# ---- block 1 ----
### src/rtl/display_mux_7seg.sv
`default_nettype none
// ============================================================================
// Module      : display_mux_7seg
// Description : Time-multiplexed driver for N_DIGITS seven-segment digits.
//               A prescaler holds each digit for REFRESH_DIV clock cycles.
//               The digit index walks 0 .. N_DIGITS-1 and then wraps.
//               Input data is captured into a shadow register once per
//               frame, so one frame never mixes old and new data.
//               The segment, dp and anode outputs are registered and lag
//               the digit index by one cycle.
// Optional    : define LEADING_ZERO_BLANK_EN to blank leading zero digits.
//               Digit 0 is never blanked.
// Ports       : clk    - clock, rising edge
//               rst_n  - asynchronous active-low reset
//               value  - 4*N_DIGITS digit codes, nibble k = digit k
//               dp_in  - decimal point request per digit
//               hex_en - 1: decode 10..15 as A..F; 0: 10..15 blank
//               seg    - segments abcdefg (seg[6] = a), registered
//               dp     - decimal point, registered
//               anode  - one-hot digit enable, registered
// Revision    : 1.0 - initial release
// ============================================================================
module display_mux_7seg #(
    parameter int N_DIGITS    = 8,
    parameter int REFRESH_DIV = 100000,
    parameter int ACTIVE_LOW  = 1
) (
    input  logic                    clk,
    input  logic                    rst_n,
    input  logic [4*N_DIGITS-1:0]   value,
    input  logic [N_DIGITS-1:0]     dp_in,
    input  logic                    hex_en,
    output logic [6:0]              seg,
    output logic                    dp,
    output logic [N_DIGITS-1:0]     anode
);

    localparam int                  c_cw      = $clog2(REFRESH_DIV);
    localparam int                  c_iw      = $clog2(N_DIGITS);
    localparam logic [c_cw-1:0]     c_cnt_max = c_cw'(REFRESH_DIV - 1);
    localparam logic [c_iw-1:0]     c_idx_max = c_iw'(N_DIGITS - 1);
    localparam logic                c_pol     = (ACTIVE_LOW != 0);
    localparam logic [N_DIGITS-1:0] c_one     = {{(N_DIGITS-1){1'b0}}, 1'b1};

    logic [c_cw-1:0]        r_cnt;
    logic [c_iw-1:0]        r_idx;
    logic                   r_first;
    logic [4*N_DIGITS-1:0]  r_val_sh;
    logic [N_DIGITS-1:0]    r_dp_sh;
    logic [6:0]             r_seg;
    logic                   r_dp;
    logic [N_DIGITS-1:0]    r_anode;

    logic                   w_tick;
    logic                   w_load;
    logic [4*N_DIGITS-1:0]  w_val_src;
    logic [N_DIGITS-1:0]    w_dp_src;
    logic [3:0]             w_nib;
    logic [6:0]             w_dec;
    logic                   w_blank_cur;
    logic [6:0]             w_seg_pos;
    logic [N_DIGITS-1:0]    w_onehot;

    assign w_tick = (r_cnt == c_cnt_max);
    assign w_load = r_first | (w_tick & (r_idx == c_idx_max));

    // Prescaler and digit index
    always_ff @(posedge clk or negedge rst_n) begin
        if (!rst_n) begin
            r_cnt <= '0;
            r_idx <= '0;
        end else begin
            r_cnt <= w_tick ? '0 : r_cnt + 1'b1;
            if (w_tick) begin
                r_idx <= (r_idx == c_idx_max) ? '0 : r_idx + 1'b1;
            end
        end
    end

    // r_first marks the first edge after reset release, where the shadow
    // register is loaded regardless of the frame position.
    always_ff @(posedge clk or negedge rst_n) begin
        if (!rst_n) begin
            r_first  <= 1'b1;
            r_val_sh <= '0;
            r_dp_sh  <= '0;
        end else begin
            r_first <= 1'b0;
            if (w_load) begin
                r_val_sh <= value;
                r_dp_sh  <= dp_in;
            end
        end
    end

    // On the first post-reset edge the shadow still holds zero while it
    // captures the live inputs; bypass it so digit 0 already shows the
    // captured data for its whole first slot.
    assign w_val_src = r_first ? value : r_val_sh;
    assign w_dp_src  = r_first ? dp_in : r_dp_sh;
    assign w_nib     = w_val_src[r_idx*4 +: 4];
    assign w_onehot  = c_one << r_idx;

    // Positive-polarity decode, bit order abcdefg
    always_comb begin
        w_dec = 7'b0000000;
        case (w_nib)
            4'h0: w_dec = 7'b1111110;
            4'h1: w_dec = 7'b0110000;
            4'h2: w_dec = 7'b1101101;
            4'h3: w_dec = 7'b1111001;
            4'h4: w_dec = 7'b0110011;
            4'h5: w_dec = 7'b1011011;
            4'h6: w_dec = 7'b1011111;
            4'h7: w_dec = 7'b1110000;
            4'h8: w_dec = 7'b1111111;
            4'h9: w_dec = 7'b1110011;
            4'hA: w_dec = hex_en ? 7'b1110111 : 7'b0000000;
            4'hB: w_dec = hex_en ? 7'b0011111 : 7'b0000000;
            4'hC: w_dec = hex_en ? 7'b1001110 : 7'b0000000;
            4'hD: w_dec = hex_en ? 7'b0111101 : 7'b0000000;
            4'hE: w_dec = hex_en ? 7'b1001111 : 7'b0000000;
            4'hF: w_dec = hex_en ? 7'b1000111 : 7'b0000000;
            default: w_dec = 7'b0000000;
        endcase
    end

`ifdef LEADING_ZERO_BLANK_EN
    // A digit is blanked when it and every more significant digit are zero.
    logic [N_DIGITS-1:0] w_blank;
    logic                w_zero_run;

    always_comb begin
        w_blank    = '0;
        w_zero_run = 1'b1;
        for (int k = N_DIGITS - 1; k >= 1; k--) begin
            if (w_val_src[k*4 +: 4] != 4'h0) begin
                w_zero_run = 1'b0;
            end
            w_blank[k] = w_zero_run;
        end
    end

    assign w_blank_cur = w_blank[r_idx];
`else
    assign w_blank_cur = 1'b0;
`endif

    assign w_seg_pos = w_blank_cur ? 7'b0000000 : w_dec;

    // Output registers; polarity applied by XOR with c_pol
    always_ff @(posedge clk or negedge rst_n) begin
        if (!rst_n) begin
            r_seg   <= {7{c_pol}};
            r_dp    <= c_pol;
            r_anode <= {N_DIGITS{c_pol}};
        end else begin
            r_seg   <= w_seg_pos ^ {7{c_pol}};
            r_dp    <= w_dp_src[r_idx] ^ c_pol;
            r_anode <= w_onehot ^ {N_DIGITS{c_pol}};
        end
    end

    assign seg   = r_seg;
    assign dp    = r_dp;
    assign anode = r_anode;

endmodule
`default_nettype wire

### config.mk
export PLATFORM = sky130hd
export DESIGN_NAME = display_mux_7seg
export DESIGN_NICKNAME = d
export VERILOG_FILES = /design/src/rtl/display_mux_7seg.sv
export SDC_FILE = /design/constraint.sdc
export NUM_CORES = 1
export LEC_CHECK = 0
export ABC_AREA = 1
export CORE_UTILIZATION = 50
export DETAILED_ROUTE_END_ITERATION = 8
export PLACE_DENSITY = 0.77
export SLEW_MARGIN = 25
export SYNTH_ARGS = -nofsm -noshare
export SYNTH_HDL_FRONTEND = slang
export SYNTH_SLANG_ARGS = --single-unit
export TNS_END_PERCENT = 30
### constraint.sdc
create_clock -name clk -period 1.62 [get_ports clk]
set_input_delay 0.324 -clock clk [delete_from_list [all_inputs] [get_ports clk]]
set_output_delay 0.324 -clock clk [all_outputs]
set_load 0.05 [all_outputs]
**Block 1: M4 wires**

Supply wires on this layer in grey.
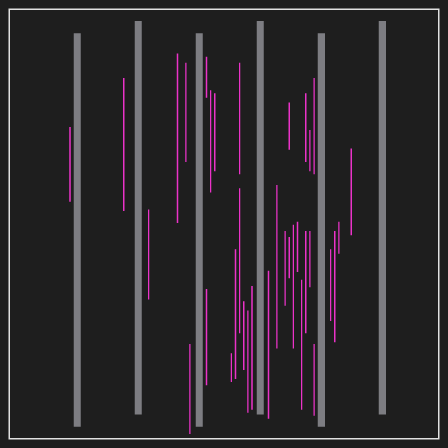
longest straight run = 37.4 µm
nets with wire on the layer = 33
share of all routed wire = 5.1%

**Block 1: drive-strength map**

The bar under the picture is 20 µm long.
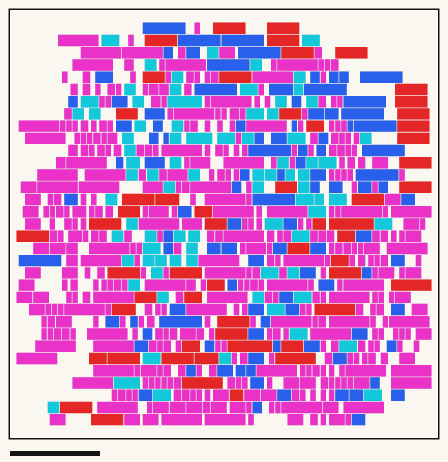
_6 and larger -> red  # cells 55
_0 and _1 cells -> magenta  # cells 452
_3 and _4 cells -> cyan  # cells 81
_2 cells -> blue  # cells 102

**Block 1: clock wires, drivers and flops**

The bar under the picture is 20 µm long.
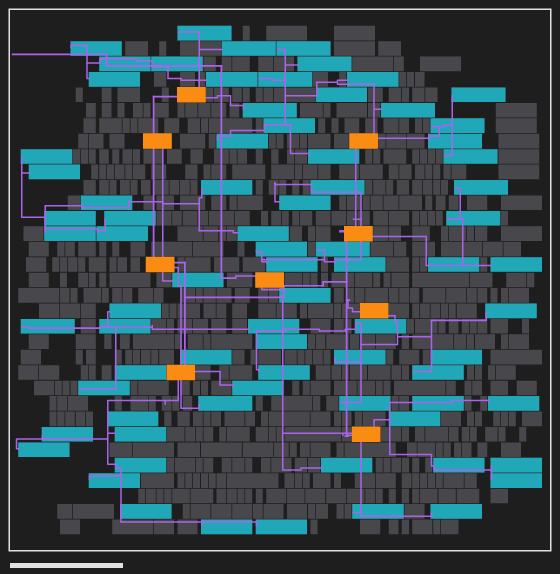
clock drivers -> orange  # count 9
clock wires -> purple  # length 1070 µm
flip-flops -> cyan  # count 77
routed clock nets = 10
flops lie = widely spread

==> GITHUB_STEP_SUMMARY <==
### Flow metrics

| Metric | Value |
|---|---|
| Most frequent cell after synthesis | `nand2_1` |
| DR vias | `4522` |
| Yosys xor share | `0` |
| Top-area cell share | `0.3458` |
| Synth cell types | `41` |
| Net Count, Synth | `~620` |
| Logic Gate Count | `378` |
| Mux area share | `0` |
| Final setup margin | `-0.4034 ns` |
| Post-Layout Cell Count | `~800` |
| CP endpoint kind | `flip-flop` |
| Setup crit end | `seg[3]$_DFF_PN1_` |
| Failing checks | `setup timing` |
| FF-to-FF path depth | `14` |
| Hold slack | `between 0.5 and 0.6 ns` |
| Clock-pin slew on the worst setup and hold paths | `about 0.090 ns` |
| Max Cap Viol | `0` |
| Pwr Total | `approximately 4.6 mW` |
| Crit-path max FO | `20` |
| Required time of the critical path | `1.92 ns` |
| # setup viols final | `approximately 56` |
| Clock share of power | `0.285` |
| Synth async-reset ratio | `1.000` |
| Peak per-stage delay on the critical path | `just under 0.6 ns` |
| Status | `complete, but fails checks` |
| Crit path depth | `14` |
| DR iter-0 viols | `between 400 and 500` |
metal layers:
| layer | up-vias | GRT usage |
|---|---|---|
| met1 | 2128 | 0.3586 |
| met4 | 0 | 0.1288 |
| met2 | 283 | 0.4780 |
| li1 | 2035 | - |
| met3 | 76 | 0.04226 |
| met5 | - | 0 |
state kept, by name (all words and copies together) (netlist names):
name and cells:
r_val_sh 32, r_cnt 17, r_first 1, r_dp_sh 8
anode 8, r_idx 3, seg 7, dp 1
timing repair:
action	in CTS	in global routing
hold buffers	1	0
setup buffers	14	16
hold endpoints to repair	7	0
setup endpoints to repair	53	63
pin swaps	5	33
cloned	4	4
gates resized	46	105

# ---- block 2 ----
**Block 2: sequential cells grouped by signal name**

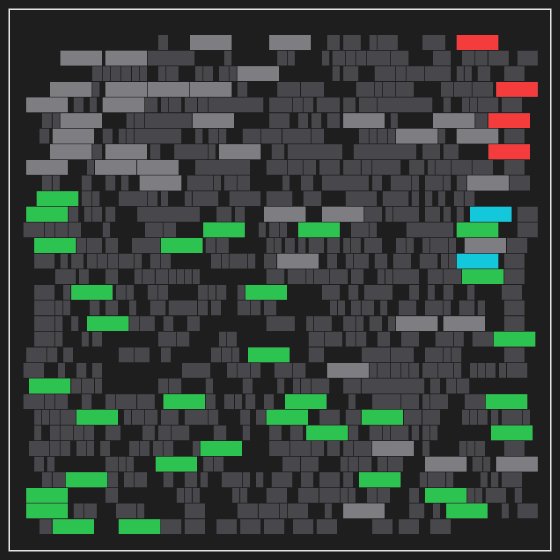
**Block 2: clock nets**

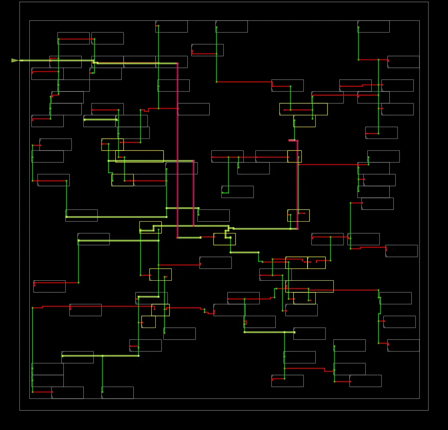
**Block 2: M4 wires**

Supply wires on this layer in grey.
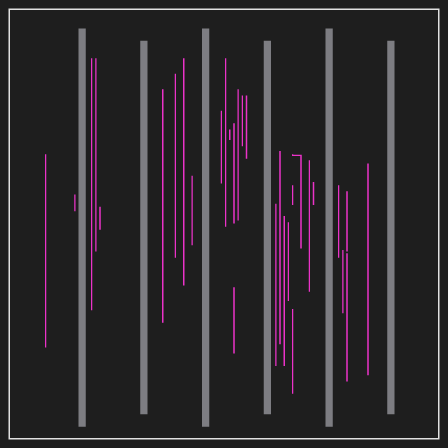
--- src/rtl/qos_pkg.sv ---
// ---------------------------------------------------------------------------
// qos_pkg
// Shared constants and types for the PCIe QoS virtual-channel scheduler.
//   NUM_VC : number of virtual channels (the scheduler supports exactly 4)
//   VC_W   : width of a VC index
//   WW     : width of a per-VC weight / credit
//   state_t: scheduler phase (INIT = configuration, RUN = scheduling)
// ---------------------------------------------------------------------------
package qos_pkg;

  localparam int NUM_VC = 4;
  localparam int VC_W   = 2;
  localparam int WW     = 8;

  typedef enum logic {
    INIT = 1'b0,
    RUN  = 1'b1
  } state_t;

endpackage : qos_pkg

--- src/rtl/vc_wrr_scheduler_if.sv ---
// ---------------------------------------------------------------------------
// vc_wrr_scheduler_if
// Bundles the scheduler's FIFO-bank and output-buffer signals.
//   Set_init   : configuration phase, weights latched while high
//   Weight_cfg : per-VC weights, VC i at [WW*i +: WW]
//   Empty      : per-VC FIFO empty flags
//   Pause_stb  : per-VC level pause from the threshold logic
//   Pop_buffer : downstream ready
//   Pop_CF     : one-hot pop strobe to the VC FIFOs
//   VC_ID      : index of the granted VC
//   Valid      : a pop strobe is present this cycle
//   Idle       : running with every VC FIFO empty
// Modports: master (environment side), slave (scheduler side).
// ---------------------------------------------------------------------------
interface vc_wrr_scheduler_if;
  import qos_pkg::*;

  logic                   Set_init;
  logic [NUM_VC*WW-1:0]   Weight_cfg;
  logic [NUM_VC-1:0]      Empty;
  logic [NUM_VC-1:0]      Pause_stb;
  logic                   Pop_buffer;
  logic [NUM_VC-1:0]      Pop_CF;
  logic [VC_W-1:0]        VC_ID;
  logic                   Valid;
  logic                   Idle;

  modport master (
    output Set_init, Weight_cfg, Empty, Pause_stb, Pop_buffer,
    input  Pop_CF, VC_ID, Valid, Idle
  );

  modport slave (
    input  Set_init, Weight_cfg, Empty, Pause_stb, Pop_buffer,
    output Pop_CF, VC_ID, Valid, Idle
  );

endinterface : vc_wrr_scheduler_if

--- src/rtl/vc_rr_picker.sv ---
// ---------------------------------------------------------------------------
// vc_rr_picker
// Combinational rotating-priority picker: returns the first set bit of
// eligible_i found searching upward from ptr_i, wrapping 3 -> 0.
//   eligible_i : request vector
//   ptr_i      : highest-priority position
//   grant_o    : one-hot grant (zero when nothing is eligible)
//   idx_o      : index of the granted position
//   any_o      : at least one request present
// ---------------------------------------------------------------------------
module vc_rr_picker
  import qos_pkg::*;
(
  input  logic [NUM_VC-1:0] eligible_i,
  input  logic [VC_W-1:0]   ptr_i,
  output logic [NUM_VC-1:0] grant_o,
  output logic [VC_W-1:0]   idx_o,
  output logic              any_o
);

  logic [2*NUM_VC-1:0] dbl;
  logic [NUM_VC-1:0]   rot;
  logic [VC_W-1:0]     off;

  // Doubling the vector lets a plain part-select perform the rotation:
  // rot[k] is the request at position (ptr + k) mod NUM_VC.
  assign dbl = {eligible_i, eligible_i};
  assign rot = dbl[{1'b0, ptr_i} +: NUM_VC];

  always_comb begin
    off = '0;
    for (int k = NUM_VC - 1; k >= 0; k--) begin
      if (rot[k]) off = VC_W'(k);
    end
  end

  assign any_o   = |rot;
  assign idx_o   = ptr_i + off;  // wraps naturally in VC_W bits
  assign grant_o = any_o ? (NUM_VC'(1) << idx_o) : '0;

endmodule : vc_rr_picker

--- src/rtl/vc_wrr_scheduler.sv ---
// ---------------------------------------------------------------------------
// vc_wrr_scheduler
// Weighted round-robin pop scheduler for the four VC FIFOs. Each VC may be
// popped up to its weight per round; a round ends with a one-cycle reload
// bubble when no VC can be served but some VC still has data.
//   CLK   : clock, rising edge
//   Reset : synchronous active-high reset
//   bus   : vc_wrr_scheduler_if.slave (config, FIFO flags, ready, strobes)
// Optional build macro STRICT_VC3_EN: VC3 becomes strict priority and
// bypasses credits; VC0..2 keep weighted round-robin among themselves.
// ---------------------------------------------------------------------------
module vc_wrr_scheduler
  import qos_pkg::*;
(
  input logic               CLK,
  input logic               Reset,
  vc_wrr_scheduler_if.slave bus
);

`ifdef STRICT_VC3_EN
  localparam bit STRICT_VC3 = 1'b1;
`else
  localparam bit STRICT_VC3 = 1'b0;
`endif

  state_t                     state_q, state_d;
  logic [NUM_VC-1:0][WW-1:0]  weight_q, weight_d;
  logic [NUM_VC-1:0][WW-1:0]  credit_q, credit_d;
  logic [VC_W-1:0]            ptr_q, ptr_d;
  logic [NUM_VC-1:0]          pop_cf_q, pop_cf_d;
  logic [VC_W-1:0]            vc_id_q, vc_id_d;
  logic                       valid_q, valid_d;
  logic                       idle_q, idle_d;

  logic [NUM_VC-1:0]          eligible;
  logic [NUM_VC-1:0]          live;      // could be served after a reload
  logic [NUM_VC-1:0]          pick_grant;
  logic [VC_W-1:0]            pick_idx;
  logic                       pick_any;
  logic                       vc3_strict;

  for (genvar gi = 0; gi < NUM_VC; gi++) begin : g_elig
    if (STRICT_VC3 && gi == NUM_VC - 1) begin : g_strict
      // The strict VC never takes part in the weighted rounds.
      assign live[gi]     = 1'b0;
      assign eligible[gi] = 1'b0;
    end else begin : g_wrr
      assign live[gi]     = ~bus.Empty[gi] & ~bus.Pause_stb[gi] & (|weight_q[gi]);
      assign eligible[gi] = live[gi] & (|credit_q[gi]);
    end
  end

  assign vc3_strict = STRICT_VC3 & ~bus.Empty[NUM_VC-1] & ~bus.Pause_stb[NUM_VC-1];

  vc_rr_picker u_picker (
    .eligible_i (eligible),
    .ptr_i      (ptr_q),
    .grant_o    (pick_grant),
    .idx_o      (pick_idx),
    .any_o      (pick_any)
  );

  always_comb begin
    weight_d = weight_q;
    credit_d = credit_q;
    ptr_d    = ptr_q;
    pop_cf_d = '0;
    vc_id_d  = vc_id_q;
    valid_d  = 1'b0;
    idle_d   = 1'b0;
    // Set_init high always means "configuring": it drops any decision and
    // leads to INIT on the next edge, whichever phase we are in.
    state_d  = bus.Set_init ? INIT : RUN;

    if (bus.Set_init) weight_d = bus.Weight_cfg;

    if (state_q == INIT || bus.Set_init) begin
      // Keep credits tracking the weights so RUN starts with a full round.
      credit_d = weight_d;
      vc_id_d  = '0;
    end else begin
      idle_d = &bus.Empty;
      if (bus.Pop_buffer) begin
        if (vc3_strict) begin
          pop_cf_d[NUM_VC-1] = 1'b1;
          vc_id_d            = VC_W'(NUM_VC - 1);
          valid_d            = 1'b1;
        end else if (pick_any) begin
          pop_cf_d           = pick_grant;
          vc_id_d            = pick_idx;
          valid_d            = 1'b1;
          credit_d[pick_idx] = credit_q[pick_idx] - 1'b1;
          // Stay on the VC while it has credit so its burst continues.
          ptr_d = (credit_q[pick_idx] == WW'(1)) ? pick_idx + 1'b1 : pick_idx;
        end else if (|live) begin
          // Round exhausted but data is waiting: refill, spend one bubble.
          credit_d = weight_q;
        end
      end
    end
  end

  always_ff @(posedge CLK) begin
    if (Reset) begin
      state_q  <= INIT;
      weight_q <= '0;
      credit_q <= '0;
      ptr_q    <= '0;
      pop_cf_q <= '0;
      vc_id_q  <= '0;
      valid_q  <= 1'b0;
      idle_q   <= 1'b0;
    end else begin
      state_q  <= state_d;
      weight_q <= weight_d;
      credit_q <= credit_d;
      ptr_q    <= ptr_d;
      pop_cf_q <= pop_cf_d;
      vc_id_q  <= vc_id_d;
      valid_q  <= valid_d;
      idle_q   <= idle_d;
    end
  end

  assign bus.Pop_CF = pop_cf_q;
  assign bus.VC_ID  = vc_id_q;
  assign bus.Valid  = valid_q;
  assign bus.Idle   = idle_q;

endmodule : vc_wrr_scheduler
--- src/flat_wrapper.sv ---
// flat-port wrapper written by rule: the top's interface ports become plain ports
module vc_wrr_scheduler_flat import qos_pkg::*;
  (CLK, Reset, bus_Set_init, bus_Weight_cfg, bus_Empty, bus_Pause_stb, bus_Pop_buffer, bus_Pop_CF, bus_VC_ID, bus_Valid, bus_Idle);
  vc_wrr_scheduler_if bus_i ();
  input logic CLK;
  input logic Reset;
  input wire logic [$bits(bus_i.Set_init)-1:0] bus_Set_init;
  input wire logic [$bits(bus_i.Weight_cfg)-1:0] bus_Weight_cfg;
  input wire logic [$bits(bus_i.Empty)-1:0] bus_Empty;
  input wire logic [$bits(bus_i.Pause_stb)-1:0] bus_Pause_stb;
  input wire logic [$bits(bus_i.Pop_buffer)-1:0] bus_Pop_buffer;
  output wire logic [$bits(bus_i.Pop_CF)-1:0] bus_Pop_CF;
  output wire logic [$bits(bus_i.VC_ID)-1:0] bus_VC_ID;
  output wire logic [$bits(bus_i.Valid)-1:0] bus_Valid;
  output wire logic [$bits(bus_i.Idle)-1:0] bus_Idle;
  assign bus_i.Set_init = bus_Set_init;
  assign bus_i.Weight_cfg = bus_Weight_cfg;
  assign bus_i.Empty = bus_Empty;
  assign bus_i.Pause_stb = bus_Pause_stb;
  assign bus_i.Pop_buffer = bus_Pop_buffer;
  assign bus_Pop_CF = bus_i.Pop_CF;
  assign bus_VC_ID = bus_i.VC_ID;
  assign bus_Valid = bus_i.Valid;
  assign bus_Idle = bus_i.Idle;
  vc_wrr_scheduler u_core (.CLK(CLK), .Reset(Reset), .bus(bus_i));
endmodule
--- config.mk ---
export PLATFORM = sky130hd
export DESIGN_NAME = vc_wrr_scheduler_flat
export DESIGN_NICKNAME = d
export VERILOG_FILES = /design/src/rtl/qos_pkg.sv /design/src/rtl/vc_wrr_scheduler_if.sv /design/src/rtl/vc_rr_picker.sv /design/src/rtl/vc_wrr_scheduler.sv /design/src/flat_wrapper.sv
export SDC_FILE = /design/constraint.sdc
export NUM_CORES = 1
export LEC_CHECK = 0
export CAP_MARGIN = 40
export CORE_MARGIN = 2
export CORE_UTILIZATION = 55
export DETAILED_ROUTE_END_ITERATION = 8
export GPL_TIMING_DRIVEN = 0
export PLACE_DENSITY = 0.79
export SLEW_MARGIN = 40
export SYNTH_ARGS = -nofsm -noshare
export SYNTH_HDL_FRONTEND = slang
export SYNTH_HIERARCHICAL = 1
export SYNTH_SLANG_ARGS = --single-unit
--- constraint.sdc ---
create_clock -name CLK -period 12.85 [get_ports CLK]
set_input_delay 1.285 -clock CLK [delete_from_list [all_inputs] [get_ports CLK]]
set_output_delay 1.285 -clock CLK [all_outputs]
set_load 0.005 [all_outputs]
==> GITHUB_STEP_SUMMARY <==
### Flow metrics

| Metric | Value |
|---|---|
| Status | `completed` |
| Worst Hold Class | `reg -> reg` |
| CTS tree | `built` |
| Cells after Synth | `between 500 and 600` |
| CP Launch Point | `bus_Pause_stb[3]` |
| Final net count | `670` |
| Mux area share | `0.08107` |
| CTS root buf | `clkbuf_8` |
| Final Hold Fails | `0` |
| Synth cell types | `60` |
| Latency at later pin | `around 0.36 ns` |
| Top area cell types | `dfxtp_1 34%, a21oi_1 9.8%, nand2_1 6.4%, nand2b_1 4.5%, mux2i_1 3.8%` |
| Comb pwr share | `0.312` |
| Synth async-reset ratio | `0` |
| Proportion of layout cells with a drive suffix above 1 | `0.07372` |
| OpenROAD warnings | `30` |
| Worst slew margin | `0.5250` |
| Global-route wire length before repair | `23670 µm` |
| Overflow after GRT | `0` |
| Die Span X | `between 90 and 100 µm` |
About 'sequential cells grouped by signal name' of block 2:
u_core/weight_q -> green  # placed flops 32
u_core/bus.Pop_CF -> red  # placed flops 4, where top right
u_core/bus.VC_ID -> cyan  # placed flops 2
not coloured = 37

About 'clock nets' of block 2:
TritonCTS buffer count: 9
Final Skew: 0.01150 ns

About 'M4 wires' of block 2:
nets with wire on the layer = 29
main direction = vertical

## worst max-delay path: stages
cell and delay (ns):
clkdlybuf4s50_1 0.42, a211o_1 0.33, a21oi_1 0.40, nor2_1 0.12
or4_2 0.55, nand3_1 0.10, ha_1 0.20, xnor2_1 0.13
xnor2_1 0.53, buf_2 0.36, mux4_2 0.39, inv_1 0.22
ha_1 0.25, inv_1 0.09, a41o_1 0.22, xor2_1 0.35
o21ai_0 0.16, nand3_1 0.17, a21oi_1 0.08

# ---- block 3 ----
**Block 3: M4 wires**

Supply wires on this layer in grey.
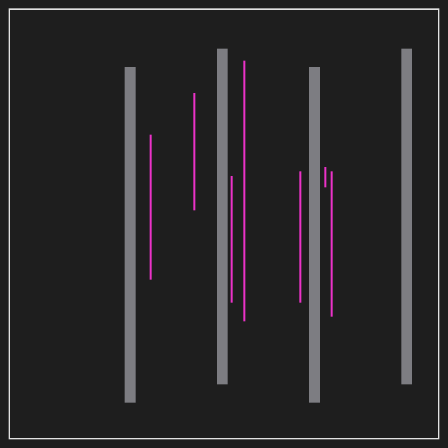
**Block 3: drive-strength map**

The bar under the picture is 20 µm long.
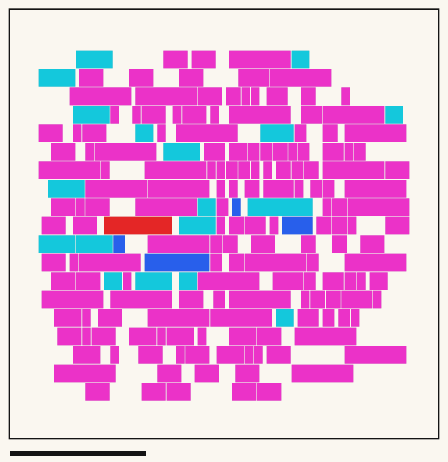
## src/rtl/spi_reg_writer.sv

```systemverilog
// -----------------------------------------------------------------------------
// spi_reg_writer
//
// SPI mode-0 initiator that writes one 8-bit value to a 7-bit register address
// using a single 16-bit frame {1'b1, wr_addr, wr_data}, MSB first. It is the
// initiator end of the register-write link that programs the PWM peripheral.
//
// Ports:
//   clk      in   system clock, all state changes on its rising edge
//   rst      in   asynchronous active-high reset
//   start    in   write request, sampled only while busy is low
//   wr_addr  in   7-bit target register address, latched on accepted start
//   wr_data  in   8-bit value to write, latched on accepted start
//   busy     out  high from the cycle after an accepted start through GAP
//   done     out  one-cycle pulse in the cycle ncs rises at frame end
//   sclk     out  SPI clock, idle low
//   copi     out  serial data, changes only while sclk is low
//   ncs      out  chip select, active low
//
// Parameter:
//   CLK_DIV  SCLK half-period in clk cycles, legal range 2..255
// -----------------------------------------------------------------------------
module spi_reg_writer #(
   parameter int CLK_DIV = 4
) (
   input  logic       clk,
   input  logic       rst,
   input  logic       start,
   input  logic [6:0] wr_addr,
   input  logic [7:0] wr_data,
   output logic       busy,
   output logic       done,
   output logic       sclk,
   output logic       copi,
   output logic       ncs
);

   // Half-period counter width and its terminal value.
   localparam int            CW       = $clog2(CLK_DIV + 1);
   localparam logic [CW-1:0] CNT_LAST = CW'(CLK_DIV - 1);
   localparam logic [CW-1:0] CNT_ZERO = CW'(0);
   localparam logic [CW-1:0] CNT_ONE  = CW'(1);

   // Number of the last bit position counted by the bit counter.
   localparam logic [4:0] BIT_LAST = 5'd15;

   // State encoding.
   localparam logic [2:0] ST_IDLE     = 3'd0;
   localparam logic [2:0] ST_SETUP    = 3'd1;
   localparam logic [2:0] ST_SHIFT_HI = 3'd2;
   localparam logic [2:0] ST_SHIFT_LO = 3'd3;
   localparam logic [2:0] ST_HOLD     = 3'd4;
   localparam logic [2:0] ST_GAP      = 3'd5;

   // Assemble the 16-bit write frame; bit 15 is the write flag.
   function automatic logic [15:0] build_frame(input logic [6:0] addr,
                                               input logic [7:0] data);
      build_frame = {1'b1, addr, data};
   endfunction

   // Registered state.
   logic [2:0]    state;
   logic [CW-1:0] cnt;
   logic [4:0]    bit_cnt;
   logic [15:0]   shift_reg;
   logic          busy_q;
   logic          done_q;
   logic          sclk_q;
   logic          copi_q;
   logic          ncs_q;

   // Next-state values.
   logic [2:0]    state_nxt;
   logic [CW-1:0] cnt_nxt;
   logic [4:0]    bit_cnt_nxt;
   logic [15:0]   shift_nxt;
   logic          busy_nxt;
   logic          done_nxt;
   logic          sclk_nxt;
   logic          copi_nxt;
   logic          ncs_nxt;

   logic          phase_end;
   logic [15:0]   frame;

   assign phase_end = (cnt == CNT_LAST);
   assign frame     = build_frame(wr_addr, wr_data);

   // Next-state and next-output logic; outputs are computed one cycle ahead
   // so every port comes straight from a flop.
   always_comb begin
      state_nxt   = state;
      cnt_nxt     = cnt;
      bit_cnt_nxt = bit_cnt;
      shift_nxt   = shift_reg;
      busy_nxt    = busy_q;
      done_nxt    = 1'b0;
      sclk_nxt    = sclk_q;
      copi_nxt    = copi_q;
      ncs_nxt     = ncs_q;

      case (state)
         ST_IDLE: begin
            if (start) begin
               // Frame is captured here; later input changes do not affect it.
               state_nxt   = ST_SETUP;
               cnt_nxt     = CNT_ZERO;
               bit_cnt_nxt = 5'd0;
               shift_nxt   = frame;
               busy_nxt    = 1'b1;
               ncs_nxt     = 1'b0;
               sclk_nxt    = 1'b0;
               copi_nxt    = frame[15];
            end else begin
               cnt_nxt  = CNT_ZERO;
               busy_nxt = 1'b0;
               ncs_nxt  = 1'b1;
               sclk_nxt = 1'b0;
               copi_nxt = 1'b0;
            end
         end

         ST_SETUP: begin
            if (phase_end) begin
               state_nxt = ST_SHIFT_HI;
               cnt_nxt   = CNT_ZERO;
               sclk_nxt  = 1'b1;
            end else begin
               cnt_nxt = cnt + CNT_ONE;
            end
         end

         ST_SHIFT_HI: begin
            if (phase_end) begin
               cnt_nxt  = CNT_ZERO;
               sclk_nxt = 1'b0;
               if (bit_cnt == BIT_LAST) begin
                  // Last rising edge done; copi keeps bit 0 through HOLD.
                  state_nxt   = ST_HOLD;
                  bit_cnt_nxt = bit_cnt + 5'd1;
               end else begin
                  // Rotate rather than shift so no register bit is left
                  // dangling; the wrapped bit is never transmitted.
                  state_nxt   = ST_SHIFT_LO;
                  bit_cnt_nxt = bit_cnt + 5'd1;
                  shift_nxt   = {shift_reg[14:0], shift_reg[15]};
                  copi_nxt    = shift_reg[14];
               end
            end else begin
               cnt_nxt = cnt + CNT_ONE;
            end
         end

         ST_SHIFT_LO: begin
            if (phase_end) begin
               state_nxt = ST_SHIFT_HI;
               cnt_nxt   = CNT_ZERO;
               sclk_nxt  = 1'b1;
            end else begin
               cnt_nxt = cnt + CNT_ONE;
            end
         end

         ST_HOLD: begin
            if (phase_end) begin
               // done coincides with ncs rising; busy stays high through GAP.
               state_nxt = ST_GAP;
               cnt_nxt   = CNT_ZERO;
               ncs_nxt   = 1'b1;
               done_nxt  = 1'b1;
               copi_nxt  = 1'b0;
            end else begin
               cnt_nxt = cnt + CNT_ONE;
            end
         end

         ST_GAP: begin
            if (phase_end) begin
               state_nxt = ST_IDLE;
               cnt_nxt   = CNT_ZERO;
               busy_nxt  = 1'b0;
            end else begin
               cnt_nxt = cnt + CNT_ONE;
            end
         end

         default: begin
            // Unreachable encodings recover to a clean idle.
            state_nxt   = ST_IDLE;
            cnt_nxt     = CNT_ZERO;
            bit_cnt_nxt = 5'd0;
            shift_nxt   = 16'h0000;
            busy_nxt    = 1'b0;
            sclk_nxt    = 1'b0;
            copi_nxt    = 1'b0;
            ncs_nxt     = 1'b1;
         end
      endcase
   end

   // State and output registers with asynchronous reset to idle.
   always_ff @(posedge clk or posedge rst) begin
      if (rst) begin
         state     <= ST_IDLE;
         cnt       <= CNT_ZERO;
         bit_cnt   <= 5'd0;
         shift_reg <= 16'h0000;
         busy_q    <= 1'b0;
         done_q    <= 1'b0;
         sclk_q    <= 1'b0;
         copi_q    <= 1'b0;
         ncs_q     <= 1'b1;
      end else begin
         state     <= state_nxt;
         cnt       <= cnt_nxt;
         bit_cnt   <= bit_cnt_nxt;
         shift_reg <= shift_nxt;
         busy_q    <= busy_nxt;
         done_q    <= done_nxt;
         sclk_q    <= sclk_nxt;
         copi_q    <= copi_nxt;
         ncs_q     <= ncs_nxt;
      end
   end

   assign busy = busy_q;
   assign done = done_q;
   assign sclk = sclk_q;
   assign copi = copi_q;
   assign ncs  = ncs_q;

endmodule

```

## config.mk

```make
export PLATFORM = sky130hd
export DESIGN_NAME = spi_reg_writer
export DESIGN_NICKNAME = d
export VERILOG_FILES = /design/src/rtl/spi_reg_writer.sv
export SDC_FILE = /design/constraint.sdc
export NUM_CORES = 1
export LEC_CHECK = 0
export CAP_MARGIN = 20
export CORE_MARGIN = 4
export CORE_UTILIZATION = 58
export DETAILED_ROUTE_END_ITERATION = 10
export PLACE_DENSITY = 0.83
export SETUP_SLACK_MARGIN = 0.2
export SYNTH_ARGS = -nofsm -noshare
export SYNTH_HDL_FRONTEND = slang
export SYNTH_SLANG_ARGS = --single-unit
export TNS_END_PERCENT = 1
```

## constraint.sdc

```tcl
create_clock -name clk -period 4.35 [get_ports clk]
set_input_delay 0.87 -clock clk [delete_from_list [all_inputs] [get_ports clk]]
set_output_delay 0.87 -clock clk [all_outputs]
set_load 0.005 [all_outputs]
```

==> GITHUB_STEP_SUMMARY <==
### Flow metrics

| Metric | Value |
|---|---|
| Status | `completed` |
| Sw power | `0.1163 mW` |
| Global-route wire length before repair | `~5900 µm` |
| Adder share | `0.02849` |
| Most crowded layer after global routing | `met2` |
| Most frequent cell after synthesis | `dfrtp_1` |
| GPL Wtd Cong | `approximately 0.85` |
| Required time of the critical path | `between 4 and 5 ns` |
| Utilization after layout | `0.7209` |
| Biggest combinational cell group after synthesis | `multiplexers` |
| Post-Synth AOI/OAI Area | `0.1182` |
| TritonCTS buffer count | `5` |
| I/O pin total | `23` |
| Synth cell types | `38` |
| Crit path DAT | `about 2.7 ns` |
| CTS root buf | `clkbuf_4` |
| ANT cells | `0` |
| Num rows | `19` |
| Wire per inst | `between 15 and 20 µm` |
About 'M4 wires' of block 3:
share of all routed wire = 4.0%
longest straight run = 38.1 µm
nets with wire on the layer = 6
main direction = vertical
wire length on this layer = 137 µm

About 'drive-strength map' of block 3:
_2 cells -> blue  # cells 4
_3 and _4 cells -> cyan  # cells 18
_6 and larger -> red  # cells 1
_0 and _1 cells -> magenta  # cells 163

## worst register-to-register path, stage by stage, from the launching register on
cell and delay, ns:
dfrtp_1 0.37, buf_4 0.25, inv_2 0.19, ha_1 0.23, inv_1 0.11, o311ai_4 0.10
a31o_1 0.75, mux2_1 0.39
## area by class of cell
class | count | share of cell area
flip-flops and latches | 32 | 0.3933
well taps | 31 | 0.01902
clock inverters | 1 | 0.002454
multi-input cells | 114 | 0.4215
repair buffers | 25 | 0.1288
clock buffers | 6 | 0.02025
inverters | 8 | 0.01472

# ---- block 4 ----
==> config.mk <==
export PLATFORM = sky130hd
export DESIGN_NAME = accum_nbit_flat
export DESIGN_NICKNAME = d
export VERILOG_FILES = /design/src/rtl/accum_nbit_pkg.sv /design/src/rtl/accum_nbit_if.sv /design/src/rtl/adder_nbit.sv /design/src/rtl/accum_nbit.sv /design/src/flat_wrapper.sv
export SDC_FILE = /design/constraint.sdc
export NUM_CORES = 1
export LEC_CHECK = 0
export ABC_AREA = 1
export CAP_MARGIN = 30
export CORE_ASPECT_RATIO = 0.7
export CORE_MARGIN = 2
export CORE_UTILIZATION = 25
export CTS_CLUSTER_DIAMETER = 50
export DETAILED_ROUTE_END_ITERATION = 7
export GPL_TIMING_DRIVEN = 0
export PLACE_DENSITY_LB_ADDON = 0.3
export RECOVER_POWER = 25
export SYNTH_ARGS = -nofsm -noshare
export SYNTH_HDL_FRONTEND = slang
export SYNTH_SLANG_ARGS = --single-unit
==> constraint.sdc <==
create_clock -name clk -period 16.1 [get_ports clk]
set_clock_uncertainty 0.05 [all_clocks]
set_input_delay 3.22 -clock clk [delete_from_list [all_inputs] [get_ports clk]]
set_output_delay 3.22 -clock clk [all_outputs]
set_load 0.05 [all_outputs]
==> src/rtl/accum_nbit_pkg.sv <==
// accum_nbit_pkg
// Shared definitions for the multi-operand accumulator:
//   - state_t   : controller state encoding (IDLE / ACCUM / DONE, 2 bits)
//   - ACC_ZERO  : accumulator clear value (sliced to WIDTH by the user)
//   - sat_ones  : all-ones saturation value for a given width
// Widths up to ACC_MAX_W bits are supported by the constants below.
package accum_nbit_pkg;

    localparam int ACC_MAX_W = 64;

    typedef enum logic [1:0] {
        ST_IDLE  = 2'd0,
        ST_ACCUM = 2'd1,
        ST_DONE  = 2'd2
    } state_t;

    localparam logic [ACC_MAX_W-1:0] ACC_ZERO = '0;

    // All-ones pattern in the low w bits; used as the saturation ceiling.
    function automatic logic [ACC_MAX_W-1:0] sat_ones(input int unsigned w);
        if (w >= ACC_MAX_W)
            return '1;
        else
            return (ACC_MAX_W'(1) << w) - ACC_MAX_W'(1);
    endfunction

endpackage

==> src/rtl/accum_nbit_if.sv <==
// accum_nbit_if
// Control and stream signals of the accumulator, grouped as one bundle.
//   start/count/busy            : run control
//   in_valid/in_ready/in_data   : operand stream (into the accumulator)
//   out_valid/out_ready/out_sum/out_ovf : result stream (out of the accumulator)
// Modports:
//   master : the side that launches runs, supplies operands, consumes results
//   slave  : the accumulator itself
interface accum_nbit_if #(
    parameter int WIDTH = 32,
    parameter int CNT_W = 8
);
    logic             start;
    logic [CNT_W-1:0] count;
    logic             busy;
    logic             in_valid;
    logic             in_ready;
    logic [WIDTH-1:0] in_data;
    logic             out_valid;
    logic             out_ready;
    logic [WIDTH-1:0] out_sum;
    logic             out_ovf;

    modport master (
        output start, count, in_valid, in_data, out_ready,
        input  busy, in_ready, out_valid, out_sum, out_ovf
    );

    modport slave (
        input  start, count, in_valid, in_data, out_ready,
        output busy, in_ready, out_valid, out_sum, out_ovf
    );
endinterface

==> src/rtl/adder_nbit.sv <==
// adder_nbit
// Combinational WIDTH-bit ripple-carry adder, carry-in tied to 0.
// No carry-out is exposed; callers detect wrap themselves.
// Ports:
//   A, B : addends (unsigned)
//   Sum  : A + B modulo 2^WIDTH
module adder_nbit #(
    parameter int WIDTH = 32
) (
    input  logic [WIDTH-1:0] A,
    input  logic [WIDTH-1:0] B,
    output logic [WIDTH-1:0] Sum
);
    // w_c[i] is the carry into bit i.
    logic [WIDTH-1:0] w_c;

    assign w_c[0] = 1'b0;

    genvar gi;
    generate
        for (gi = 0; gi < WIDTH; gi++) begin : g_fa
            assign Sum[gi] = A[gi] ^ B[gi] ^ w_c[gi];
            // The carry out of the top bit is deliberately dropped.
            if (gi < WIDTH - 1) begin : g_carry
                assign w_c[gi+1] = (A[gi] & B[gi]) | (w_c[gi] & (A[gi] ^ B[gi]));
            end
        end
    endgenerate
endmodule

==> src/rtl/accum_nbit.sv <==
// accum_nbit
// Sequential multi-operand accumulator around the ripple adder adder_nbit.
// After a start pulse carrying a count, it accepts that many operands over
// a valid/ready stream, sums them, and presents the total with a sticky
// overflow flag on a valid/ready result port.
// Ports:
//   clk   : clock, rising edge
//   rst_n : asynchronous active-low reset
//   bus   : accum_nbit_if.slave (start/count/busy, operand stream,
//           result stream)
// Build option:
//   ACCUM_NBIT_SAT_EN : when defined, an overflowing beat saturates the
//                       accumulator to all-ones instead of wrapping.
module accum_nbit
    import accum_nbit_pkg::*;
#(
    parameter int WIDTH = 32,
    parameter int CNT_W = 8
) (
    input  logic         clk,
    input  logic         rst_n,
    accum_nbit_if.slave  bus
);
    localparam logic [WIDTH-1:0] C_ZERO = ACC_ZERO[WIDTH-1:0];
`ifdef ACCUM_NBIT_SAT_EN
    localparam logic [ACC_MAX_W-1:0] C_ONES_FULL = sat_ones(WIDTH);
    localparam logic [WIDTH-1:0]     C_SAT       = C_ONES_FULL[WIDTH-1:0];
`endif

    state_t           r_state;
    logic [WIDTH-1:0] r_acc;
    logic             r_ovf;
    logic [CNT_W-1:0] r_rem;

    logic [WIDTH-1:0] w_sum;
    logic [WIDTH-1:0] w_acc_next;
    logic             w_carry;
    logic             w_beat;
    logic             w_last;

    adder_nbit #(.WIDTH(WIDTH)) u_adder (
        .A   (r_acc),
        .B   (bus.in_data),
        .Sum (w_sum)
    );

    // The adder has no carry-out: a modular sum smaller than the running
    // total means the addition wrapped.
    assign w_carry = (w_sum < r_acc);

`ifdef ACCUM_NBIT_SAT_EN
    // Once at all-ones, any non-zero operand carries again and zero keeps
    // the value, so saturation holds for the rest of the run by itself.
    assign w_acc_next = w_carry ? C_SAT : w_sum;
`else
    assign w_acc_next = w_sum;
`endif

    assign w_beat = (r_state == ST_ACCUM) && bus.in_valid;
    assign w_last = (r_rem == CNT_W'(1));

    // Outputs decode straight from registers; in_ready never looks at
    // in_valid or start.
    assign bus.busy      = (r_state != ST_IDLE);
    assign bus.in_ready  = (r_state == ST_ACCUM);
    assign bus.out_valid = (r_state == ST_DONE);
    assign bus.out_sum   = r_acc;
    assign bus.out_ovf   = r_ovf;

    always_ff @(posedge clk or negedge rst_n) begin
        if (!rst_n) begin
            r_state <= ST_IDLE;
            r_acc   <= C_ZERO;
            r_ovf   <= 1'b0;
            r_rem   <= '0;
        end else begin
            case (r_state)
                ST_IDLE: begin
                    if (bus.start) begin
                        r_acc   <= C_ZERO;
                        r_ovf   <= 1'b0;
                        r_rem   <= bus.count;
                        r_state <= (bus.count == '0) ? ST_DONE : ST_ACCUM;
                    end
                end
                ST_ACCUM: begin
                    // r_rem is at least 1 here, so the decrement cannot underflow.
                    if (w_beat) begin
                        r_acc <= w_acc_next;
                        r_ovf <= r_ovf | w_carry;
                        r_rem <= r_rem - CNT_W'(1);
                        if (w_last)
                            r_state <= ST_DONE;
                    end
                end
                ST_DONE: begin
                    if (bus.out_ready)
                        r_state <= ST_IDLE;
                end
                default: r_state <= ST_IDLE;
            endcase
        end
    end
endmodule

==> src/flat_wrapper.sv <==
// flat-port wrapper written by rule: the top's interface ports become plain ports
module accum_nbit_flat import accum_nbit_pkg::*;
#(
    parameter int WIDTH = 32,
    parameter int CNT_W = 8
)
  (clk, rst_n, bus_start, bus_count, bus_in_valid, bus_in_data, bus_out_ready, bus_busy, bus_in_ready, bus_out_valid, bus_out_sum, bus_out_ovf);
  accum_nbit_if #(.WIDTH(WIDTH), .CNT_W(CNT_W)) bus_i ();
  input  logic clk;
  input  logic rst_n;
  input wire logic [$bits(bus_i.start)-1:0] bus_start;
  input wire logic [$bits(bus_i.count)-1:0] bus_count;
  input wire logic [$bits(bus_i.in_valid)-1:0] bus_in_valid;
  input wire logic [$bits(bus_i.in_data)-1:0] bus_in_data;
  input wire logic [$bits(bus_i.out_ready)-1:0] bus_out_ready;
  output wire logic [$bits(bus_i.busy)-1:0] bus_busy;
  output wire logic [$bits(bus_i.in_ready)-1:0] bus_in_ready;
  output wire logic [$bits(bus_i.out_valid)-1:0] bus_out_valid;
  output wire logic [$bits(bus_i.out_sum)-1:0] bus_out_sum;
  output wire logic [$bits(bus_i.out_ovf)-1:0] bus_out_ovf;
  assign bus_i.start = bus_start;
  assign bus_i.count = bus_count;
  assign bus_i.in_valid = bus_in_valid;
  assign bus_i.in_data = bus_in_data;
  assign bus_i.out_ready = bus_out_ready;
  assign bus_busy = bus_i.busy;
  assign bus_in_ready = bus_i.in_ready;
  assign bus_out_valid = bus_i.out_valid;
  assign bus_out_sum = bus_i.out_sum;
  assign bus_out_ovf = bus_i.out_ovf;
  accum_nbit #(.WIDTH(WIDTH), .CNT_W(CNT_W)) u_core (.clk(clk), .rst_n(rst_n), .bus(bus_i));
endmodule
**Block 4: drive-strength map**

The bar under the picture is 50 µm long.
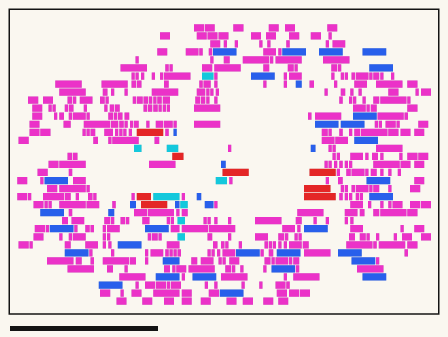
_2 cells -> blue  # cells 39
_6 and larger -> red  # cells 8
_3 and _4 cells -> cyan  # cells 8
_0 and _1 cells -> magenta  # cells 452

**Block 4: sequential cells grouped by signal name**

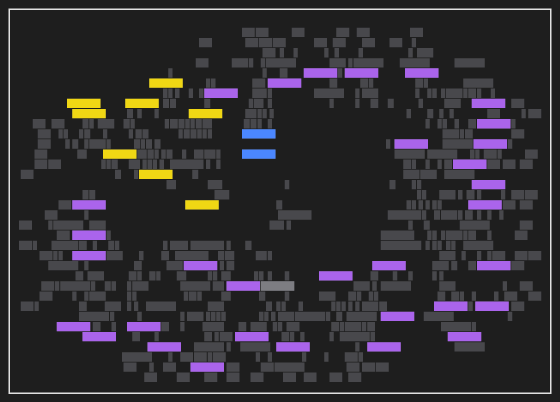
u_core.r_state -> blue  # placed flops 2
u_core.bus.out_sum -> purple  # placed flops 32, where widely spread
u_core.r_rem -> yellow  # placed flops 8, where top left
not coloured = 1

==> GITHUB_STEP_SUMMARY <==
### Flow metrics

| Metric | Value |
|---|---|
| Status | `completed` |
| Synth area leader | `dfrtp_1` |
| Sequential portion of the cell area | `0.2244` |
| Met1 wire length | `4224 µm` |
| Post-synthesis chip area from yosys | `3471 µm²` |
| Post-Layout Cell Count | `slightly below 700` |
| Met2 Use GR | `0.2017` |
| DR vias/cell | `approximately 4.1` |
| Routed wl met2 | `around 3900 µm` |
| # DRC | `0` |
| ANT cells | `0` |
| Peak per-stage delay on the critical path | `around 0.46 ns` |
| Hold Path Stages | `2` |
| Most instantiated logic cell after routing | `inv_1` |
| Leak Pwr | `2.305 nW` |
| Cells after Synth | `around 420` |
| DIE AREA | `between 10000 and 15000 µm²` |
| Pwr Total | `1.075 mW` |
| Register area share after synthesis | `0.3100` |
| Setup TNS | `0 ns` |
| Placed cell areas | `around 4500 µm²` |
| Latency at later pin | `between 0.2 and 0.3 ns` |
==> sequential cells by signal, summed over array words and instances (netlist names) <==
register            cells
u_core.bus.out_sum     32
u_core.r_state          2
u_core.bus.out_ovf      1
u_core.r_rem            8
==> where the power goes <==
part	internal [mW]	total [mW]	switching [mW]
clock	0.0774	0.124	0.0471
combinational	0.300	0.766	0.466
sequential	0.154	0.184	0.0299
==> kinds of logic after synthesis <==
logic type / synth area share
DFF: 0.3100
AOI/OAI and AO/OA: 0.1110
and+or+nand+nor: 0.1309
xor gates and xnor gates: 0.01009
adders and majority gates: 0.2920
buffers and inverters: 0.1460

# ---- block 5 ----
==> src/rtl/cpu_pkg.sv <==
// Shared types and helpers for the shift/rotate execution unit.
package cpu_pkg;

    // Default datapath geometry; the shift helper below is sized to DATA_W.
    localparam int unsigned DATA_W = 8;
    localparam int unsigned ADDR_W = 3;
    localparam int unsigned AMT_W  = 3;

    typedef enum logic [1:0] {
        OP_LSL = 2'd0,
        OP_LSR = 2'd1,
        OP_ASR = 2'd2,
        OP_ROL = 2'd3
    } shift_op_t;

    typedef enum logic [1:0] {
        ST_IDLE  = 2'd0,
        ST_SHIFT = 2'd1,
        ST_WB    = 2'd2
    } shstate_t;

    // One single-bit step: returns {bit shifted/rotated out, shifted value}.
    function automatic logic [DATA_W:0] shift1(input shift_op_t op, input logic [DATA_W-1:0] x);
        logic [DATA_W:0] r;
        r = '0;
        case (op)
            OP_LSL:  r = {x[DATA_W-1], x[DATA_W-2:0], 1'b0};
            OP_LSR:  r = {x[0], 1'b0, x[DATA_W-1:1]};
            OP_ASR:  r = {x[0], x[DATA_W-1], x[DATA_W-1:1]};
            OP_ROL:  r = {x[DATA_W-1], x[DATA_W-2:0], x[DATA_W-1]};
            default: r = '0;
        endcase
        return r;
    endfunction

endpackage

==> src/rtl/shift_seq.sv <==
// Multi-cycle shift/rotate unit: one bit per cycle, then a one-cycle
// write request to the register file with result flags.
module shift_seq
    import cpu_pkg::*;
#(
    // W must match cpu_pkg::DATA_W because the step helper is sized to it.
    parameter int unsigned W  = DATA_W,
    parameter int unsigned PW = ADDR_W,
    parameter int unsigned CW = AMT_W
) (
    input  logic          clk,
    input  logic          reset,
    input  logic          start,
    input  logic [1:0]    op,
    input  logic [W-1:0]  dat_in,
    input  logic [CW-1:0] amt,
    input  logic [PW-1:0] dst_addr,
    output logic          busy,
    output logic          wr_en,
    output logic [PW-1:0] wr_addr,
    output logic [W-1:0]  dat_out,
    output logic          zeroOut,
    output logic          ngtvOut,
    output logic          scryOut
);

    shstate_t      state_q, state_d;
    shift_op_t     op_q, op_d;
    logic [W-1:0]  opr_q, opr_d;
    logic [CW-1:0] cnt_q, cnt_d;
    logic [PW-1:0] dst_q, dst_d;

    logic [W-1:0]  dat_out_q, dat_out_d;
    logic [PW-1:0] wr_addr_q, wr_addr_d;
    logic          zero_q, zero_d;
    logic          ngtv_q, ngtv_d;
    logic          scry_q, scry_d;

    logic          load;
    logic [W-1:0]  load_dat;
    logic          load_scry;
    logic [W:0]    step;

    assign step = shift1(op_q, opr_q);

    // Next-state, operand/counter update and output-register load on WB entry.
    always_comb begin
        // NOTE: every signal gets a default first so no path leaves one unassigned (no latches).
        state_d   = state_q;
        op_d      = op_q;
        opr_d     = opr_q;
        cnt_d     = cnt_q;
        dst_d     = dst_q;
        load      = 1'b0;
        load_dat  = opr_q;
        load_scry = 1'b0;

        case (state_q)
            ST_IDLE: begin
                if (start) begin
                    op_d  = shift_op_t'(op);
                    opr_d = dat_in;
                    cnt_d = amt;
                    dst_d = dst_addr;
                    if (amt == '0) begin
                        // Zero-length op: pass the operand straight through, no carry.
                        state_d   = ST_WB;
                        load      = 1'b1;
                        load_dat  = dat_in;
                        load_scry = 1'b0;
                    end else begin
                        state_d = ST_SHIFT;
                    end
                end
            end
            ST_SHIFT: begin
                opr_d = step[W-1:0];
                cnt_d = cnt_q - CW'(1);
                if (cnt_q == CW'(1)) begin
                    // Final step: its result and carry go directly into the outputs.
                    state_d   = ST_WB;
                    load      = 1'b1;
                    load_dat  = step[W-1:0];
                    load_scry = step[W];
                end
            end
            ST_WB:   state_d = ST_IDLE;
            default: state_d = ST_IDLE;
        endcase

        // Result registers only change on WB entry and hold otherwise.
        dat_out_d = load ? load_dat  : dat_out_q;
        wr_addr_d = load ? (state_q == ST_IDLE ? dst_addr : dst_q) : wr_addr_q;
        zero_d    = load ? (load_dat == '0) : zero_q;
        ngtv_d    = load ? load_dat[W-1]    : ngtv_q;
        scry_d    = load ? load_scry        : scry_q;
    end

    // State, working registers and result registers; all cleared by async reset.
    always_ff @(posedge clk or negedge reset) begin
        if (!reset) begin
            state_q   <= ST_IDLE;
            op_q      <= OP_LSL;
            opr_q     <= '0;
            cnt_q     <= '0;
            dst_q     <= '0;
            dat_out_q <= '0;
            wr_addr_q <= '0;
            zero_q    <= 1'b0;
            ngtv_q    <= 1'b0;
            scry_q    <= 1'b0;
        end else begin
            // NOTE: non-blocking assignments so every register samples pre-edge values.
            state_q   <= state_d;
            op_q      <= op_d;
            opr_q     <= opr_d;
            cnt_q     <= cnt_d;
            dst_q     <= dst_d;
            dat_out_q <= dat_out_d;
            wr_addr_q <= wr_addr_d;
            zero_q    <= zero_d;
            ngtv_q    <= ngtv_d;
            scry_q    <= scry_d;
        end
    end

    assign busy    = (state_q != ST_IDLE);
    assign wr_en   = (state_q == ST_WB);
    assign wr_addr = wr_addr_q;
    assign dat_out = dat_out_q;
    assign zeroOut = zero_q;
    assign ngtvOut = ngtv_q;
    assign scryOut = scry_q;

endmodule

==> config.mk <==
export PLATFORM = sky130hd
export DESIGN_NAME = shift_seq
export DESIGN_NICKNAME = d
export VERILOG_FILES = /design/src/rtl/cpu_pkg.sv /design/src/rtl/shift_seq.sv
export SDC_FILE = /design/constraint.sdc
export NUM_CORES = 1
export LEC_CHECK = 0
export ABC_AREA = 1
export CAP_MARGIN = 25
export CORE_MARGIN = 2
export CORE_UTILIZATION = 51
export CTS_CLUSTER_SIZE = 14
export DETAILED_ROUTE_END_ITERATION = 8
export PLACE_DENSITY = 0.8
export REMOVE_ABC_BUFFERS = 1
export SETUP_SLACK_MARGIN = 0.15
export SLEW_MARGIN = 20
export SYNTH_ARGS = -nofsm -noshare
export SYNTH_HDL_FRONTEND = slang
export SYNTH_SLANG_ARGS = --single-unit
==> constraint.sdc <==
create_clock -name clk -period 2 [get_ports clk]
set_input_delay 0.2 -clock clk [delete_from_list [all_inputs] [get_ports clk]]
set_output_delay 0.2 -clock clk [all_outputs]
set_load 0.005 [all_outputs]
**Block 5: drive-strength map**

The bar under the picture is 20 µm long.
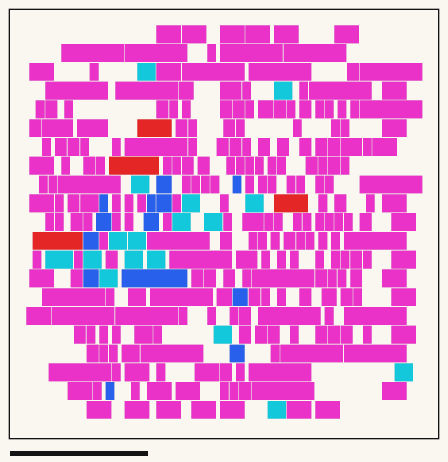
_0 and _1 cells -> magenta  # cells 247
_6 and larger -> red  # cells 4
_2 cells -> blue  # cells 13
_3 and _4 cells -> cyan  # cells 17

**Block 5: clock wires, drivers and flops**

The bar under the picture is 20 µm long.
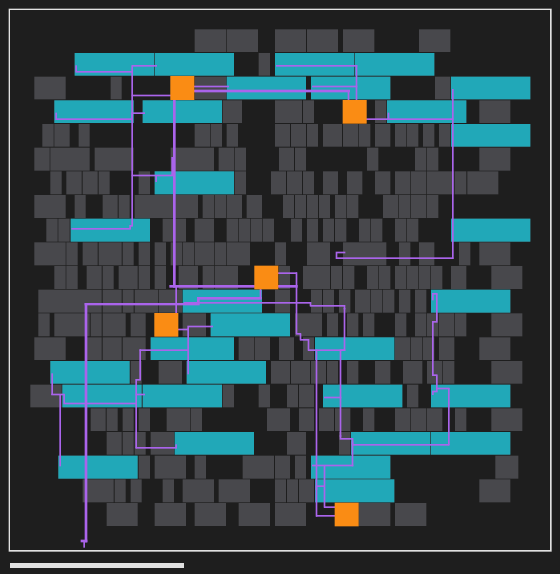
clock drivers -> orange  # count 5
clock wires -> purple  # length 425 µm
flip-flops -> cyan  # count 31
routed clock nets = 6

==> GITHUB_STEP_SUMMARY <==
### Flow metrics

| Metric | Value |
|---|---|
| Status | `completed` |
| Yosys xor share | `0` |
| Synth cell types | `22` |
| Top-area cell share | `0.4522` |
| # setup viols final | `0` |
| Die Span X | `between 60 and 70 µm` |
| Clock-pin slew on the worst setup and hold paths | `approximately 0.10 ns` |
| Yosys warning tally | `0` |
| Crit path depth | `4` |
| Kind of cell adding the most delay to the critical path | `buffers and inverters` |
| Leak Pwr | `about 1.1 nW` |
| Top Consumer | `combinational cells` |
| Crit Path Class | `reg -> out` |
| RSZ-0062 raised after global routing | `false` |
| Area of all sequential standard cells | `~780 µm²` |
| Pre-Place Util | `0.5223` |
| Logic share of the area | `0.3609` |
| P per Cell Area | `between 1500 and 2000 nW/µm²` |
| Most instantiated logic cell after routing | `nand2_1` |
| Max Used Layer | `met4` |
| Ys flops | `31` |
| Max Clk Rate | `0.5669 GHz` |
| DR vias | `about 1700` |
| I/O pin total | `35` |
| Num rows | `21` |
| Routed wl met2 | `between 2000 and 2500 µm` |
| Buffers outside the clock class | `46` |
| Clock tree buffer depth | `2` |
| Biggest combinational cell group after synthesis | `simple AND/OR/NAND/NOR gates` |
| Wire per inst | `about 13 µm` |
## worst reg2reg max path, delay by kind of cell, from the launching register on
kind | cells | cell delay (ns)
AND-OR/OR-AND | 1 | 0.07
flip-flops | 1 | 0.46
buffers and inverters | 4 | 0.51
AND/OR/NAND/NOR | 3 | 0.52
## sequential cells by signal, summed over array words and instances (netlist names)
register / cells
dat_out: 8
opr_q: 8
cnt_q: 3
dst_q: 3
wr_addr: 3
op_q: 2
state_q: 2
scryOut: 1
zeroOut: 1

# ---- block 6 ----
**Block 6: selected gate families**

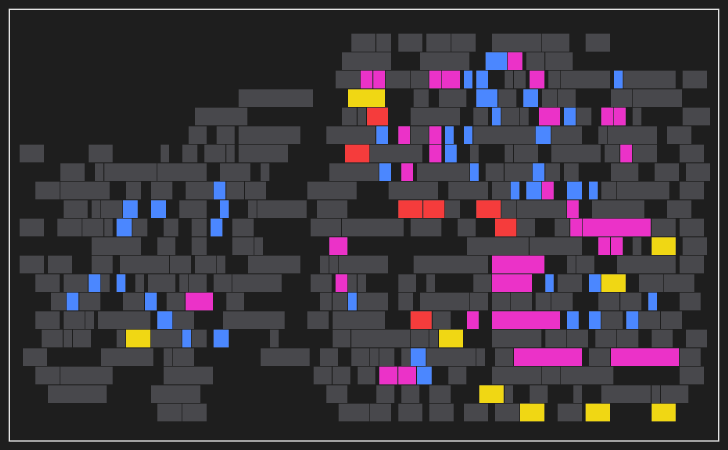
==> config.mk <==
export PLATFORM = sky130hd
export DESIGN_NAME = pipe_hazard_ctrl
export DESIGN_NICKNAME = d
export VERILOG_FILES = /design/src/rtl/pipe_hazard_ctrl.sv
export SDC_FILE = /design/constraint.sdc
export NUM_CORES = 1
export LEC_CHECK = 0
export CAP_MARGIN = 20
export CORE_ASPECT_RATIO = 0.6
export CORE_UTILIZATION = 35
export CTS_BUF_LIST = sky130_fd_sc_hd__clkbuf_16
export CTS_CLUSTER_DIAMETER = 50
export DETAILED_ROUTE_END_ITERATION = 10
export MAX_ROUTING_LAYER = met4
export PLACE_DENSITY = 0.76
export RECOVER_POWER = 100
export SETUP_SLACK_MARGIN = 0.2
export SYNTH_ARGS = -nofsm -noshare
export SYNTH_HDL_FRONTEND = slang
export SYNTH_SLANG_ARGS = --single-unit
export TNS_END_PERCENT = 50
==> constraint.sdc <==
create_clock -name clk -period 1.8 [get_ports clk]
set_input_delay 0.18 -clock clk [delete_from_list [all_inputs] [get_ports clk]]
set_output_delay 0.18 -clock clk [all_outputs]
set_load 0.02 [all_outputs]
==> src/rtl/pipe_hazard_ctrl.sv <==
// Pipeline sequencing controller: tracks in-flight register writers, detects RAW
// hazards at ID, squashes wrong-path fetches after redirects, freezes on memory busy.
module pipe_hazard_ctrl #(
   parameter int unsigned FLUSH_CYCLES = 1,
   parameter int unsigned FWD          = 1
) (
   input  logic        clk,
   input  logic        rst,
   input  logic        id_valid,
   input  logic [4:0]  id_rs1,
   input  logic [4:0]  id_rs2,
   input  logic        id_use_rs1,
   input  logic        id_use_rs2,
   input  logic [4:0]  id_rd,
   input  logic        id_regwr,
   input  logic        id_memtoreg,
   input  logic        ex_taken,
   input  logic        mem_busy,
   output logic        pc_hold,
   output logic        ifid_hold,
   output logic        id_ban,
   output logic        ifid_flush,
   output logic        freeze,
   output logic [15:0] stall_cycles,
   output logic [15:0] flush_events
);

   localparam int unsigned RW = 5;
   localparam int unsigned CW = 16;
   localparam int unsigned FW = 3;
   localparam logic [CW-1:0] CNT_MAX    = '1;
   localparam logic [FW-1:0] FLUSH_INIT = FW'(FLUSH_CYCLES - 1);

   typedef struct packed {
      logic          valid;
      logic [RW-1:0] rd;
      logic          regwr;
      logic          memtoreg;
   } ex_slot_t;

   // MEM slot only needs writer identity; WB writers are bypassed by the register file.
   typedef struct packed {
      logic          valid;
      logic [RW-1:0] rd;
      logic          regwr;
   } mem_slot_t;

   typedef enum logic {
      S_RUN   = 1'b0,
      S_FLUSH = 1'b1
   } state_t;

   state_t        r_state;
   state_t        w_state_nxt;
   logic [FW-1:0] r_fcnt;
   logic [FW-1:0] w_fcnt_nxt;
   ex_slot_t      r_ex;
   mem_slot_t     r_mem;
   ex_slot_t      w_id_slot;
   logic [CW-1:0] r_stall_cycles;
   logic [CW-1:0] r_flush_events;

   logic w_adv;
   logic w_stall_inc;
   logic w_flush_inc;
   logic w_ex_rs1;
   logic w_ex_rs2;
   logic w_mem_rs1;
   logic w_mem_rs2;
   logic w_ex_hit;
   logic w_mem_hit;
   logic w_hazard;

   // Source-match per slot; x0 never matches.
   assign w_ex_rs1  = r_ex.valid  && r_ex.regwr  && (r_ex.rd  == id_rs1) && (id_rs1 != '0);
   assign w_ex_rs2  = r_ex.valid  && r_ex.regwr  && (r_ex.rd  == id_rs2) && (id_rs2 != '0);
   assign w_mem_rs1 = r_mem.valid && r_mem.regwr && (r_mem.rd == id_rs1) && (id_rs1 != '0);
   assign w_mem_rs2 = r_mem.valid && r_mem.regwr && (r_mem.rd == id_rs2) && (id_rs2 != '0);

   assign w_ex_hit  = (id_use_rs1 && w_ex_rs1)  || (id_use_rs2 && w_ex_rs2);
   assign w_mem_hit = (id_use_rs1 && w_mem_rs1) || (id_use_rs2 && w_mem_rs2);

   assign w_hazard = id_valid && ((FWD != 0) ? (w_ex_hit && r_ex.memtoreg)
                                             : (w_ex_hit || w_mem_hit));

   assign w_id_slot = '{valid:    id_valid && !id_ban,
                        rd:       id_rd,
                        regwr:    id_regwr,
                        memtoreg: id_memtoreg};

   // Next-state and control outputs; priority rst > freeze > redirect/flush > hazard.
   always_comb begin
      pc_hold     = 1'b0;
      ifid_hold   = 1'b0;
      id_ban      = 1'b0;
      ifid_flush  = 1'b0;
      freeze      = 1'b0;
      w_state_nxt = r_state;
      w_fcnt_nxt  = r_fcnt;
      w_adv       = 1'b0;
      w_stall_inc = 1'b0;
      w_flush_inc = 1'b0;
      if (rst) begin
         id_ban     = 1'b1;
         ifid_flush = 1'b1;
      end else if (mem_busy) begin
         freeze = 1'b1;
      end else begin
         w_adv = 1'b1;
         case (r_state)
            S_RUN: begin
               if (ex_taken) begin
                  id_ban      = 1'b1;
                  ifid_flush  = 1'b1;
                  w_flush_inc = 1'b1;
                  if (FLUSH_CYCLES > 1) begin
                     w_state_nxt = S_FLUSH;
                     w_fcnt_nxt  = FLUSH_INIT;
                  end
               end else if (w_hazard) begin
                  pc_hold     = 1'b1;
                  ifid_hold   = 1'b1;
                  id_ban      = 1'b1;
                  w_stall_inc = 1'b1;
               end
            end
            S_FLUSH: begin
               id_ban     = 1'b1;
               ifid_flush = 1'b1;
               w_fcnt_nxt = r_fcnt - 1'b1;
               if (r_fcnt <= FW'(1)) begin
                  w_state_nxt = S_RUN;
               end
            end
            default: begin
               w_state_nxt = S_RUN;
            end
         endcase
      end
   end

   // State, shadow slots and saturating counters.
   always_ff @(posedge clk) begin
      if (rst) begin
         r_state        <= S_RUN;
         r_fcnt         <= '0;
         r_ex           <= '0;
         r_mem          <= '0;
         r_stall_cycles <= '0;
         r_flush_events <= '0;
      end else begin
         r_state <= w_state_nxt;
         r_fcnt  <= w_fcnt_nxt;
         if (w_adv) begin
            r_mem <= '{valid: r_ex.valid, rd: r_ex.rd, regwr: r_ex.regwr};
            r_ex  <= w_id_slot;
         end
         if (w_stall_inc && (r_stall_cycles != CNT_MAX)) begin
            r_stall_cycles <= r_stall_cycles + 1'b1;
         end
         if (w_flush_inc && (r_flush_events != CNT_MAX)) begin
            r_flush_events <= r_flush_events + 1'b1;
         end
      end
   end

   assign stall_cycles = r_stall_cycles;
   assign flush_events = r_flush_events;

endmodule
==> GITHUB_STEP_SUMMARY <==
### Flow metrics

| Metric | Value |
|---|---|
| Status | `complete, but fails checks` |
| Failing checks | `setup timing` |
| Post-Route WL | `between 5000 and 6000 µm` |
| Vias in the first global route | `around 2100` |
| Most frequent cell after synthesis | `dfxtp_1` |
| Logic Gate Count | `193` |
| CTS tree | `built` |
| # hold bufs at CTS | `0` |
| Clk cell area share | `0.05263` |
| Required time of the critical path | `between 1.5 and 2 ns` |
| Utilization after layout | `0.6059` |
| Biggest combinational cell group after synthesis | `simple AND/OR/NAND/NOR gates` |
| Cell Area, Synth | `~2200 µm²` |
| Top logic cells by instance count in the layout | `43 x clkdlybuf4s50_1, 36 x buf_4, 33 x nor2_1` |
| TritonCTS buffer count | `5` |
| Global-route wire length before repair | `9639 µm` |
| Gate Area | `between 1000 and 1500 µm²` |
| Crit Path Class | `reg -> reg` |
| Hold endpoint | `r_ex[7]$_SDFFE_PP0P_` |
| # setup viols final | `17` |
| Final setup margin | `-0.1891 ns` |
| Latency at later pin | `0.28 ns` |
| Net Count, Synth | `about 280` |
| Worst slew margin | `0.7906` |
Notes on 'selected gate families' of block 6 above:
non-inverting ao/oa cells -> red  # cells 7, where middle
mux cells -> yellow  # cells 9, most used mux2i_1
nand cells -> blue  # cells 42, most used nand3_1
aoi and oai cells -> magenta  # cells 31, most used a21oi_1

-- sequential cells by signal (all words and copies together) (netlist names) --
name	flops
r_fcnt	3
r_ex	8
flush_events	16
r_state	1
stall_cycles	16
-- metal layers --
| metal | global-route usage | vias to the layer above |
|---|---|---|
| met3 | 0.04451 | 7 |
| met2 | 0.2900 | 71 |
| met1 | 0.2440 | 1030 |
| met4 | 0.04286 | 0 |
| li1 | - | 1092 |
| met5 | - | - |
-- tightest hold or removal path, stage by stage --
cell and delay (ns):
dlymetal6s2s_1 0.12, nor4_1 0.07, a22o_1 0.21

# ---- block 7 ----
**Block 7: clock nets**

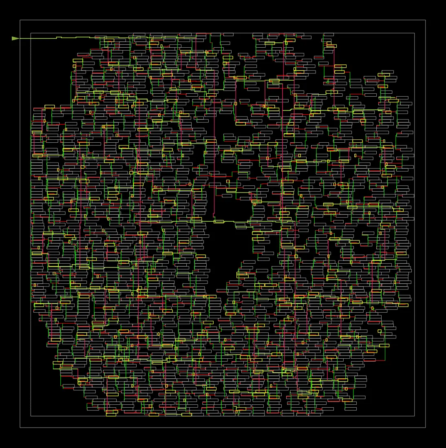
$ cat src/rtl/spk_serializer_if.sv
// Beat input and word output handshake bundle of the spike serializer.
// Ports: muap_comb_* (5-bank beat in), dout_* (32-bit word stream out, ready/valid).
// slave = serializer side, master = producer/consumer side.
interface spk_serializer_if;
   logic         muap_comb_valid;
   logic [159:0] muap_comb_data;
   logic [59:0]  muap_comb_ch;
   logic         dout_ready;
   logic         dout_valid;
   logic [31:0]  dout_data;
   logic [11:0]  dout_ch;
   logic         dout_last;

   modport slave (
      input  muap_comb_valid, muap_comb_data, muap_comb_ch, dout_ready,
      output dout_valid, dout_data, dout_ch, dout_last
   );

   modport master (
      output muap_comb_valid, muap_comb_data, muap_comb_ch, dout_ready,
      input  dout_valid, dout_data, dout_ch, dout_last
   );
endinterface

$ cat src/rtl/spk_serializer.sv
// Serialises 5-bank spike beats into a 32-bit word stream with optional frame headers.
// Latency: beat captured at edge N -> first word valid after edge N+2 (from idle).
// Backpressure: words hold while dout_ready=0; beats arriving with the FIFO full are dropped.
// Ports: bus_clk/bus_rst_n, ser_en (capture enable), clr (clear drop stats),
//        bus (spk_serializer_if.slave), frame_cnt/drop_cnt/overflow status.
// Macro SPK_SER_HDR_EN: when defined, frame-start beats are preceded by a header word.

// Small FIFO with look-ahead of the entry after the head (used for bubble-free chaining).
module spk_fifo #(
   parameter int unsigned W     = 8,
   parameter int unsigned DEPTH = 8
) (
   input  logic                     clk,
   input  logic                     rst_n,
   input  logic                     push_i,
   input  logic                     pop_i,
   input  logic [W-1:0]             din_i,
   output logic [W-1:0]             head_o,
   output logic [W-1:0]             next_o,
   output logic [$clog2(DEPTH):0]   count_o
);
   localparam int unsigned AW = $clog2(DEPTH);

   logic [W-1:0]  mem_q [DEPTH];
   logic [AW-1:0] wr_ptr_q, rd_ptr_q, rd_nxt;
   logic [AW:0]   count_q;

   assign rd_nxt = rd_ptr_q + 1'b1;

   always_ff @(posedge clk or negedge rst_n) begin
      if (!rst_n) begin
         wr_ptr_q <= '0;
         rd_ptr_q <= '0;
         count_q  <= '0;
      end else begin
         if (push_i) wr_ptr_q <= wr_ptr_q + 1'b1;
         if (pop_i)  rd_ptr_q <= rd_nxt;
         count_q <= count_q + (AW+1)'(push_i) - (AW+1)'(pop_i);
      end
   end

   always_ff @(posedge clk) begin
      if (push_i) mem_q[wr_ptr_q] <= din_i;
   end

   assign head_o  = mem_q[rd_ptr_q];
   assign next_o  = mem_q[rd_nxt];
   assign count_o = count_q;
endmodule

module spk_serializer #(
   parameter int unsigned FIFO_DEPTH = 8,
   parameter logic [15:0] HDR_MAGIC  = 16'hC0DE
) (
   input  logic                   bus_clk,
   input  logic                   bus_rst_n,
   input  logic                   ser_en,
   input  logic                   clr,
   spk_serializer_if.slave        bus,
   output logic [15:0]            frame_cnt,
   output logic [15:0]            drop_cnt,
   output logic                   overflow
);
   localparam int unsigned CW = $clog2(FIFO_DEPTH) + 1;

   typedef struct packed {
      logic [59:0]  ch;
      logic [159:0] data;
   } beat_t;

   typedef struct packed {
      logic [31:0] data;
      logic [11:0] ch;
      logic        last;
   } word_t;

`ifdef SPK_SER_HDR_EN
   typedef enum logic [1:0] {IDLE, HDR, DATA} state_t;
`else
   typedef enum logic [1:0] {IDLE, DATA} state_t;
`endif

   state_t        state_q, state_d;
   logic [2:0]    idx_q, idx_d;
   logic          valid_q, valid_d;
   word_t         word_q, word_d;
   logic [15:0]   frame_q, frame_d;
   logic [15:0]   drop_q, drop_d;
   logic          ovf_q, ovf_d;
   logic          ne_q;

   beat_t         din, head, nxt, start_src;
   logic [CW-1:0] count;
   logic          full, push, pop, drop, xfer, start;

   function automatic word_t bank_word(beat_t b, logic [2:0] k);
      word_t w;
      w.data = b.data[32*k +: 32];
      w.ch   = b.ch[12*k +: 12];
      w.last = (k == 3'd4);
      return w;
   endfunction

   function automatic logic is_fs(beat_t b);
      return b.ch[11:0] == 12'd0;
   endfunction

   // Capture: full comes from the registered count, so a same-cycle pop never frees a slot.
   assign din  = '{ch: bus.muap_comb_ch, data: bus.muap_comb_data};
   assign full = (count == CW'(FIFO_DEPTH));
   assign push = bus.muap_comb_valid && ser_en && !full;
   assign drop = bus.muap_comb_valid && ser_en && full;

   spk_fifo #(.W($bits(beat_t)), .DEPTH(FIFO_DEPTH)) u_fifo (
      .clk     (bus_clk),
      .rst_n   (bus_rst_n),
      .push_i  (push),
      .pop_i   (pop),
      .din_i   (din),
      .head_o  (head),
      .next_o  (nxt),
      .count_o (count)
   );

   assign xfer = valid_q && bus.dout_ready;

   always_comb begin
      state_d   = state_q;
      idx_d     = idx_q;
      valid_d   = valid_q;
      word_d    = word_q;
      frame_d   = frame_q;
      pop       = 1'b0;
      start     = 1'b0;
      start_src = head;

      case (state_q)
         IDLE: begin
            if (ne_q) start = 1'b1;
         end
`ifdef SPK_SER_HDR_EN
         HDR: begin
            if (xfer) begin
               state_d = DATA;
               idx_d   = 3'd0;
               word_d  = bank_word(head, 3'd0);
            end
         end
`endif
         DATA: begin
            if (xfer) begin
               if (idx_q == 3'd4) begin
                  pop = 1'b1;
                  if (is_fs(head)) frame_d = frame_q + 16'd1;
                  // Chain straight into the following beat when one is already stored.
                  if (count > CW'(1)) begin
                     start     = 1'b1;
                     start_src = nxt;
                  end else begin
                     state_d = IDLE;
                     valid_d = 1'b0;
                  end
               end else begin
                  idx_d  = idx_q + 3'd1;
                  word_d = bank_word(head, idx_q + 3'd1);
               end
            end
         end
         default: ;
      endcase

      // First word of a beat; header carries the count after any pop made this cycle.
      if (start) begin
         valid_d = 1'b1;
         idx_d   = 3'd0;
`ifdef SPK_SER_HDR_EN
         if (is_fs(start_src)) begin
            state_d = HDR;
            word_d  = '{data: {HDR_MAGIC, frame_d}, ch: 12'hFFF, last: 1'b0};
         end else
`endif
         begin
            state_d = DATA;
            word_d  = bank_word(start_src, 3'd0);
         end
      end

      drop_d = drop_q;
      ovf_d  = ovf_q;
      if (clr) begin
         drop_d = 16'd0;
         ovf_d  = 1'b0;
      end else if (drop) begin
         ovf_d = 1'b1;
         if (drop_q != 16'hFFFF) drop_d = drop_q + 16'd1;
      end
   end

   always_ff @(posedge bus_clk or negedge bus_rst_n) begin
      if (!bus_rst_n) begin
         state_q <= IDLE;
         idx_q   <= '0;
         valid_q <= 1'b0;
         word_q  <= '0;
         frame_q <= '0;
         drop_q  <= '0;
         ovf_q   <= 1'b0;
         ne_q    <= 1'b0;
      end else begin
         state_q <= state_d;
         idx_q   <= idx_d;
         valid_q <= valid_d;
         word_q  <= word_d;
         frame_q <= frame_d;
         drop_q  <= drop_d;
         ovf_q   <= ovf_d;
         // Registered not-empty: adds the launch cycle out of idle. Forced low on a pop
         // so a just-emptied FIFO is never seen as holding a beat.
         ne_q    <= (count != '0) && !pop;
      end
   end

   assign bus.dout_valid = valid_q;
   assign bus.dout_data  = word_q.data;
   assign bus.dout_ch    = word_q.ch;
   assign bus.dout_last  = word_q.last;
   assign frame_cnt      = frame_q;
   assign drop_cnt       = drop_q;
   assign overflow       = ovf_q;
endmodule
$ cat src/flat_wrapper.sv
// flat-port wrapper written by rule: the top's interface ports become plain ports
module spk_serializer_flat 
#(
   parameter int unsigned FIFO_DEPTH = 8,
   parameter logic [15:0] HDR_MAGIC  = 16'hC0DE
)
  (bus_clk, bus_rst_n, ser_en, clr, frame_cnt, drop_cnt, overflow, bus_muap_comb_valid, bus_muap_comb_data, bus_muap_comb_ch, bus_dout_ready, bus_dout_valid, bus_dout_data, bus_dout_ch, bus_dout_last);
  spk_serializer_if bus_i ();
  input  logic bus_clk;
  input  logic bus_rst_n;
  input  logic ser_en;
  input  logic clr;
  output logic [15:0] frame_cnt;
  output logic [15:0] drop_cnt;
  output logic overflow;
  input wire logic [$bits(bus_i.muap_comb_valid)-1:0] bus_muap_comb_valid;
  input wire logic [$bits(bus_i.muap_comb_data)-1:0] bus_muap_comb_data;
  input wire logic [$bits(bus_i.muap_comb_ch)-1:0] bus_muap_comb_ch;
  input wire logic [$bits(bus_i.dout_ready)-1:0] bus_dout_ready;
  output wire logic [$bits(bus_i.dout_valid)-1:0] bus_dout_valid;
  output wire logic [$bits(bus_i.dout_data)-1:0] bus_dout_data;
  output wire logic [$bits(bus_i.dout_ch)-1:0] bus_dout_ch;
  output wire logic [$bits(bus_i.dout_last)-1:0] bus_dout_last;
  assign bus_i.muap_comb_valid = bus_muap_comb_valid;
  assign bus_i.muap_comb_data = bus_muap_comb_data;
  assign bus_i.muap_comb_ch = bus_muap_comb_ch;
  assign bus_i.dout_ready = bus_dout_ready;
  assign bus_dout_valid = bus_i.dout_valid;
  assign bus_dout_data = bus_i.dout_data;
  assign bus_dout_ch = bus_i.dout_ch;
  assign bus_dout_last = bus_i.dout_last;
  spk_serializer #(.FIFO_DEPTH(FIFO_DEPTH), .HDR_MAGIC(HDR_MAGIC)) u_core (.bus_clk(bus_clk), .bus_rst_n(bus_rst_n), .ser_en(ser_en), .clr(clr), .bus(bus_i), .frame_cnt(frame_cnt), .drop_cnt(drop_cnt), .overflow(overflow));
endmodule
$ cat config.mk
export PLATFORM = sky130hd
export DESIGN_NAME = spk_serializer_flat
export DESIGN_NICKNAME = d
export VERILOG_FILES = /design/src/rtl/spk_serializer_if.sv /design/src/rtl/spk_serializer.sv /design/src/flat_wrapper.sv
export SDC_FILE = /design/constraint.sdc
export NUM_CORES = 2
export LEC_CHECK = 0
export ABC_AREA = 1
export CAP_MARGIN = 40
export CORE_AREA = 10 10 373 375
export DETAILED_ROUTE_END_ITERATION = 16
export DIE_AREA = 0 0 383 385
export DONT_BUFFER_PORTS = 1
export GPL_ROUTABILITY_DRIVEN = 0
export GPL_TIMING_DRIVEN = 1
export PLACE_DENSITY = 0.73
export SLEW_MARGIN = 20
export SYNTH_ARGS = -nofsm -noshare
export SYNTH_HDL_FRONTEND = slang
export SYNTH_SLANG_ARGS = --single-unit
$ cat constraint.sdc
create_clock -name bus_clk -period 19.8 [get_ports bus_clk]
set_clock_uncertainty 0.2 [all_clocks]
set_input_delay 2.97 -clock bus_clk [delete_from_list [all_inputs] [get_ports bus_clk]]
set_output_delay 2.97 -clock bus_clk [all_outputs]
set_load 0.05 [all_outputs]
==> GITHUB_STEP_SUMMARY <==
### Flow metrics

| Metric | Value |
|---|---|
| Status | `completed` |
| Hold Path Stages | `1` |
| Crit path DAT | `approximately 6.0 ns` |
| Post-synth top cells | `1760 x edfxtp_1, 1256 x nand2_1, 841 x nor2_1, 727 x o21ai_0, 500 x nand3_1` |
| Clock share of power | `0.253` |
| Met2 Use GR | `0.4512` |
| Max Used Layer | `met5` |
| Well tap count | `roughly 1800` |
| Post-CTS resize count | `0` |
| Commonest flop | `edfxtp_1` |
| Cells after Synth | `between 6000 and 7000` |
| P_int | `approximately 8 mW` |
| Synth cell types | `38` |
| Cell Area, Synth | `between 70000 and 80000 µm²` |
| Htree depth | `4` |
| Post-Route WL | `roughly 220000 µm` |
| Logic Gate Count | `approximately 4200` |
| Initial DRT Pass Iterations | `8` |
| Max Slew Vio Count | `0` |
| RSZ-0062 raised after global routing | `false` |
| Ys flops | `1853` |
| Clock tree buffer depth | `3` |
| Clk sinks | `approximately 1900` |
| Worst slew margin | `0.1134` |
About 'clock nets' of block 7:
clkbuf count: 225
TritonCTS buffer count: 182

-- cell families after synthesis --
kind of cell / share of synthesized area
AND/OR/NAND/NOR: 0.1348
adder cells (fa/ha/maj): 0.002171
flip-flops: 0.7041
buffers and inverters: 0.04314
XOR/XNOR: 0.001788
AND-OR/OR-AND: 0.1140
-- power groups by stage --
stage	registers (mW)	logic (mW)	clock network, mW
finish	5.03	5.19	3.46
detailed placement	5.10	5.00	0
floorplan	5.06	3.28	0
global placement	5.09	4.85	0
CTS	5.02	5.03	3.48
global route	5.05	5.58	3.65

# ---- block 8 ----
**Block 8: clock nets**

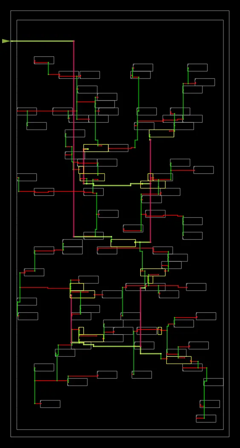
**Block 8: M4 wires**

Supply wires on this layer in grey.
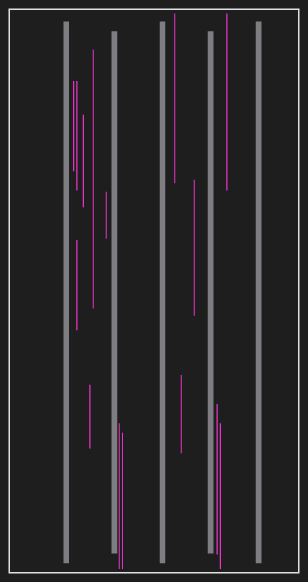
**Block 8: clock wires, drivers and flops**

The bar under the picture is 20 µm long.
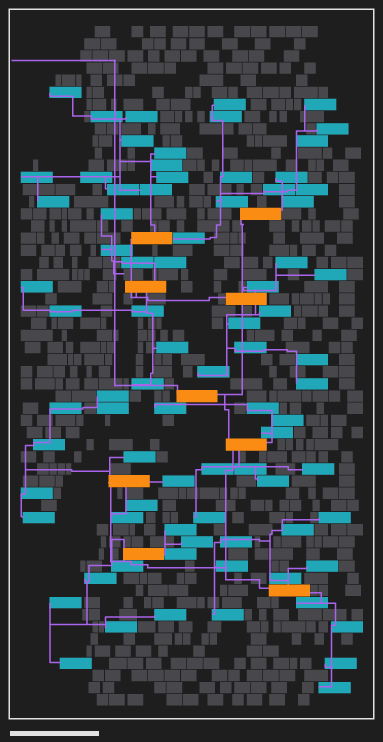
`config.mk`:
```
export PLATFORM = sky130hd
export DESIGN_NAME = ecc_op_sched_flat
export DESIGN_NICKNAME = d
export VERILOG_FILES = /design/src/rtl/ecc_pkg.sv /design/src/rtl/ecc_op_sched_if.sv /design/src/rtl/ecc_rr_arb2.sv /design/src/rtl/ecc_op_sched.sv /design/src/flat_wrapper.sv
export SDC_FILE = /design/constraint.sdc
export NUM_CORES = 1
export LEC_CHECK = 0
export ABC_CLOCK_PERIOD_IN_PS = 3550
export CORE_ASPECT_RATIO = 2
export CORE_MARGIN = 2
export CORE_UTILIZATION = 40
export DETAILED_ROUTE_END_ITERATION = 12
export GPL_TIMING_DRIVEN = 1
export PLACE_DENSITY = 0.72
export SLEW_MARGIN = 20
export SYNTH_ARGS = -nofsm -noshare
export SYNTH_HDL_FRONTEND = slang
export SYNTH_SLANG_ARGS = --single-unit
```
`constraint.sdc`:
```
create_clock -name clk -period 3.55 [get_ports clk]
set_input_delay 1.065 -clock clk [delete_from_list [all_inputs] [get_ports clk]]
set_output_delay 1.065 -clock clk [all_outputs]
set_load 0.1 [all_outputs]
```
`src/rtl/ecc_pkg.sv`:
```
// Shared types for the ECC operation scheduler: operation, code mode,
// response status and scheduler state encodings.
package ecc_pkg;

  typedef enum logic [1:0] {OP_ENC, OP_DEC, OP_FULL, OP_RSV} op_e;
  typedef enum logic [1:0] {MODE_H1, MODE_H2, MODE_H3, MODE_ILL} mode_e;
  typedef enum logic [1:0] {ST_OK, ST_CORR, ST_DET, ST_ERR} status_e;
  typedef enum logic [1:0] {S_IDLE, S_ISSUE, S_WAIT, S_RESP} state_e;

  // Decoder error count to response status; a count of 3 is not a legal
  // decoder answer and is reported as an error.
  function automatic status_e err_to_status(input logic [1:0] num_err);
    status_e st;
    case (num_err)
      2'd0:    st = ST_OK;
      2'd1:    st = ST_CORR;
      2'd2:    st = ST_DET;
      default: st = ST_ERR;
    endcase
    return st;
  endfunction

endpackage

```
`src/rtl/ecc_op_sched_if.sv`:
```
// Bundle of the requester, datapath and response signals of the scheduler.
// slave  : the scheduler's view.
// master : the surrounding system (requesters, datapath, response sink).
//
// Handshakes: a request is taken on a clock edge where req_valid[i] and
// req_ready[i] are both high; a response is taken on an edge where
// rsp_valid and rsp_ready are both high, and rsp_* hold steady until then.
// dp_start is a one-cycle launch, dp_done a one-cycle completion, and dp_*
// operands hold steady from dp_start until dp_done.
interface ecc_op_sched_if #(parameter int DATA_WIDTH = 32);
  logic [1:0]                 req_valid;
  logic [1:0]                 req_ready;
  logic [1:0][1:0]            req_op;
  logic [1:0][1:0]            req_mode;
  logic [1:0][DATA_WIDTH-1:0] req_data;
  logic                       dp_start;
  logic                       dp_op;
  logic [1:0]                 dp_mode;
  logic [DATA_WIDTH-1:0]      dp_data;
  logic                       dp_done;
  logic [DATA_WIDTH-1:0]      dp_result;
  logic [1:0]                 dp_num_err;
  logic                       rsp_valid;
  logic                       rsp_ready;
  logic                       rsp_id;
  logic [DATA_WIDTH-1:0]      rsp_data;
  logic [1:0]                 rsp_status;

  modport slave (
    input  req_valid, req_op, req_mode, req_data,
    input  dp_done, dp_result, dp_num_err, rsp_ready,
    output req_ready, dp_start, dp_op, dp_mode, dp_data,
    output rsp_valid, rsp_id, rsp_data, rsp_status
  );

  modport master (
    output req_valid, req_op, req_mode, req_data,
    output dp_done, dp_result, dp_num_err, rsp_ready,
    input  req_ready, dp_start, dp_op, dp_mode, dp_data,
    input  rsp_valid, rsp_id, rsp_data, rsp_status
  );
endinterface

```
`src/rtl/ecc_rr_arb2.sv`:
```
// Two-way round-robin arbiter. The pointer side wins a tie; after a grant
// is used the pointer moves to the requester that did not win.
module ecc_rr_arb2 (
  input  logic       clk,
  input  logic       rst,
  input  logic [1:0] req,
  input  logic       update,
  output logic [1:0] grant
);

  logic ptr;

  // Pick the single requester, or the pointer side when both ask.
  always_comb begin
    grant = 2'b00;
    case (req)
      2'b01:   grant = 2'b01;
      2'b10:   grant = 2'b10;
      2'b11:   grant = ptr ? 2'b10 : 2'b01;
      default: grant = 2'b00;
    endcase
  end

  // Point at the loser of the grant just used (grant[0] set means 0 won).
  always_ff @(posedge clk) begin
    if (!rst) begin
      ptr <= 1'b0;
    end else if (update) begin
      ptr <= grant[0];
    end
  end

endmodule

```
`src/rtl/ecc_op_sched.sv`:
```
// Scheduler for the shared Hamming ECC datapath: arbitrates two requesters,
// runs one datapath pass at a time (two for FULL_CHANNEL: encode then
// decode), guards each pass with a watchdog and returns a status code.
module ecc_op_sched
  import ecc_pkg::*;
#(
  parameter int DATA_WIDTH = 32,
  parameter int TIMEOUT    = 16,
  parameter int CNT_W      = 5
) (
  input  logic           clk,
  input  logic           rst,
  ecc_op_sched_if.slave  bus,
  output state_e         state
);

  localparam logic [CNT_W-1:0] WD_LAST = CNT_W'(TIMEOUT - 1);

  logic [1:0]            grant;
  logic                  winner;
  logic                  accept;
  logic [1:0]            sel_op;
  logic [1:0]            sel_mode;
  logic [DATA_WIDTH-1:0] sel_data;
  logic                  sel_illegal;
  logic                  is_full;
  logic [CNT_W-1:0]      wdog;

  ecc_rr_arb2 u_arb (
    .clk    (clk),
    .rst    (rst),
    .req    (bus.req_valid),
    .update (accept),
    .grant  (grant)
  );

  assign winner        = grant[1];
  assign accept        = (state == S_IDLE) && (grant != 2'b00);
  assign bus.req_ready = (state == S_IDLE) ? grant : 2'b00;
  assign sel_op        = bus.req_op[winner];
  assign sel_mode      = bus.req_mode[winner];
  assign sel_data      = bus.req_data[winner];
  assign sel_illegal   = (sel_op == OP_RSV) || (sel_mode == MODE_ILL);

  // Sequencer: accept, launch pass(es), watch for completion, hand back.
  always_ff @(posedge clk) begin
    if (!rst) begin
      state          <= S_IDLE;
      is_full        <= 1'b0;
      wdog           <= '0;
      bus.dp_start   <= 1'b0;
      bus.dp_op      <= 1'b0;
      bus.dp_mode    <= 2'b00;
      bus.dp_data    <= '0;
      bus.rsp_valid  <= 1'b0;
      bus.rsp_id     <= 1'b0;
      bus.rsp_data   <= '0;
      bus.rsp_status <= ST_OK;
    end else begin
      bus.dp_start <= 1'b0;
      case (state)
        S_IDLE: begin
          if (accept) begin
            bus.rsp_id <= winner;
            is_full    <= (sel_op == OP_FULL);
            if (sel_illegal) begin
              bus.rsp_data   <= sel_data;
              bus.rsp_status <= ST_ERR;
              bus.rsp_valid  <= 1'b1;
              state          <= S_RESP;
            end else begin
              bus.dp_start <= 1'b1;
              bus.dp_op    <= (sel_op == OP_DEC);
              bus.dp_mode  <= sel_mode;
              bus.dp_data  <= sel_data;
              state        <= S_ISSUE;
            end
          end
        end
        S_ISSUE: begin
          wdog  <= '0;
          state <= S_WAIT;
        end
        S_WAIT: begin
          wdog <= wdog + 1'b1;
          if (bus.dp_done) begin
            if (is_full && !bus.dp_op) begin
              // Feed the fresh codeword straight back for the decode pass.
              bus.dp_data  <= bus.dp_result;
              bus.dp_op    <= 1'b1;
              bus.dp_start <= 1'b1;
              state        <= S_ISSUE;
            end else begin
              bus.rsp_data   <= bus.dp_result;
              bus.rsp_status <= bus.dp_op ? err_to_status(bus.dp_num_err) : ST_OK;
              bus.rsp_valid  <= 1'b1;
              state          <= S_RESP;
            end
          end else if (wdog == WD_LAST) begin
            bus.rsp_data   <= '0;
            bus.rsp_status <= ST_ERR;
            bus.rsp_valid  <= 1'b1;
            state          <= S_RESP;
          end
        end
        S_RESP: begin
          if (bus.rsp_ready) begin
            bus.rsp_valid <= 1'b0;
            state         <= S_IDLE;
          end
        end
        default: state <= S_IDLE;
      endcase
    end
  end

endmodule

```
`src/flat_wrapper.sv`:
```
// flat-port wrapper written by rule: the top's interface ports become plain ports
module ecc_op_sched_flat import ecc_pkg::*;
#(
  parameter int DATA_WIDTH = 32,
  parameter int TIMEOUT    = 16,
  parameter int CNT_W      = 5
)
  (clk, rst, state, bus_req_valid, bus_req_op, bus_req_mode, bus_req_data, bus_dp_done, bus_dp_result, bus_dp_num_err, bus_rsp_ready, bus_req_ready, bus_dp_start, bus_dp_op, bus_dp_mode, bus_dp_data, bus_rsp_valid, bus_rsp_id, bus_rsp_data, bus_rsp_status);
  ecc_op_sched_if #(.DATA_WIDTH(DATA_WIDTH)) bus_i ();
  input  logic clk;
  input  logic rst;
  output state_e state;
  input wire logic [$bits(bus_i.req_valid)-1:0] bus_req_valid;
  input wire logic [$bits(bus_i.req_op)-1:0] bus_req_op;
  input wire logic [$bits(bus_i.req_mode)-1:0] bus_req_mode;
  input wire logic [$bits(bus_i.req_data)-1:0] bus_req_data;
  input wire logic [$bits(bus_i.dp_done)-1:0] bus_dp_done;
  input wire logic [$bits(bus_i.dp_result)-1:0] bus_dp_result;
  input wire logic [$bits(bus_i.dp_num_err)-1:0] bus_dp_num_err;
  input wire logic [$bits(bus_i.rsp_ready)-1:0] bus_rsp_ready;
  output wire logic [$bits(bus_i.req_ready)-1:0] bus_req_ready;
  output wire logic [$bits(bus_i.dp_start)-1:0] bus_dp_start;
  output wire logic [$bits(bus_i.dp_op)-1:0] bus_dp_op;
  output wire logic [$bits(bus_i.dp_mode)-1:0] bus_dp_mode;
  output wire logic [$bits(bus_i.dp_data)-1:0] bus_dp_data;
  output wire logic [$bits(bus_i.rsp_valid)-1:0] bus_rsp_valid;
  output wire logic [$bits(bus_i.rsp_id)-1:0] bus_rsp_id;
  output wire logic [$bits(bus_i.rsp_data)-1:0] bus_rsp_data;
  output wire logic [$bits(bus_i.rsp_status)-1:0] bus_rsp_status;
  assign bus_i.req_valid = bus_req_valid;
  assign bus_i.req_op = bus_req_op;
  assign bus_i.req_mode = bus_req_mode;
  assign bus_i.req_data = bus_req_data;
  assign bus_i.dp_done = bus_dp_done;
  assign bus_i.dp_result = bus_dp_result;
  assign bus_i.dp_num_err = bus_dp_num_err;
  assign bus_i.rsp_ready = bus_rsp_ready;
  assign bus_req_ready = bus_i.req_ready;
  assign bus_dp_start = bus_i.dp_start;
  assign bus_dp_op = bus_i.dp_op;
  assign bus_dp_mode = bus_i.dp_mode;
  assign bus_dp_data = bus_i.dp_data;
  assign bus_rsp_valid = bus_i.rsp_valid;
  assign bus_rsp_id = bus_i.rsp_id;
  assign bus_rsp_data = bus_i.rsp_data;
  assign bus_rsp_status = bus_i.rsp_status;
  ecc_op_sched #(.DATA_WIDTH(DATA_WIDTH), .TIMEOUT(TIMEOUT), .CNT_W(CNT_W)) u_core (.clk(clk), .rst(rst), .bus(bus_i), .state(state));
endmodule
```
==> GITHUB_STEP_SUMMARY <==
### Flow metrics

| Metric | Value |
|---|---|
| Status | `completed` |
| Num rows | `between 50 and 60` |
| CTS root buf | `clkbuf_16` |
| CP bufs+invs | `2` |
| Cell Area, Synth | `roughly 4800 µm²` |
| ANT nets after route | `0` |
| Reg2reg start | `u_core.state[0]$_SDFFE_PN0P_` |
| Core Area | `~12000 µm²` |
| Mux area share | `0.1700` |
| Most instantiated logic cell after routing | `clkdlybuf4s50_1` |
| Max Cap Viol | `0` |
Notes on 'clock nets' of block 8 above:
clkbuf count: 11
clk sinks: 81
flip-flops: 81

Notes on 'M4 wires' of block 8 above:
nets with wire on the layer = 12
wire length on this layer = 529 µm
main direction = vertical

Notes on 'clock wires, drivers and flops' of block 8 above:
flip-flops -> cyan  # count 81
clock wires -> purple  # length 1070 µm
clock drivers -> orange  # count 9
flops lie = widely spread
routed clock nets = 10

[metrics by stage]
stage	setup WS, ns	hold slack, ns	cell area (µm²)
3_5_place_dp	0.2651	0.4485	6484
2_1_floorplan	0.2954	0.4628	4782
4_1_cts	0.2580	0.4615	6746
5_1_grt	0.2111	0.4868	6746
6_report	0.2629	0.4625	6749
3_3_place_gp	0.2748	0.4480	6484
[layer usage]
metal	vias to the layer above	track usage	wire length (µm)
met5	-	0	0
met4	0	0.1195	529
met3	31	0.03571	605
met2	117	0.4329	8479
met1	2144	0.2455	5654
li1	2121	-	-

# ---- block 9 ----
**Block 9: M4 wires**

Supply wires on this layer in grey.
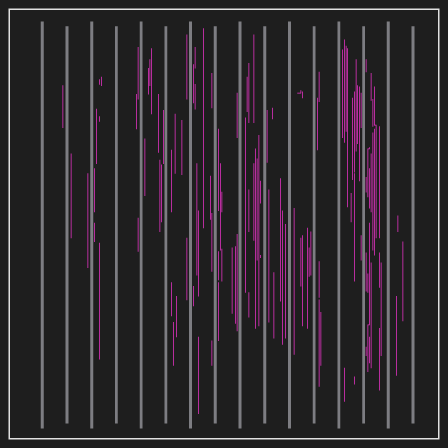
**Block 9: sequential cells grouped by signal name**

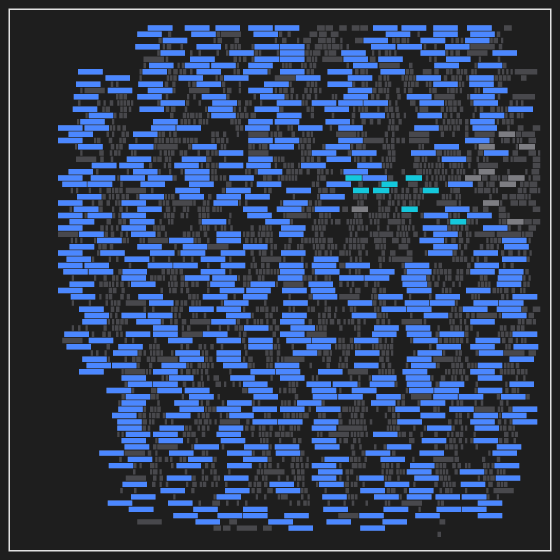
**Block 9: clock wires, drivers and flops**

The bar under the picture is 50 µm long.
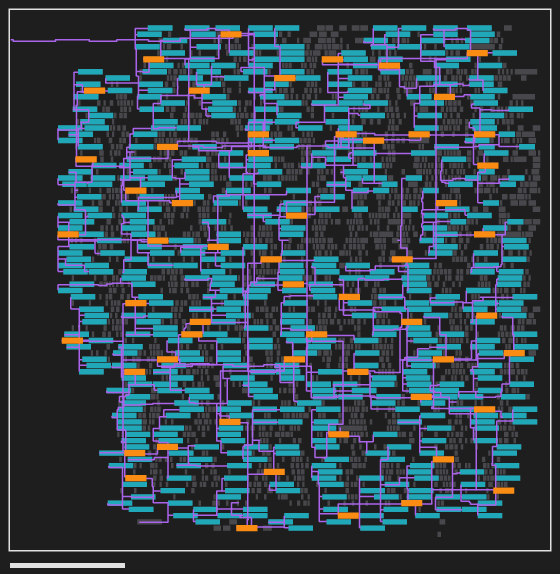
### config.mk
export PLATFORM = sky130hd
export DESIGN_NAME = gshare_bpu
export DESIGN_NICKNAME = d
export VERILOG_FILES = /design/src/rtl/bpu_pkg.sv /design/src/rtl/bpu_pht.sv /design/src/rtl/gshare_bpu.sv
export SDC_FILE = /design/constraint.sdc
export NUM_CORES = 1
export LEC_CHECK = 0
export ABC_AREA = 1
export ABC_CLOCK_PERIOD_IN_PS = 18600
export CAP_MARGIN = 20
export CORE_MARGIN = 4
export CORE_UTILIZATION = 49
export DETAILED_ROUTE_END_ITERATION = 10
export PLACE_DENSITY = 0.66
export SLEW_MARGIN = 20
export SYNTH_ARGS = -nofsm -noshare
export SYNTH_HDL_FRONTEND = slang
export SYNTH_SLANG_ARGS = --single-unit
### constraint.sdc
create_clock -name clk -period 18.6 [get_ports clk]
set_input_delay 3.72 -clock clk [delete_from_list [all_inputs] [get_ports clk]]
set_output_delay 3.72 -clock clk [all_outputs]
set_load 0.05 [all_outputs]
### src/rtl/bpu_pkg.sv
// Shared types and constants for the gshare predictor, its PHT and the pipeline control-flow decode.
package bpu_pkg;

  typedef logic [1:0] ctr2_t;

  localparam ctr2_t      CTR_WNT    = 2'b01;
  localparam logic [6:0] OPC_BRANCH = 7'b1100011;
  localparam logic [6:0] OPC_JAL    = 7'b1101111;
  localparam logic [6:0] OPC_JALR   = 7'b1100111;

  typedef enum logic {
    ST_INIT,
    ST_RUN
  } bpu_state_e;

  function automatic ctr2_t ctr_sat_update(input ctr2_t ctr, input logic taken);
    ctr2_t res;
    res = ctr;
    if (taken && ctr != 2'b11) res = ctr + 2'b01;
    else if (!taken && ctr != 2'b00) res = ctr - 2'b01;
    return res;
  endfunction

endpackage

### src/rtl/bpu_pht.sv
// Pattern history table: 2-bit counters with async read ports and one sync write port
// shared between the init sweep and saturating training updates.
module bpu_pht
  import bpu_pkg::*;
#(
  parameter int IDX_W = 8
) (
  input  logic             clk,
  input  logic [IDX_W-1:0] rd_idx,
  output logic [1:0]       rd_ctr,
  input  logic [IDX_W-1:0] up_idx,
  output logic [1:0]       up_ctr,
  input  logic             up_en,
  input  logic             up_taken,
  input  logic             init_en,
  input  logic [IDX_W-1:0] init_idx
);

  ctr2_t            pht_q [2**IDX_W];
  logic             wr_en;
  logic [IDX_W-1:0] wr_idx;
  ctr2_t            wr_data;

  assign rd_ctr = pht_q[rd_idx];
  assign up_ctr = pht_q[up_idx];

  // The sweep owns the write port; the top never asserts up_en while it runs.
  always_comb begin
    wr_en   = 1'b0;
    wr_idx  = up_idx;
    wr_data = ctr_sat_update(up_ctr, up_taken);
    if (init_en) begin
      wr_en   = 1'b1;
      wr_idx  = init_idx;
      wr_data = CTR_WNT;
    end else if (up_en) begin
      wr_en = 1'b1;
    end
  end

  always_ff @(posedge clk) begin
    if (wr_en) pht_q[wr_idx] <= wr_data;
  end

endmodule

### src/rtl/gshare_bpu.sv
// Gshare branch predictor top: init FSM, non-speculative GHR, index hash, mispredict flag.
// Optional BPU_STATS_EN adds stat_branches / stat_mispred counters.
module gshare_bpu
  import bpu_pkg::*;
#(
  parameter int IDX_W  = 8,
  parameter int GHR_W  = 8,
  parameter int PC_LSB = 2
) (
  input  logic             clk,
  input  logic             rst,
  output logic             ready,
  input  logic             lk_valid,
  input  logic [31:0]      lk_pc,
  input  logic [6:0]       lk_opcode,
  output logic             lk_taken,
  output logic [IDX_W-1:0] lk_idx,
  input  logic             up_valid,
  input  logic [IDX_W-1:0] up_idx,
  input  logic [6:0]       up_opcode,
  input  logic             up_taken,
  output logic             mispredict
`ifdef BPU_STATS_EN
  ,
  output logic [31:0]      stat_branches,
  output logic [31:0]      stat_mispred
`endif
);

  bpu_state_e       state_q, state_d;
  logic [IDX_W-1:0] sweep_q, sweep_d;
  logic [GHR_W-1:0] ghr_q, ghr_d;
  logic             mispred_q, mispred_d;
  logic [1:0]       rd_ctr;
  logic [1:0]       up_ctr;
  logic             up_acc;
  logic             unused_pc;

  assign unused_pc = ^{lk_pc[31:PC_LSB+IDX_W], lk_pc[PC_LSB-1:0]};

  assign ready      = (state_q == ST_RUN);
  assign lk_idx     = lk_pc[PC_LSB +: IDX_W] ^ IDX_W'(ghr_q);
  assign up_acc     = up_valid & ready & (up_opcode == OPC_BRANCH);
  assign mispredict = mispred_q;

  bpu_pht #(.IDX_W(IDX_W)) u_pht (
    .clk      (clk),
    .rd_idx   (lk_idx),
    .rd_ctr   (rd_ctr),
    .up_idx   (up_idx),
    .up_ctr   (up_ctr),
    .up_en    (up_acc),
    .up_taken (up_taken),
    .init_en  (state_q == ST_INIT),
    .init_idx (sweep_q)
  );

  always_comb begin
    lk_taken = 1'b0;
    if (lk_valid && ready) begin
      case (lk_opcode)
        OPC_JAL, OPC_JALR: lk_taken = 1'b1;
        OPC_BRANCH:        lk_taken = rd_ctr[1];
        default:           lk_taken = 1'b0;
      endcase
    end
  end

  always_comb begin
    state_d   = state_q;
    sweep_d   = sweep_q;
    ghr_d     = ghr_q;
    mispred_d = 1'b0;
    case (state_q)
      ST_INIT: begin
        sweep_d = sweep_q + 1'b1;
        if (sweep_q == '1) state_d = ST_RUN;
      end
      ST_RUN: begin
        if (up_acc) begin
          ghr_d     = {ghr_q[GHR_W-2:0], up_taken};
          mispred_d = up_taken ^ up_ctr[1];
        end
      end
      default: state_d = ST_INIT;
    endcase
  end

  always_ff @(posedge clk) begin
    if (rst) begin
      state_q   <= ST_INIT;
      sweep_q   <= '0;
      ghr_q     <= '0;
      mispred_q <= 1'b0;
    end else begin
      state_q   <= state_d;
      sweep_q   <= sweep_d;
      ghr_q     <= ghr_d;
      mispred_q <= mispred_d;
    end
  end

`ifdef BPU_STATS_EN
  logic [31:0] stat_branches_q, stat_branches_d;
  logic [31:0] stat_mispred_q, stat_mispred_d;

  always_comb begin
    stat_branches_d = stat_branches_q;
    stat_mispred_d  = stat_mispred_q;
    if (up_acc) begin
      stat_branches_d = stat_branches_q + 32'd1;
      if (up_taken ^ up_ctr[1]) stat_mispred_d = stat_mispred_q + 32'd1;
    end
  end

  always_ff @(posedge clk) begin
    if (rst) begin
      stat_branches_q <= '0;
      stat_mispred_q  <= '0;
    end else begin
      stat_branches_q <= stat_branches_d;
      stat_mispred_q  <= stat_mispred_d;
    end
  end

  assign stat_branches = stat_branches_q;
  assign stat_mispred  = stat_mispred_q;
`endif

endmodule

==> GITHUB_STEP_SUMMARY <==
### Flow metrics

| Metric | Value |
|---|---|
| ANT nets after route | `0` |
| Status | `completed` |
| Initial DRT Pass Iterations | `8` |
| Signal inverters | `between 50 and 60` |
| # DRC | `0` |
| Post-Place Cells | `roughly 3200` |
| Slowest cell on the critical path | `nand2_4` |
| Global-route wire length before repair | `117600 µm` |
| Sequential portion of the cell area | `0.5700` |
| Mapped Avg Cell Area | `~9.6 µm²` |
| Number of port buffers | `between 40 and 50` |
| Net Count, Synth | `about 2700` |
| Most instantiated logic cell after routing | `nor2_1` |
| Post-synth EDFFs | `512` |
| HPWL after detailed placement | `between 40000 and 50000 µm` |
| Logic power comb | `between 0.2 and 0.25 mW` |
| Setup slack, reg-to-reg | `around 14 ns` |
| Hold slack | `0.4810 ns` |
| Clkbuf count | `between 60 and 70` |
| Max Slew Vio Count | `0` |
| CP Cell Sequence | `clkdlybuf4s50_1, inv_1, nand2_2, nand2_4, buf_4, nand2_1, nand3_1, nand3_1, nand3_1, nand3_1, nand3_1, nand3_1, nand3_1, nand3_1, a21oi_1, clkdlybuf4s50_1` |
Notes on 'M4 wires' of block 9 above:
longest straight run = 110 µm
main direction = vertical
nets with wire on the layer = 66
wire length on this layer = 4190 µm
share of all routed wire = 5.3%

Notes on 'sequential cells grouped by signal name' of block 9 above:
sweep_q -> cyan  # placed flops 8
u_pht.pht_q -> blue  # placed flops 512, where widely spread
not coloured = 10

Notes on 'clock wires, drivers and flops' of block 9 above:
clock wires -> purple  # length 6460 µm
flip-flops -> cyan  # count 530
clock drivers -> orange  # count 56
flops lie = widely spread

==> metal layers <==
metal | part of all wire | wire (µm) | track usage
met5 | 0 | 0 | 0
met4 | 0.053 | 4194 | 0.1319
met3 | 0.11 | 8699 | 0.05546
met2 | 0.46 | 36010 | 0.4417
met1 | 0.38 | 30200 | 0.3638
==> flip-flops by register name (all words and copies together), names as in the netlist <==
signal and cells:
u_pht.pht_q 512, ready 1, mispredict 1, ghr_q 8, sweep_q 8
==> per-stage QoR <==
stage	area, µm²	total power [mW]
CTS	27600	2.568
global route	27600	2.635
global placement	25910	1.518
detailed placement	25910	1.520
floorplan	25240	1.450
finish	27600	2.566

# ---- block 10 ----
$ cat config.mk
export PLATFORM = sky130hd
export DESIGN_NAME = seq_multiplier
export DESIGN_NICKNAME = d
export VERILOG_FILES = /design/src/rtl/seq_multiplier_pkg.sv /design/src/rtl/seq_mult_datapath.sv /design/src/rtl/seq_multiplier.sv
export SDC_FILE = /design/constraint.sdc
export NUM_CORES = 1
export LEC_CHECK = 0
export CORE_MARGIN = 2
export CORE_UTILIZATION = 40
export CTS_CLUSTER_SIZE = 25
export DETAILED_ROUTE_END_ITERATION = 8
export GPL_TIMING_DRIVEN = 0
export PLACE_DENSITY_LB_ADDON = 0.12
export SLEW_MARGIN = 20
export SYNTH_ARGS = -nofsm -noshare
export SYNTH_HDL_FRONTEND = slang
export SYNTH_HIERARCHICAL = 1
export SYNTH_SLANG_ARGS = --single-unit
$ cat constraint.sdc
create_clock -name clk -period 3.1 [get_ports clk]
set_input_delay 0.31 -clock clk [delete_from_list [all_inputs] [get_ports clk]]
set_output_delay 0.31 -clock clk [all_outputs]
set_load 0.05 [all_outputs]
$ cat src/rtl/seq_multiplier_pkg.sv
// Shared definitions for the Ej8 sequential multiplier: FSM state encodings
// and the default operand width used by the neighbouring register stages.
package seq_multiplier_pkg;

  localparam int DEFAULT_WIDTH = 8;

  typedef enum logic [1:0] {
    ST_IDLE = 2'd0,
    ST_RUN  = 2'd1,
    ST_DONE = 2'd2
  } state_t;

endpackage

$ cat src/rtl/seq_mult_datapath.sv
// Shift-and-add datapath: multiplicand register, accumulator and one WIDTH+1-bit adder.
// acc_next exposes the post-step accumulator so the top can capture the final product on the last step.
module seq_mult_datapath
  import seq_multiplier_pkg::*;
#(
  parameter int WIDTH = DEFAULT_WIDTH
) (
  input  logic               clk,
  input  logic               reset_n,
  input  logic               load,
  input  logic               step,
  input  logic [WIDTH-1:0]   a,
  input  logic [WIDTH-1:0]   b,
  output logic [2*WIDTH-1:0] acc_next
);

  logic [WIDTH-1:0]   mcand;
  logic [2*WIDTH-1:0] acc;
  logic [WIDTH-1:0]   addend;
  logic [WIDTH:0]     sum;

  // The carry is kept as the top bit of sum and shifted into the accumulator.
  always_comb begin
    addend   = acc[0] ? mcand : '0;
    sum      = {1'b0, acc[2*WIDTH-1:WIDTH]} + {1'b0, addend};
    acc_next = {sum, acc[WIDTH-1:1]};
  end

  always_ff @(posedge clk) begin
    if (!reset_n) begin
      mcand <= '0;
      acc   <= '0;
    end else if (load) begin
      mcand <= a;
      acc   <= {{WIDTH{1'b0}}, b};
    end else if (step) begin
      acc <= acc_next;
    end
  end

endmodule

$ cat src/rtl/seq_multiplier.sv
// Unsigned sequential multiplier with start/busy/done handshake; one shift-add step per cycle.
// Holds the FSM, step counter and product register; the arithmetic lives in seq_mult_datapath.
module seq_multiplier
  import seq_multiplier_pkg::*;
#(
  parameter int WIDTH = DEFAULT_WIDTH
) (
  input  logic               clk,
  input  logic               reset_n,
  input  logic               start,
  input  logic [WIDTH-1:0]   a,
  input  logic [WIDTH-1:0]   b,
  output logic               busy,
  output logic               done,
  output logic [2*WIDTH-1:0] product
);

  localparam int CW = $clog2(WIDTH);

  state_t             state;
  state_t             state_next;
  logic [CW-1:0]      count;
  logic               last_step;
  logic               load;
  logic               step;
  logic [2*WIDTH-1:0] acc_next;

  assign last_step = (count == CW'(WIDTH - 1));

  always_ff @(posedge clk) begin
    if (!reset_n) state <= ST_IDLE;
    else          state <= state_next;
  end

  always_comb begin
    state_next = state;
    case (state)
      ST_IDLE: if (start) state_next = ST_RUN;
      ST_RUN:  if (last_step) state_next = ST_DONE;
      ST_DONE: state_next = start ? ST_RUN : ST_IDLE;
      default: state_next = ST_IDLE;
    endcase
  end

  // busy/done decode only the state register, so no input reaches an output combinationally.
  always_comb begin
    busy = (state == ST_RUN);
    done = (state == ST_DONE);
    load = ((state == ST_IDLE) || (state == ST_DONE)) && start;
    step = (state == ST_RUN);
  end

  always_ff @(posedge clk) begin
    if (!reset_n) begin
      count   <= '0;
      product <= '0;
    end else if (load) begin
      count <= '0;
    end else if (step) begin
      count <= count + 1'b1;
      if (last_step) product <= acc_next;
    end
  end

  seq_mult_datapath #(.WIDTH(WIDTH)) u_datapath (
    .clk      (clk),
    .reset_n  (reset_n),
    .load     (load),
    .step     (step),
    .a        (a),
    .b        (b),
    .acc_next (acc_next)
  );

endmodule

**Block 10: drive-strength map**

The bar under the picture is 20 µm long.
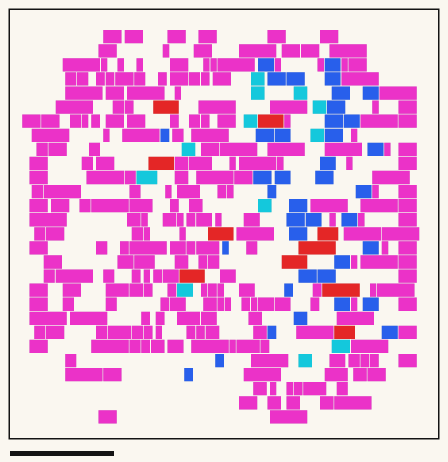
_3 and _4 cells -> cyan  # cells 12
_0 and _1 cells -> magenta  # cells 248
_2 cells -> blue  # cells 39
_6 and larger -> red  # cells 10

==> GITHUB_STEP_SUMMARY <==
### Flow metrics

| Metric | Value |
|---|---|
| Signal inverters | `4` |
| Top-area cell share | `0.3638` |
| Kind of cell adding the most delay to the critical path | `AND-OR/OR-AND gates` |
| Required time of the critical path | `3.34 ns` |
| FF-to-FF path depth | `9` |
| Hold_sp | `product[10]$_SDFFE_PN0P_` |
| DR vias/cell | `around 5` |
| Setup slack, reg-to-reg | `between 0.7 and 0.8 ns` |
| Max Slew Vio Count | `0` |
| Fillers | `595` |
| CP bufs+invs | `0` |
| Post-synthesis chip area from yosys | `~2500 µm²` |
| Ys cells | `~270` |
| Worst ir drop on vdd | `approximately 0.23 mV` |
| Worst slew margin | `0.6673` |
| Seq. pwr | `slightly above 0.6 mW` |
| Post-Place Cells | `376` |
| Proportion of layout cells with a drive suffix above 1 | `0.1974` |
| Max Cap Viol | `0` |
| Setup WS pre-CTS | `between 0.8 and 0.9 ns` |
| Htree depth | `2` |
| Status | `completed` |
| Crit path DAT | `roughly 2.6 ns` |
| # hold bufs at CTS | `0` |
| P per Cell Area | `approximately 380 nW/µm²` |
| CP Cell Sequence | `and2_1, ha_1, fa_1, a21o_1, a211o_1, a21oi_1, xnor2_1, nand3_1, o21ai_2` |
| GRT met1 Usage | `0.2495` |
## stage by stage
step	total power, mW	cell area (µm²)
after floorplan	0.7238	2476
after global placement	0.7771	2930
after detailed placement	0.7783	2930
after CTS	1.172	3027
after global routing	1.212	3027
final	1.160	3027
## logic make-up (layout without fill, tap and decap cells)
group                    count (synthesis)  count (layout)  synth area share
XOR/XNOR                                 5               5           0.01768
flip-flops                              45              45            0.3638
AND/OR/NAND/NOR                        103             103            0.2481
multiplexers                            18              18           0.07276
buffers and inverters                   26              70           0.07478
AND-OR/OR-AND                           57              57            0.1642
adder cells (fa/ha/maj)                 11              11           0.05862

# ---- block 11 ----
### src/rtl/mi_pkg.sv
// Shared types and constants for the audio frame scheduler slice.
package mi_pkg;
   localparam int unsigned SAMPLE_W        = 27;
   localparam int unsigned RAM_DATA_W      = 32;
   localparam int unsigned CLK_DIV_DEFAULT = 1041;
   localparam int unsigned TICK_W          = 16;

   typedef enum logic [1:0] {
      ST_IDLE  = 2'd0,
      ST_START = 2'd1,
      ST_RUN   = 2'd2,
      ST_WAIT  = 2'd3
   } sched_state_e;
endpackage

### src/rtl/mi_frame_scheduler_if.sv
// Host parameter-write requester and shared parameter RAM port bundle.
interface mi_frame_scheduler_if
   import mi_pkg::*;
#(
   parameter int unsigned ADDR_W = 10
);
   logic                  host_req;
   logic                  host_we;
   logic [ADDR_W-1:0]     host_addr;
   logic [RAM_DATA_W-1:0] host_wdata;
   logic                  host_gnt;
   logic [ADDR_W-1:0]     ram_addr;
   logic                  ram_we;
   logic [RAM_DATA_W-1:0] ram_wdata;

   modport master (
      output host_req, host_we, host_addr, host_wdata,
      input  host_gnt, ram_addr, ram_we, ram_wdata
   );

   modport slave (
      input  host_req, host_we, host_addr, host_wdata,
      output host_gnt, ram_addr, ram_we, ram_wdata
   );
endinterface

### src/rtl/mi_tick_divider.sv
// Frame-rate tick generator: counts 0..CLK_DIV-1 while enabled, held at 0 otherwise.
module mi_tick_divider
   import mi_pkg::*;
#(
   parameter int unsigned CLK_DIV = CLK_DIV_DEFAULT
) (
   input  logic clk,
   input  logic reset,
   input  logic enable,
   output logic tick
);
   logic [TICK_W-1:0] r_count;
   logic              w_last;

   assign w_last = (r_count == TICK_W'(CLK_DIV - 1));
   assign tick   = enable & w_last;

   always_ff @(posedge clk) begin
      if (reset) begin
         r_count <= '0;
      end else if (!enable || w_last) begin
         r_count <= '0;
      end else begin
         r_count <= r_count + 1'b1;
      end
   end
endmodule

### src/rtl/mi_frame_scheduler.sv
// Per-frame pipeline sequencer with sample capture, overrun flag and host/pipeline RAM arbitration.
module mi_frame_scheduler
   import mi_pkg::*;
#(
   parameter int unsigned CLK_DIV = CLK_DIV_DEFAULT,
   parameter int unsigned ADDR_W  = 10
) (
   input  logic                       clk,
   input  logic                       reset,
   input  logic                       enable,
   output logic                       pipe_start,
   input  logic                       pipe_ready,
   input  logic signed [SAMPLE_W-1:0] pipe_out,
   input  logic [ADDR_W-1:0]          pipe_addr,
   mi_frame_scheduler_if.slave        host,
   output logic signed [SAMPLE_W-1:0] sample_out,
   output logic                       sample_valid,
   output logic                       overrun,
   input  logic                       overrun_clr,
   output logic [15:0]                frame_count
);
   sched_state_e               r_state;
   sched_state_e               w_next;
   logic signed [SAMPLE_W-1:0] r_sample;
   logic                       r_valid;
   logic                       r_overrun;
   logic [15:0]                r_frames;
   logic                       w_tick;
   logic                       w_done;
   logic                       w_host_ok;

   mi_tick_divider #(.CLK_DIV(CLK_DIV)) u_tick_divider (
      .clk    (clk),
      .reset  (reset),
      .enable (enable),
      .tick   (w_tick)
   );

   assign w_done = (r_state == ST_RUN) && pipe_ready;

   always_comb begin
      w_next = r_state;
      case (r_state)
         ST_IDLE:  if (w_tick) w_next = ST_START;
         ST_START: w_next = ST_RUN;
         ST_RUN:   if (pipe_ready) w_next = ST_WAIT;
         ST_WAIT: begin
            if (w_tick)       w_next = ST_START;
            else if (!enable) w_next = ST_IDLE;
         end
         default:  w_next = ST_IDLE;
      endcase
   end

   // A tick landing while a frame is in flight is dropped and only flagged.
   always_ff @(posedge clk) begin
      if (reset) begin
         r_state   <= ST_IDLE;
         r_sample  <= '0;
         r_valid   <= 1'b0;
         r_overrun <= 1'b0;
         r_frames  <= '0;
      end else begin
         r_state <= w_next;
         r_valid <= w_done;
         if (w_done) begin
            r_sample <= pipe_out;
            r_frames <= r_frames + 16'd1;
         end
         if (w_tick && (r_state == ST_START || r_state == ST_RUN)) begin
            r_overrun <= 1'b1;
         end else if (overrun_clr) begin
            r_overrun <= 1'b0;
         end
      end
   end

   assign pipe_start   = (r_state == ST_START);
   assign sample_out   = r_sample;
   assign sample_valid = r_valid;
   assign overrun      = r_overrun;
   assign frame_count  = r_frames;

   assign w_host_ok = !reset && host.host_req && !w_tick &&
                      (r_state == ST_IDLE || r_state == ST_WAIT);

   assign host.host_gnt  = w_host_ok;
   assign host.ram_addr  = w_host_ok ? host.host_addr : pipe_addr;
   assign host.ram_we    = w_host_ok & host.host_we;
   assign host.ram_wdata = host.host_wdata;
endmodule

### src/flat_wrapper.sv
// flat-port wrapper written by rule: the top's interface ports become plain ports
module mi_frame_scheduler_flat import mi_pkg::*;
#(
   parameter int unsigned CLK_DIV = CLK_DIV_DEFAULT,
   parameter int unsigned ADDR_W  = 10
)
  (clk, reset, enable, pipe_start, pipe_ready, pipe_out, pipe_addr, sample_out, sample_valid, overrun, overrun_clr, frame_count, host_host_req, host_host_we, host_host_addr, host_host_wdata, host_host_gnt, host_ram_addr, host_ram_we, host_ram_wdata);
  mi_frame_scheduler_if #(.ADDR_W(ADDR_W)) host_i ();
  input  logic clk;
  input  logic reset;
  input  logic enable;
  output logic pipe_start;
  input  logic pipe_ready;
  input  logic signed [SAMPLE_W-1:0] pipe_out;
  input  logic [ADDR_W-1:0] pipe_addr;
  output logic signed [SAMPLE_W-1:0] sample_out;
  output logic sample_valid;
  output logic overrun;
  input  logic overrun_clr;
  output logic [15:0] frame_count;
  input wire logic [$bits(host_i.host_req)-1:0] host_host_req;
  input wire logic [$bits(host_i.host_we)-1:0] host_host_we;
  input wire logic [$bits(host_i.host_addr)-1:0] host_host_addr;
  input wire logic [$bits(host_i.host_wdata)-1:0] host_host_wdata;
  output wire logic [$bits(host_i.host_gnt)-1:0] host_host_gnt;
  output wire logic [$bits(host_i.ram_addr)-1:0] host_ram_addr;
  output wire logic [$bits(host_i.ram_we)-1:0] host_ram_we;
  output wire logic [$bits(host_i.ram_wdata)-1:0] host_ram_wdata;
  assign host_i.host_req = host_host_req;
  assign host_i.host_we = host_host_we;
  assign host_i.host_addr = host_host_addr;
  assign host_i.host_wdata = host_host_wdata;
  assign host_host_gnt = host_i.host_gnt;
  assign host_ram_addr = host_i.ram_addr;
  assign host_ram_we = host_i.ram_we;
  assign host_ram_wdata = host_i.ram_wdata;
  mi_frame_scheduler #(.CLK_DIV(CLK_DIV), .ADDR_W(ADDR_W)) u_core (.clk(clk), .reset(reset), .enable(enable), .pipe_start(pipe_start), .pipe_ready(pipe_ready), .pipe_out(pipe_out), .pipe_addr(pipe_addr), .host(host_i), .sample_out(sample_out), .sample_valid(sample_valid), .overrun(overrun), .overrun_clr(overrun_clr), .frame_count(frame_count));
endmodule
### config.mk
export PLATFORM = sky130hd
export DESIGN_NAME = mi_frame_scheduler_flat
export DESIGN_NICKNAME = d
export VERILOG_FILES = /design/src/rtl/mi_pkg.sv /design/src/rtl/mi_frame_scheduler_if.sv /design/src/rtl/mi_tick_divider.sv /design/src/rtl/mi_frame_scheduler.sv /design/src/flat_wrapper.sv
export SDC_FILE = /design/constraint.sdc
export NUM_CORES = 1
export LEC_CHECK = 0
export CAP_MARGIN = 10
export CELL_PAD_IN_SITES_DETAIL_PLACEMENT = 1
export CELL_PAD_IN_SITES_GLOBAL_PLACEMENT = 2
export CORE_MARGIN = 2
export CORE_UTILIZATION = 20
export CTS_CLUSTER_DIAMETER = 60
export DETAILED_ROUTE_END_ITERATION = 12
export PLACE_DENSITY = 0.76
export SYNTH_ARGS = -nofsm -noshare
export SYNTH_HDL_FRONTEND = slang
export SYNTH_HIERARCHICAL = 1
export SYNTH_SLANG_ARGS = --single-unit
### constraint.sdc
create_clock -name clk -period 2.49 [get_ports clk]
set_input_delay 0.3735 -clock clk [delete_from_list [all_inputs] [get_ports clk]]
set_output_delay 0.3735 -clock clk [all_outputs]
set_load 0.05 [all_outputs]
**Block 11: clock nets**

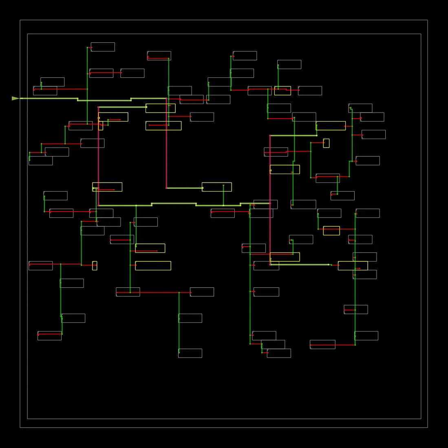
Latency at later pin: 0.33 ns
flip-flops: 63
Final Skew: 0.005591 ns

**Block 11: clock wires, drivers and flops**

The bar under the picture is 50 µm long.
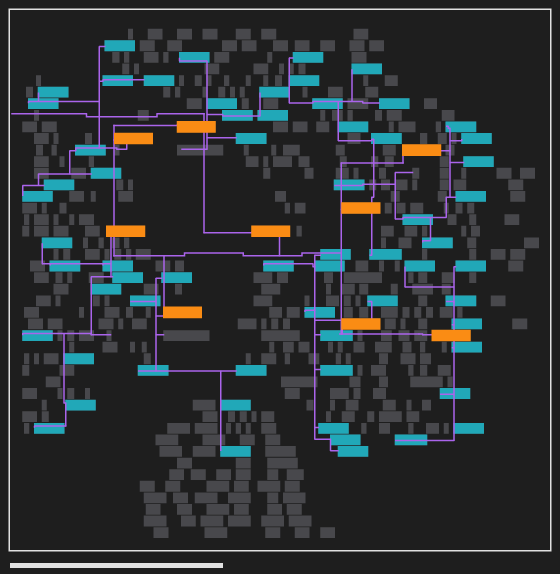
clock drivers -> orange  # count 9
flip-flops -> cyan  # count 63
clock wires -> purple  # length 980 µm
flops lie = widely spread
routed clock nets = 10

==> cells in the final DEF, fill, tap and decap left out, drive strengths merged, types with 3 or more instances in the layout <==
| master | n |
|---|---|
| nand3 | 8 |
| o21ai | 4 |
| nand4 | 14 |
| nor2 | 32 |
| mux2 | 10 |
| xor2 | 10 |
| nand2 | 64 |
| clkbuf | 13 |
| nor3 | 6 |
| and4 | 3 |
| xnor2 | 15 |
| or3 | 3 |
| and2 | 3 |
| clkdlybuf4s50 | 98 |
| nor4 | 7 |
| inv | 10 |
| buf | 29 |
| dfxtp | 63 |
| a21oi | 34 |
| ha | 8 |
==> GITHUB_STEP_SUMMARY <==
### Flow metrics

| Metric | Value |
|---|---|
| Signal inverters | `10` |
| DR iter-0 viols | `103` |
| Actual slew at the worst max-slew pin | `0.5522 ns` |
| # setup viols final | `11` |
| Max Used Layer | `met4` |
| Reg2reg end | `u_core/r_state[0]$_SDFFE_PP0P_` |
| Ys flops | `between 60 and 70` |
| Overflow after GRT | `0` |
| Pre-Place Util | `0.2057` |
| Seq. pwr | `~1.0 mW` |
| Die Span X | `approximately 130 µm` |
| Failing checks | `setup timing` |
| Worst ir drop on vdd | `around 0.24 mV` |
| Leak Pwr | `1.625 nW` |
| Reg2reg start | `u_core/u_tick_divider/r_count[1]$_SDFF_PP0_` |
| Routed wl met2 | `4543 µm` |
| Setup TNS | `-0.6772 ns` |
| Met1 wire length | `3633 µm` |
| HPWL after detailed placement | `roughly 6400 µm` |
| Hold endpoint | `u_core/sample_out[20]$_SDFFE_PP0P_` |
| Ys cells | `354` |
| CTS root buf | `clkbuf_16` |
| Status | `complete, but fails checks` |
| DIE AREA | `around 16000 µm²` |
| Utilization after layout | `0.3175` |
| Most crowded layer after global routing | `met2` |
| Final setup margin | `-0.07846 ns` |


## Gallery

Drive-strength map.
image #1
The bar under the picture is 20 µm long.
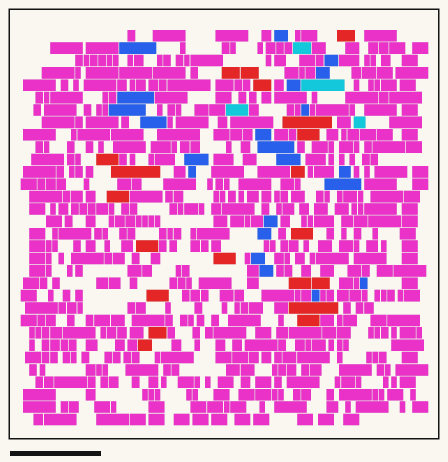
image #2
The bar under the picture is 20 µm long.
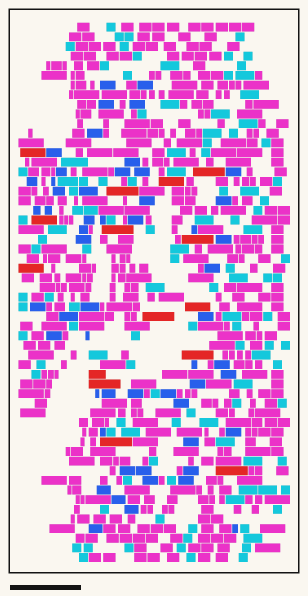
image #3
The bar under the picture is 20 µm long.
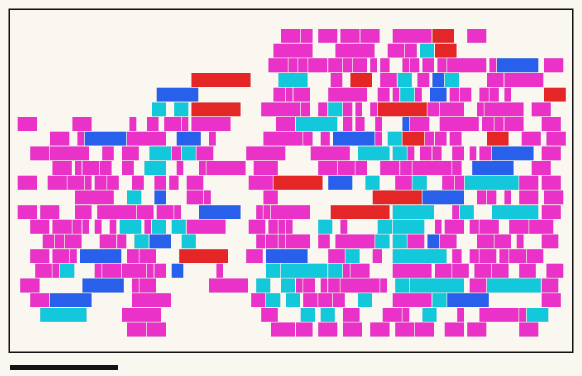
image #4
The bar under the picture is 50 µm long.
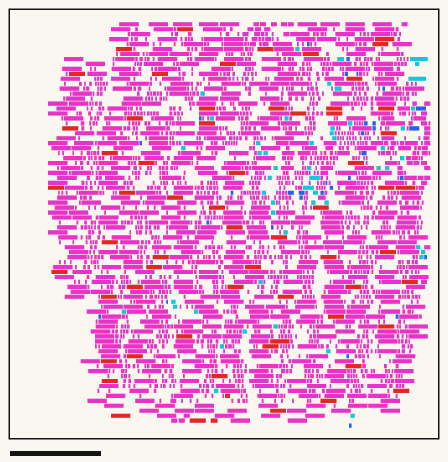
image #5
The bar under the picture is 50 µm long.
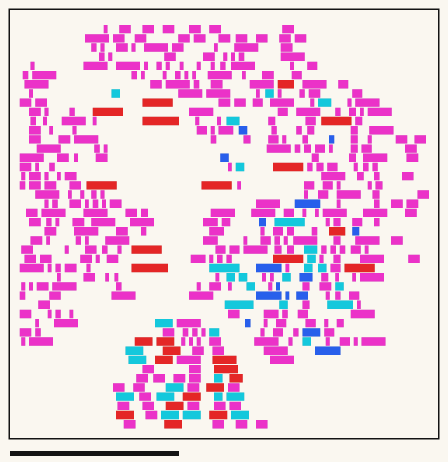
| picture | from |
|---|---|
| image #2 | block 8 |
| image #5 | block 11 |
| image #3 | block 6 |
| image #1 | block 2 |
| image #4 | block 9 |
- largest die: image #4
- smallest die: image #3


==> notes/layouts.md <==
Pictures saved along the way, in no particular order.

Sequential cells grouped by signal name.
shot_01.png
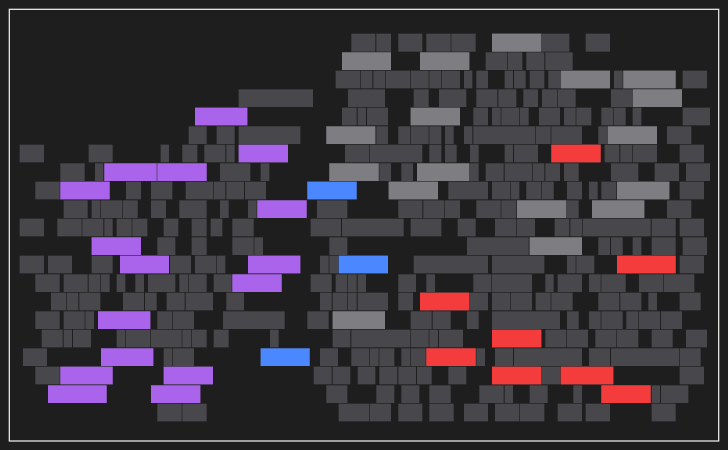
shot_02.png
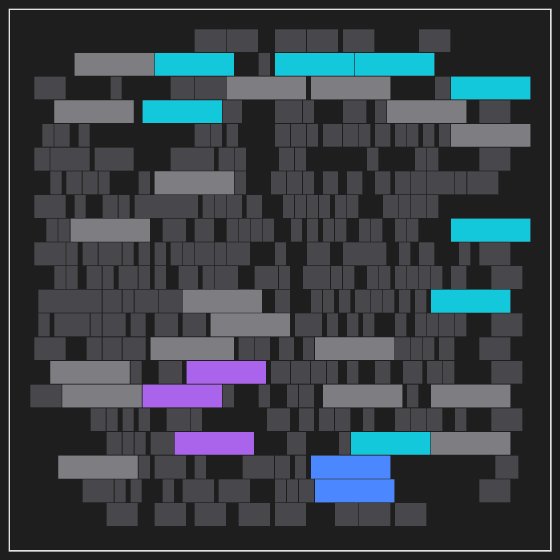
shot_03.png
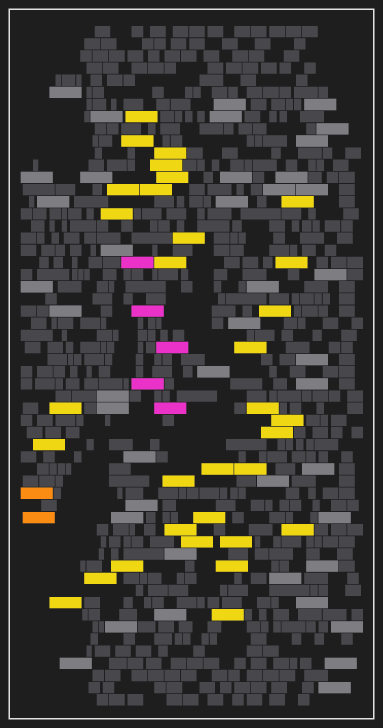
shot_04.png
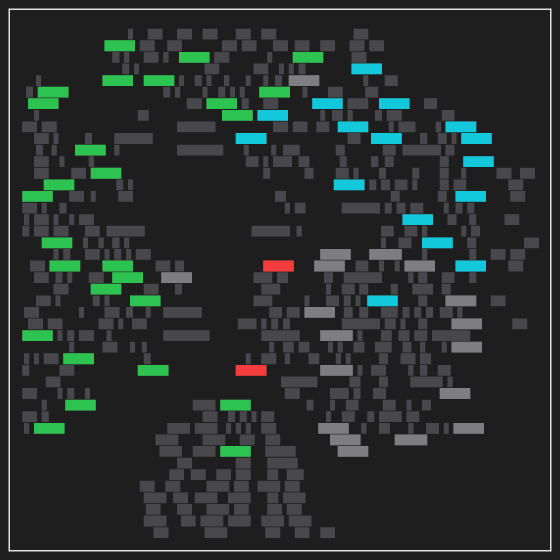
shot_05.png
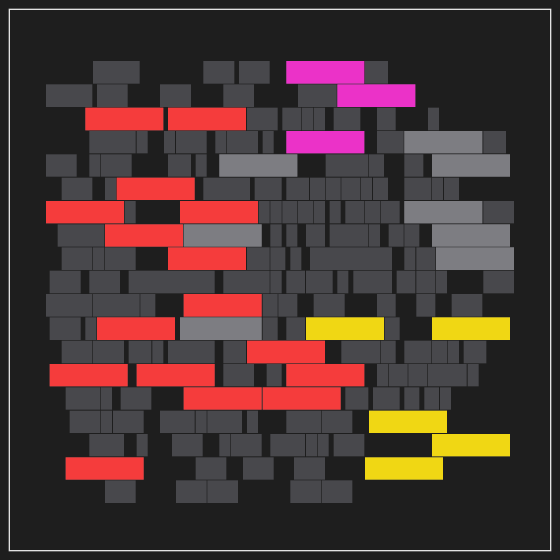
shot_06.png
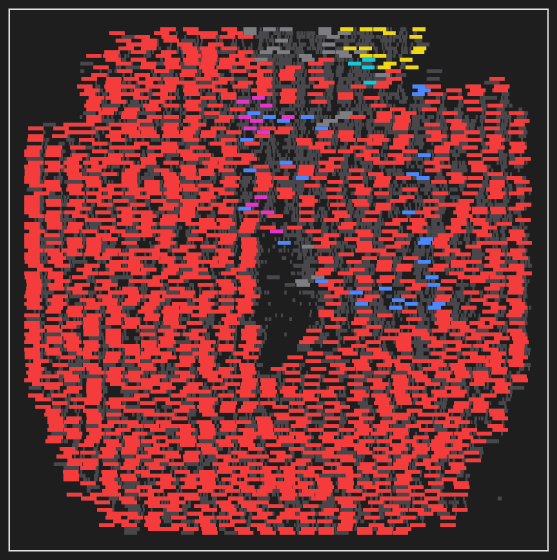
shot_03.png is block 8.
shot_01.png is block 6.
shot_05.png is block 3.
shot_06.png is block 7.
shot_04.png is block 11.
shot_02.png is block 5.
- most cells: shot_06.png

Power and IR drop assume default switching activity.
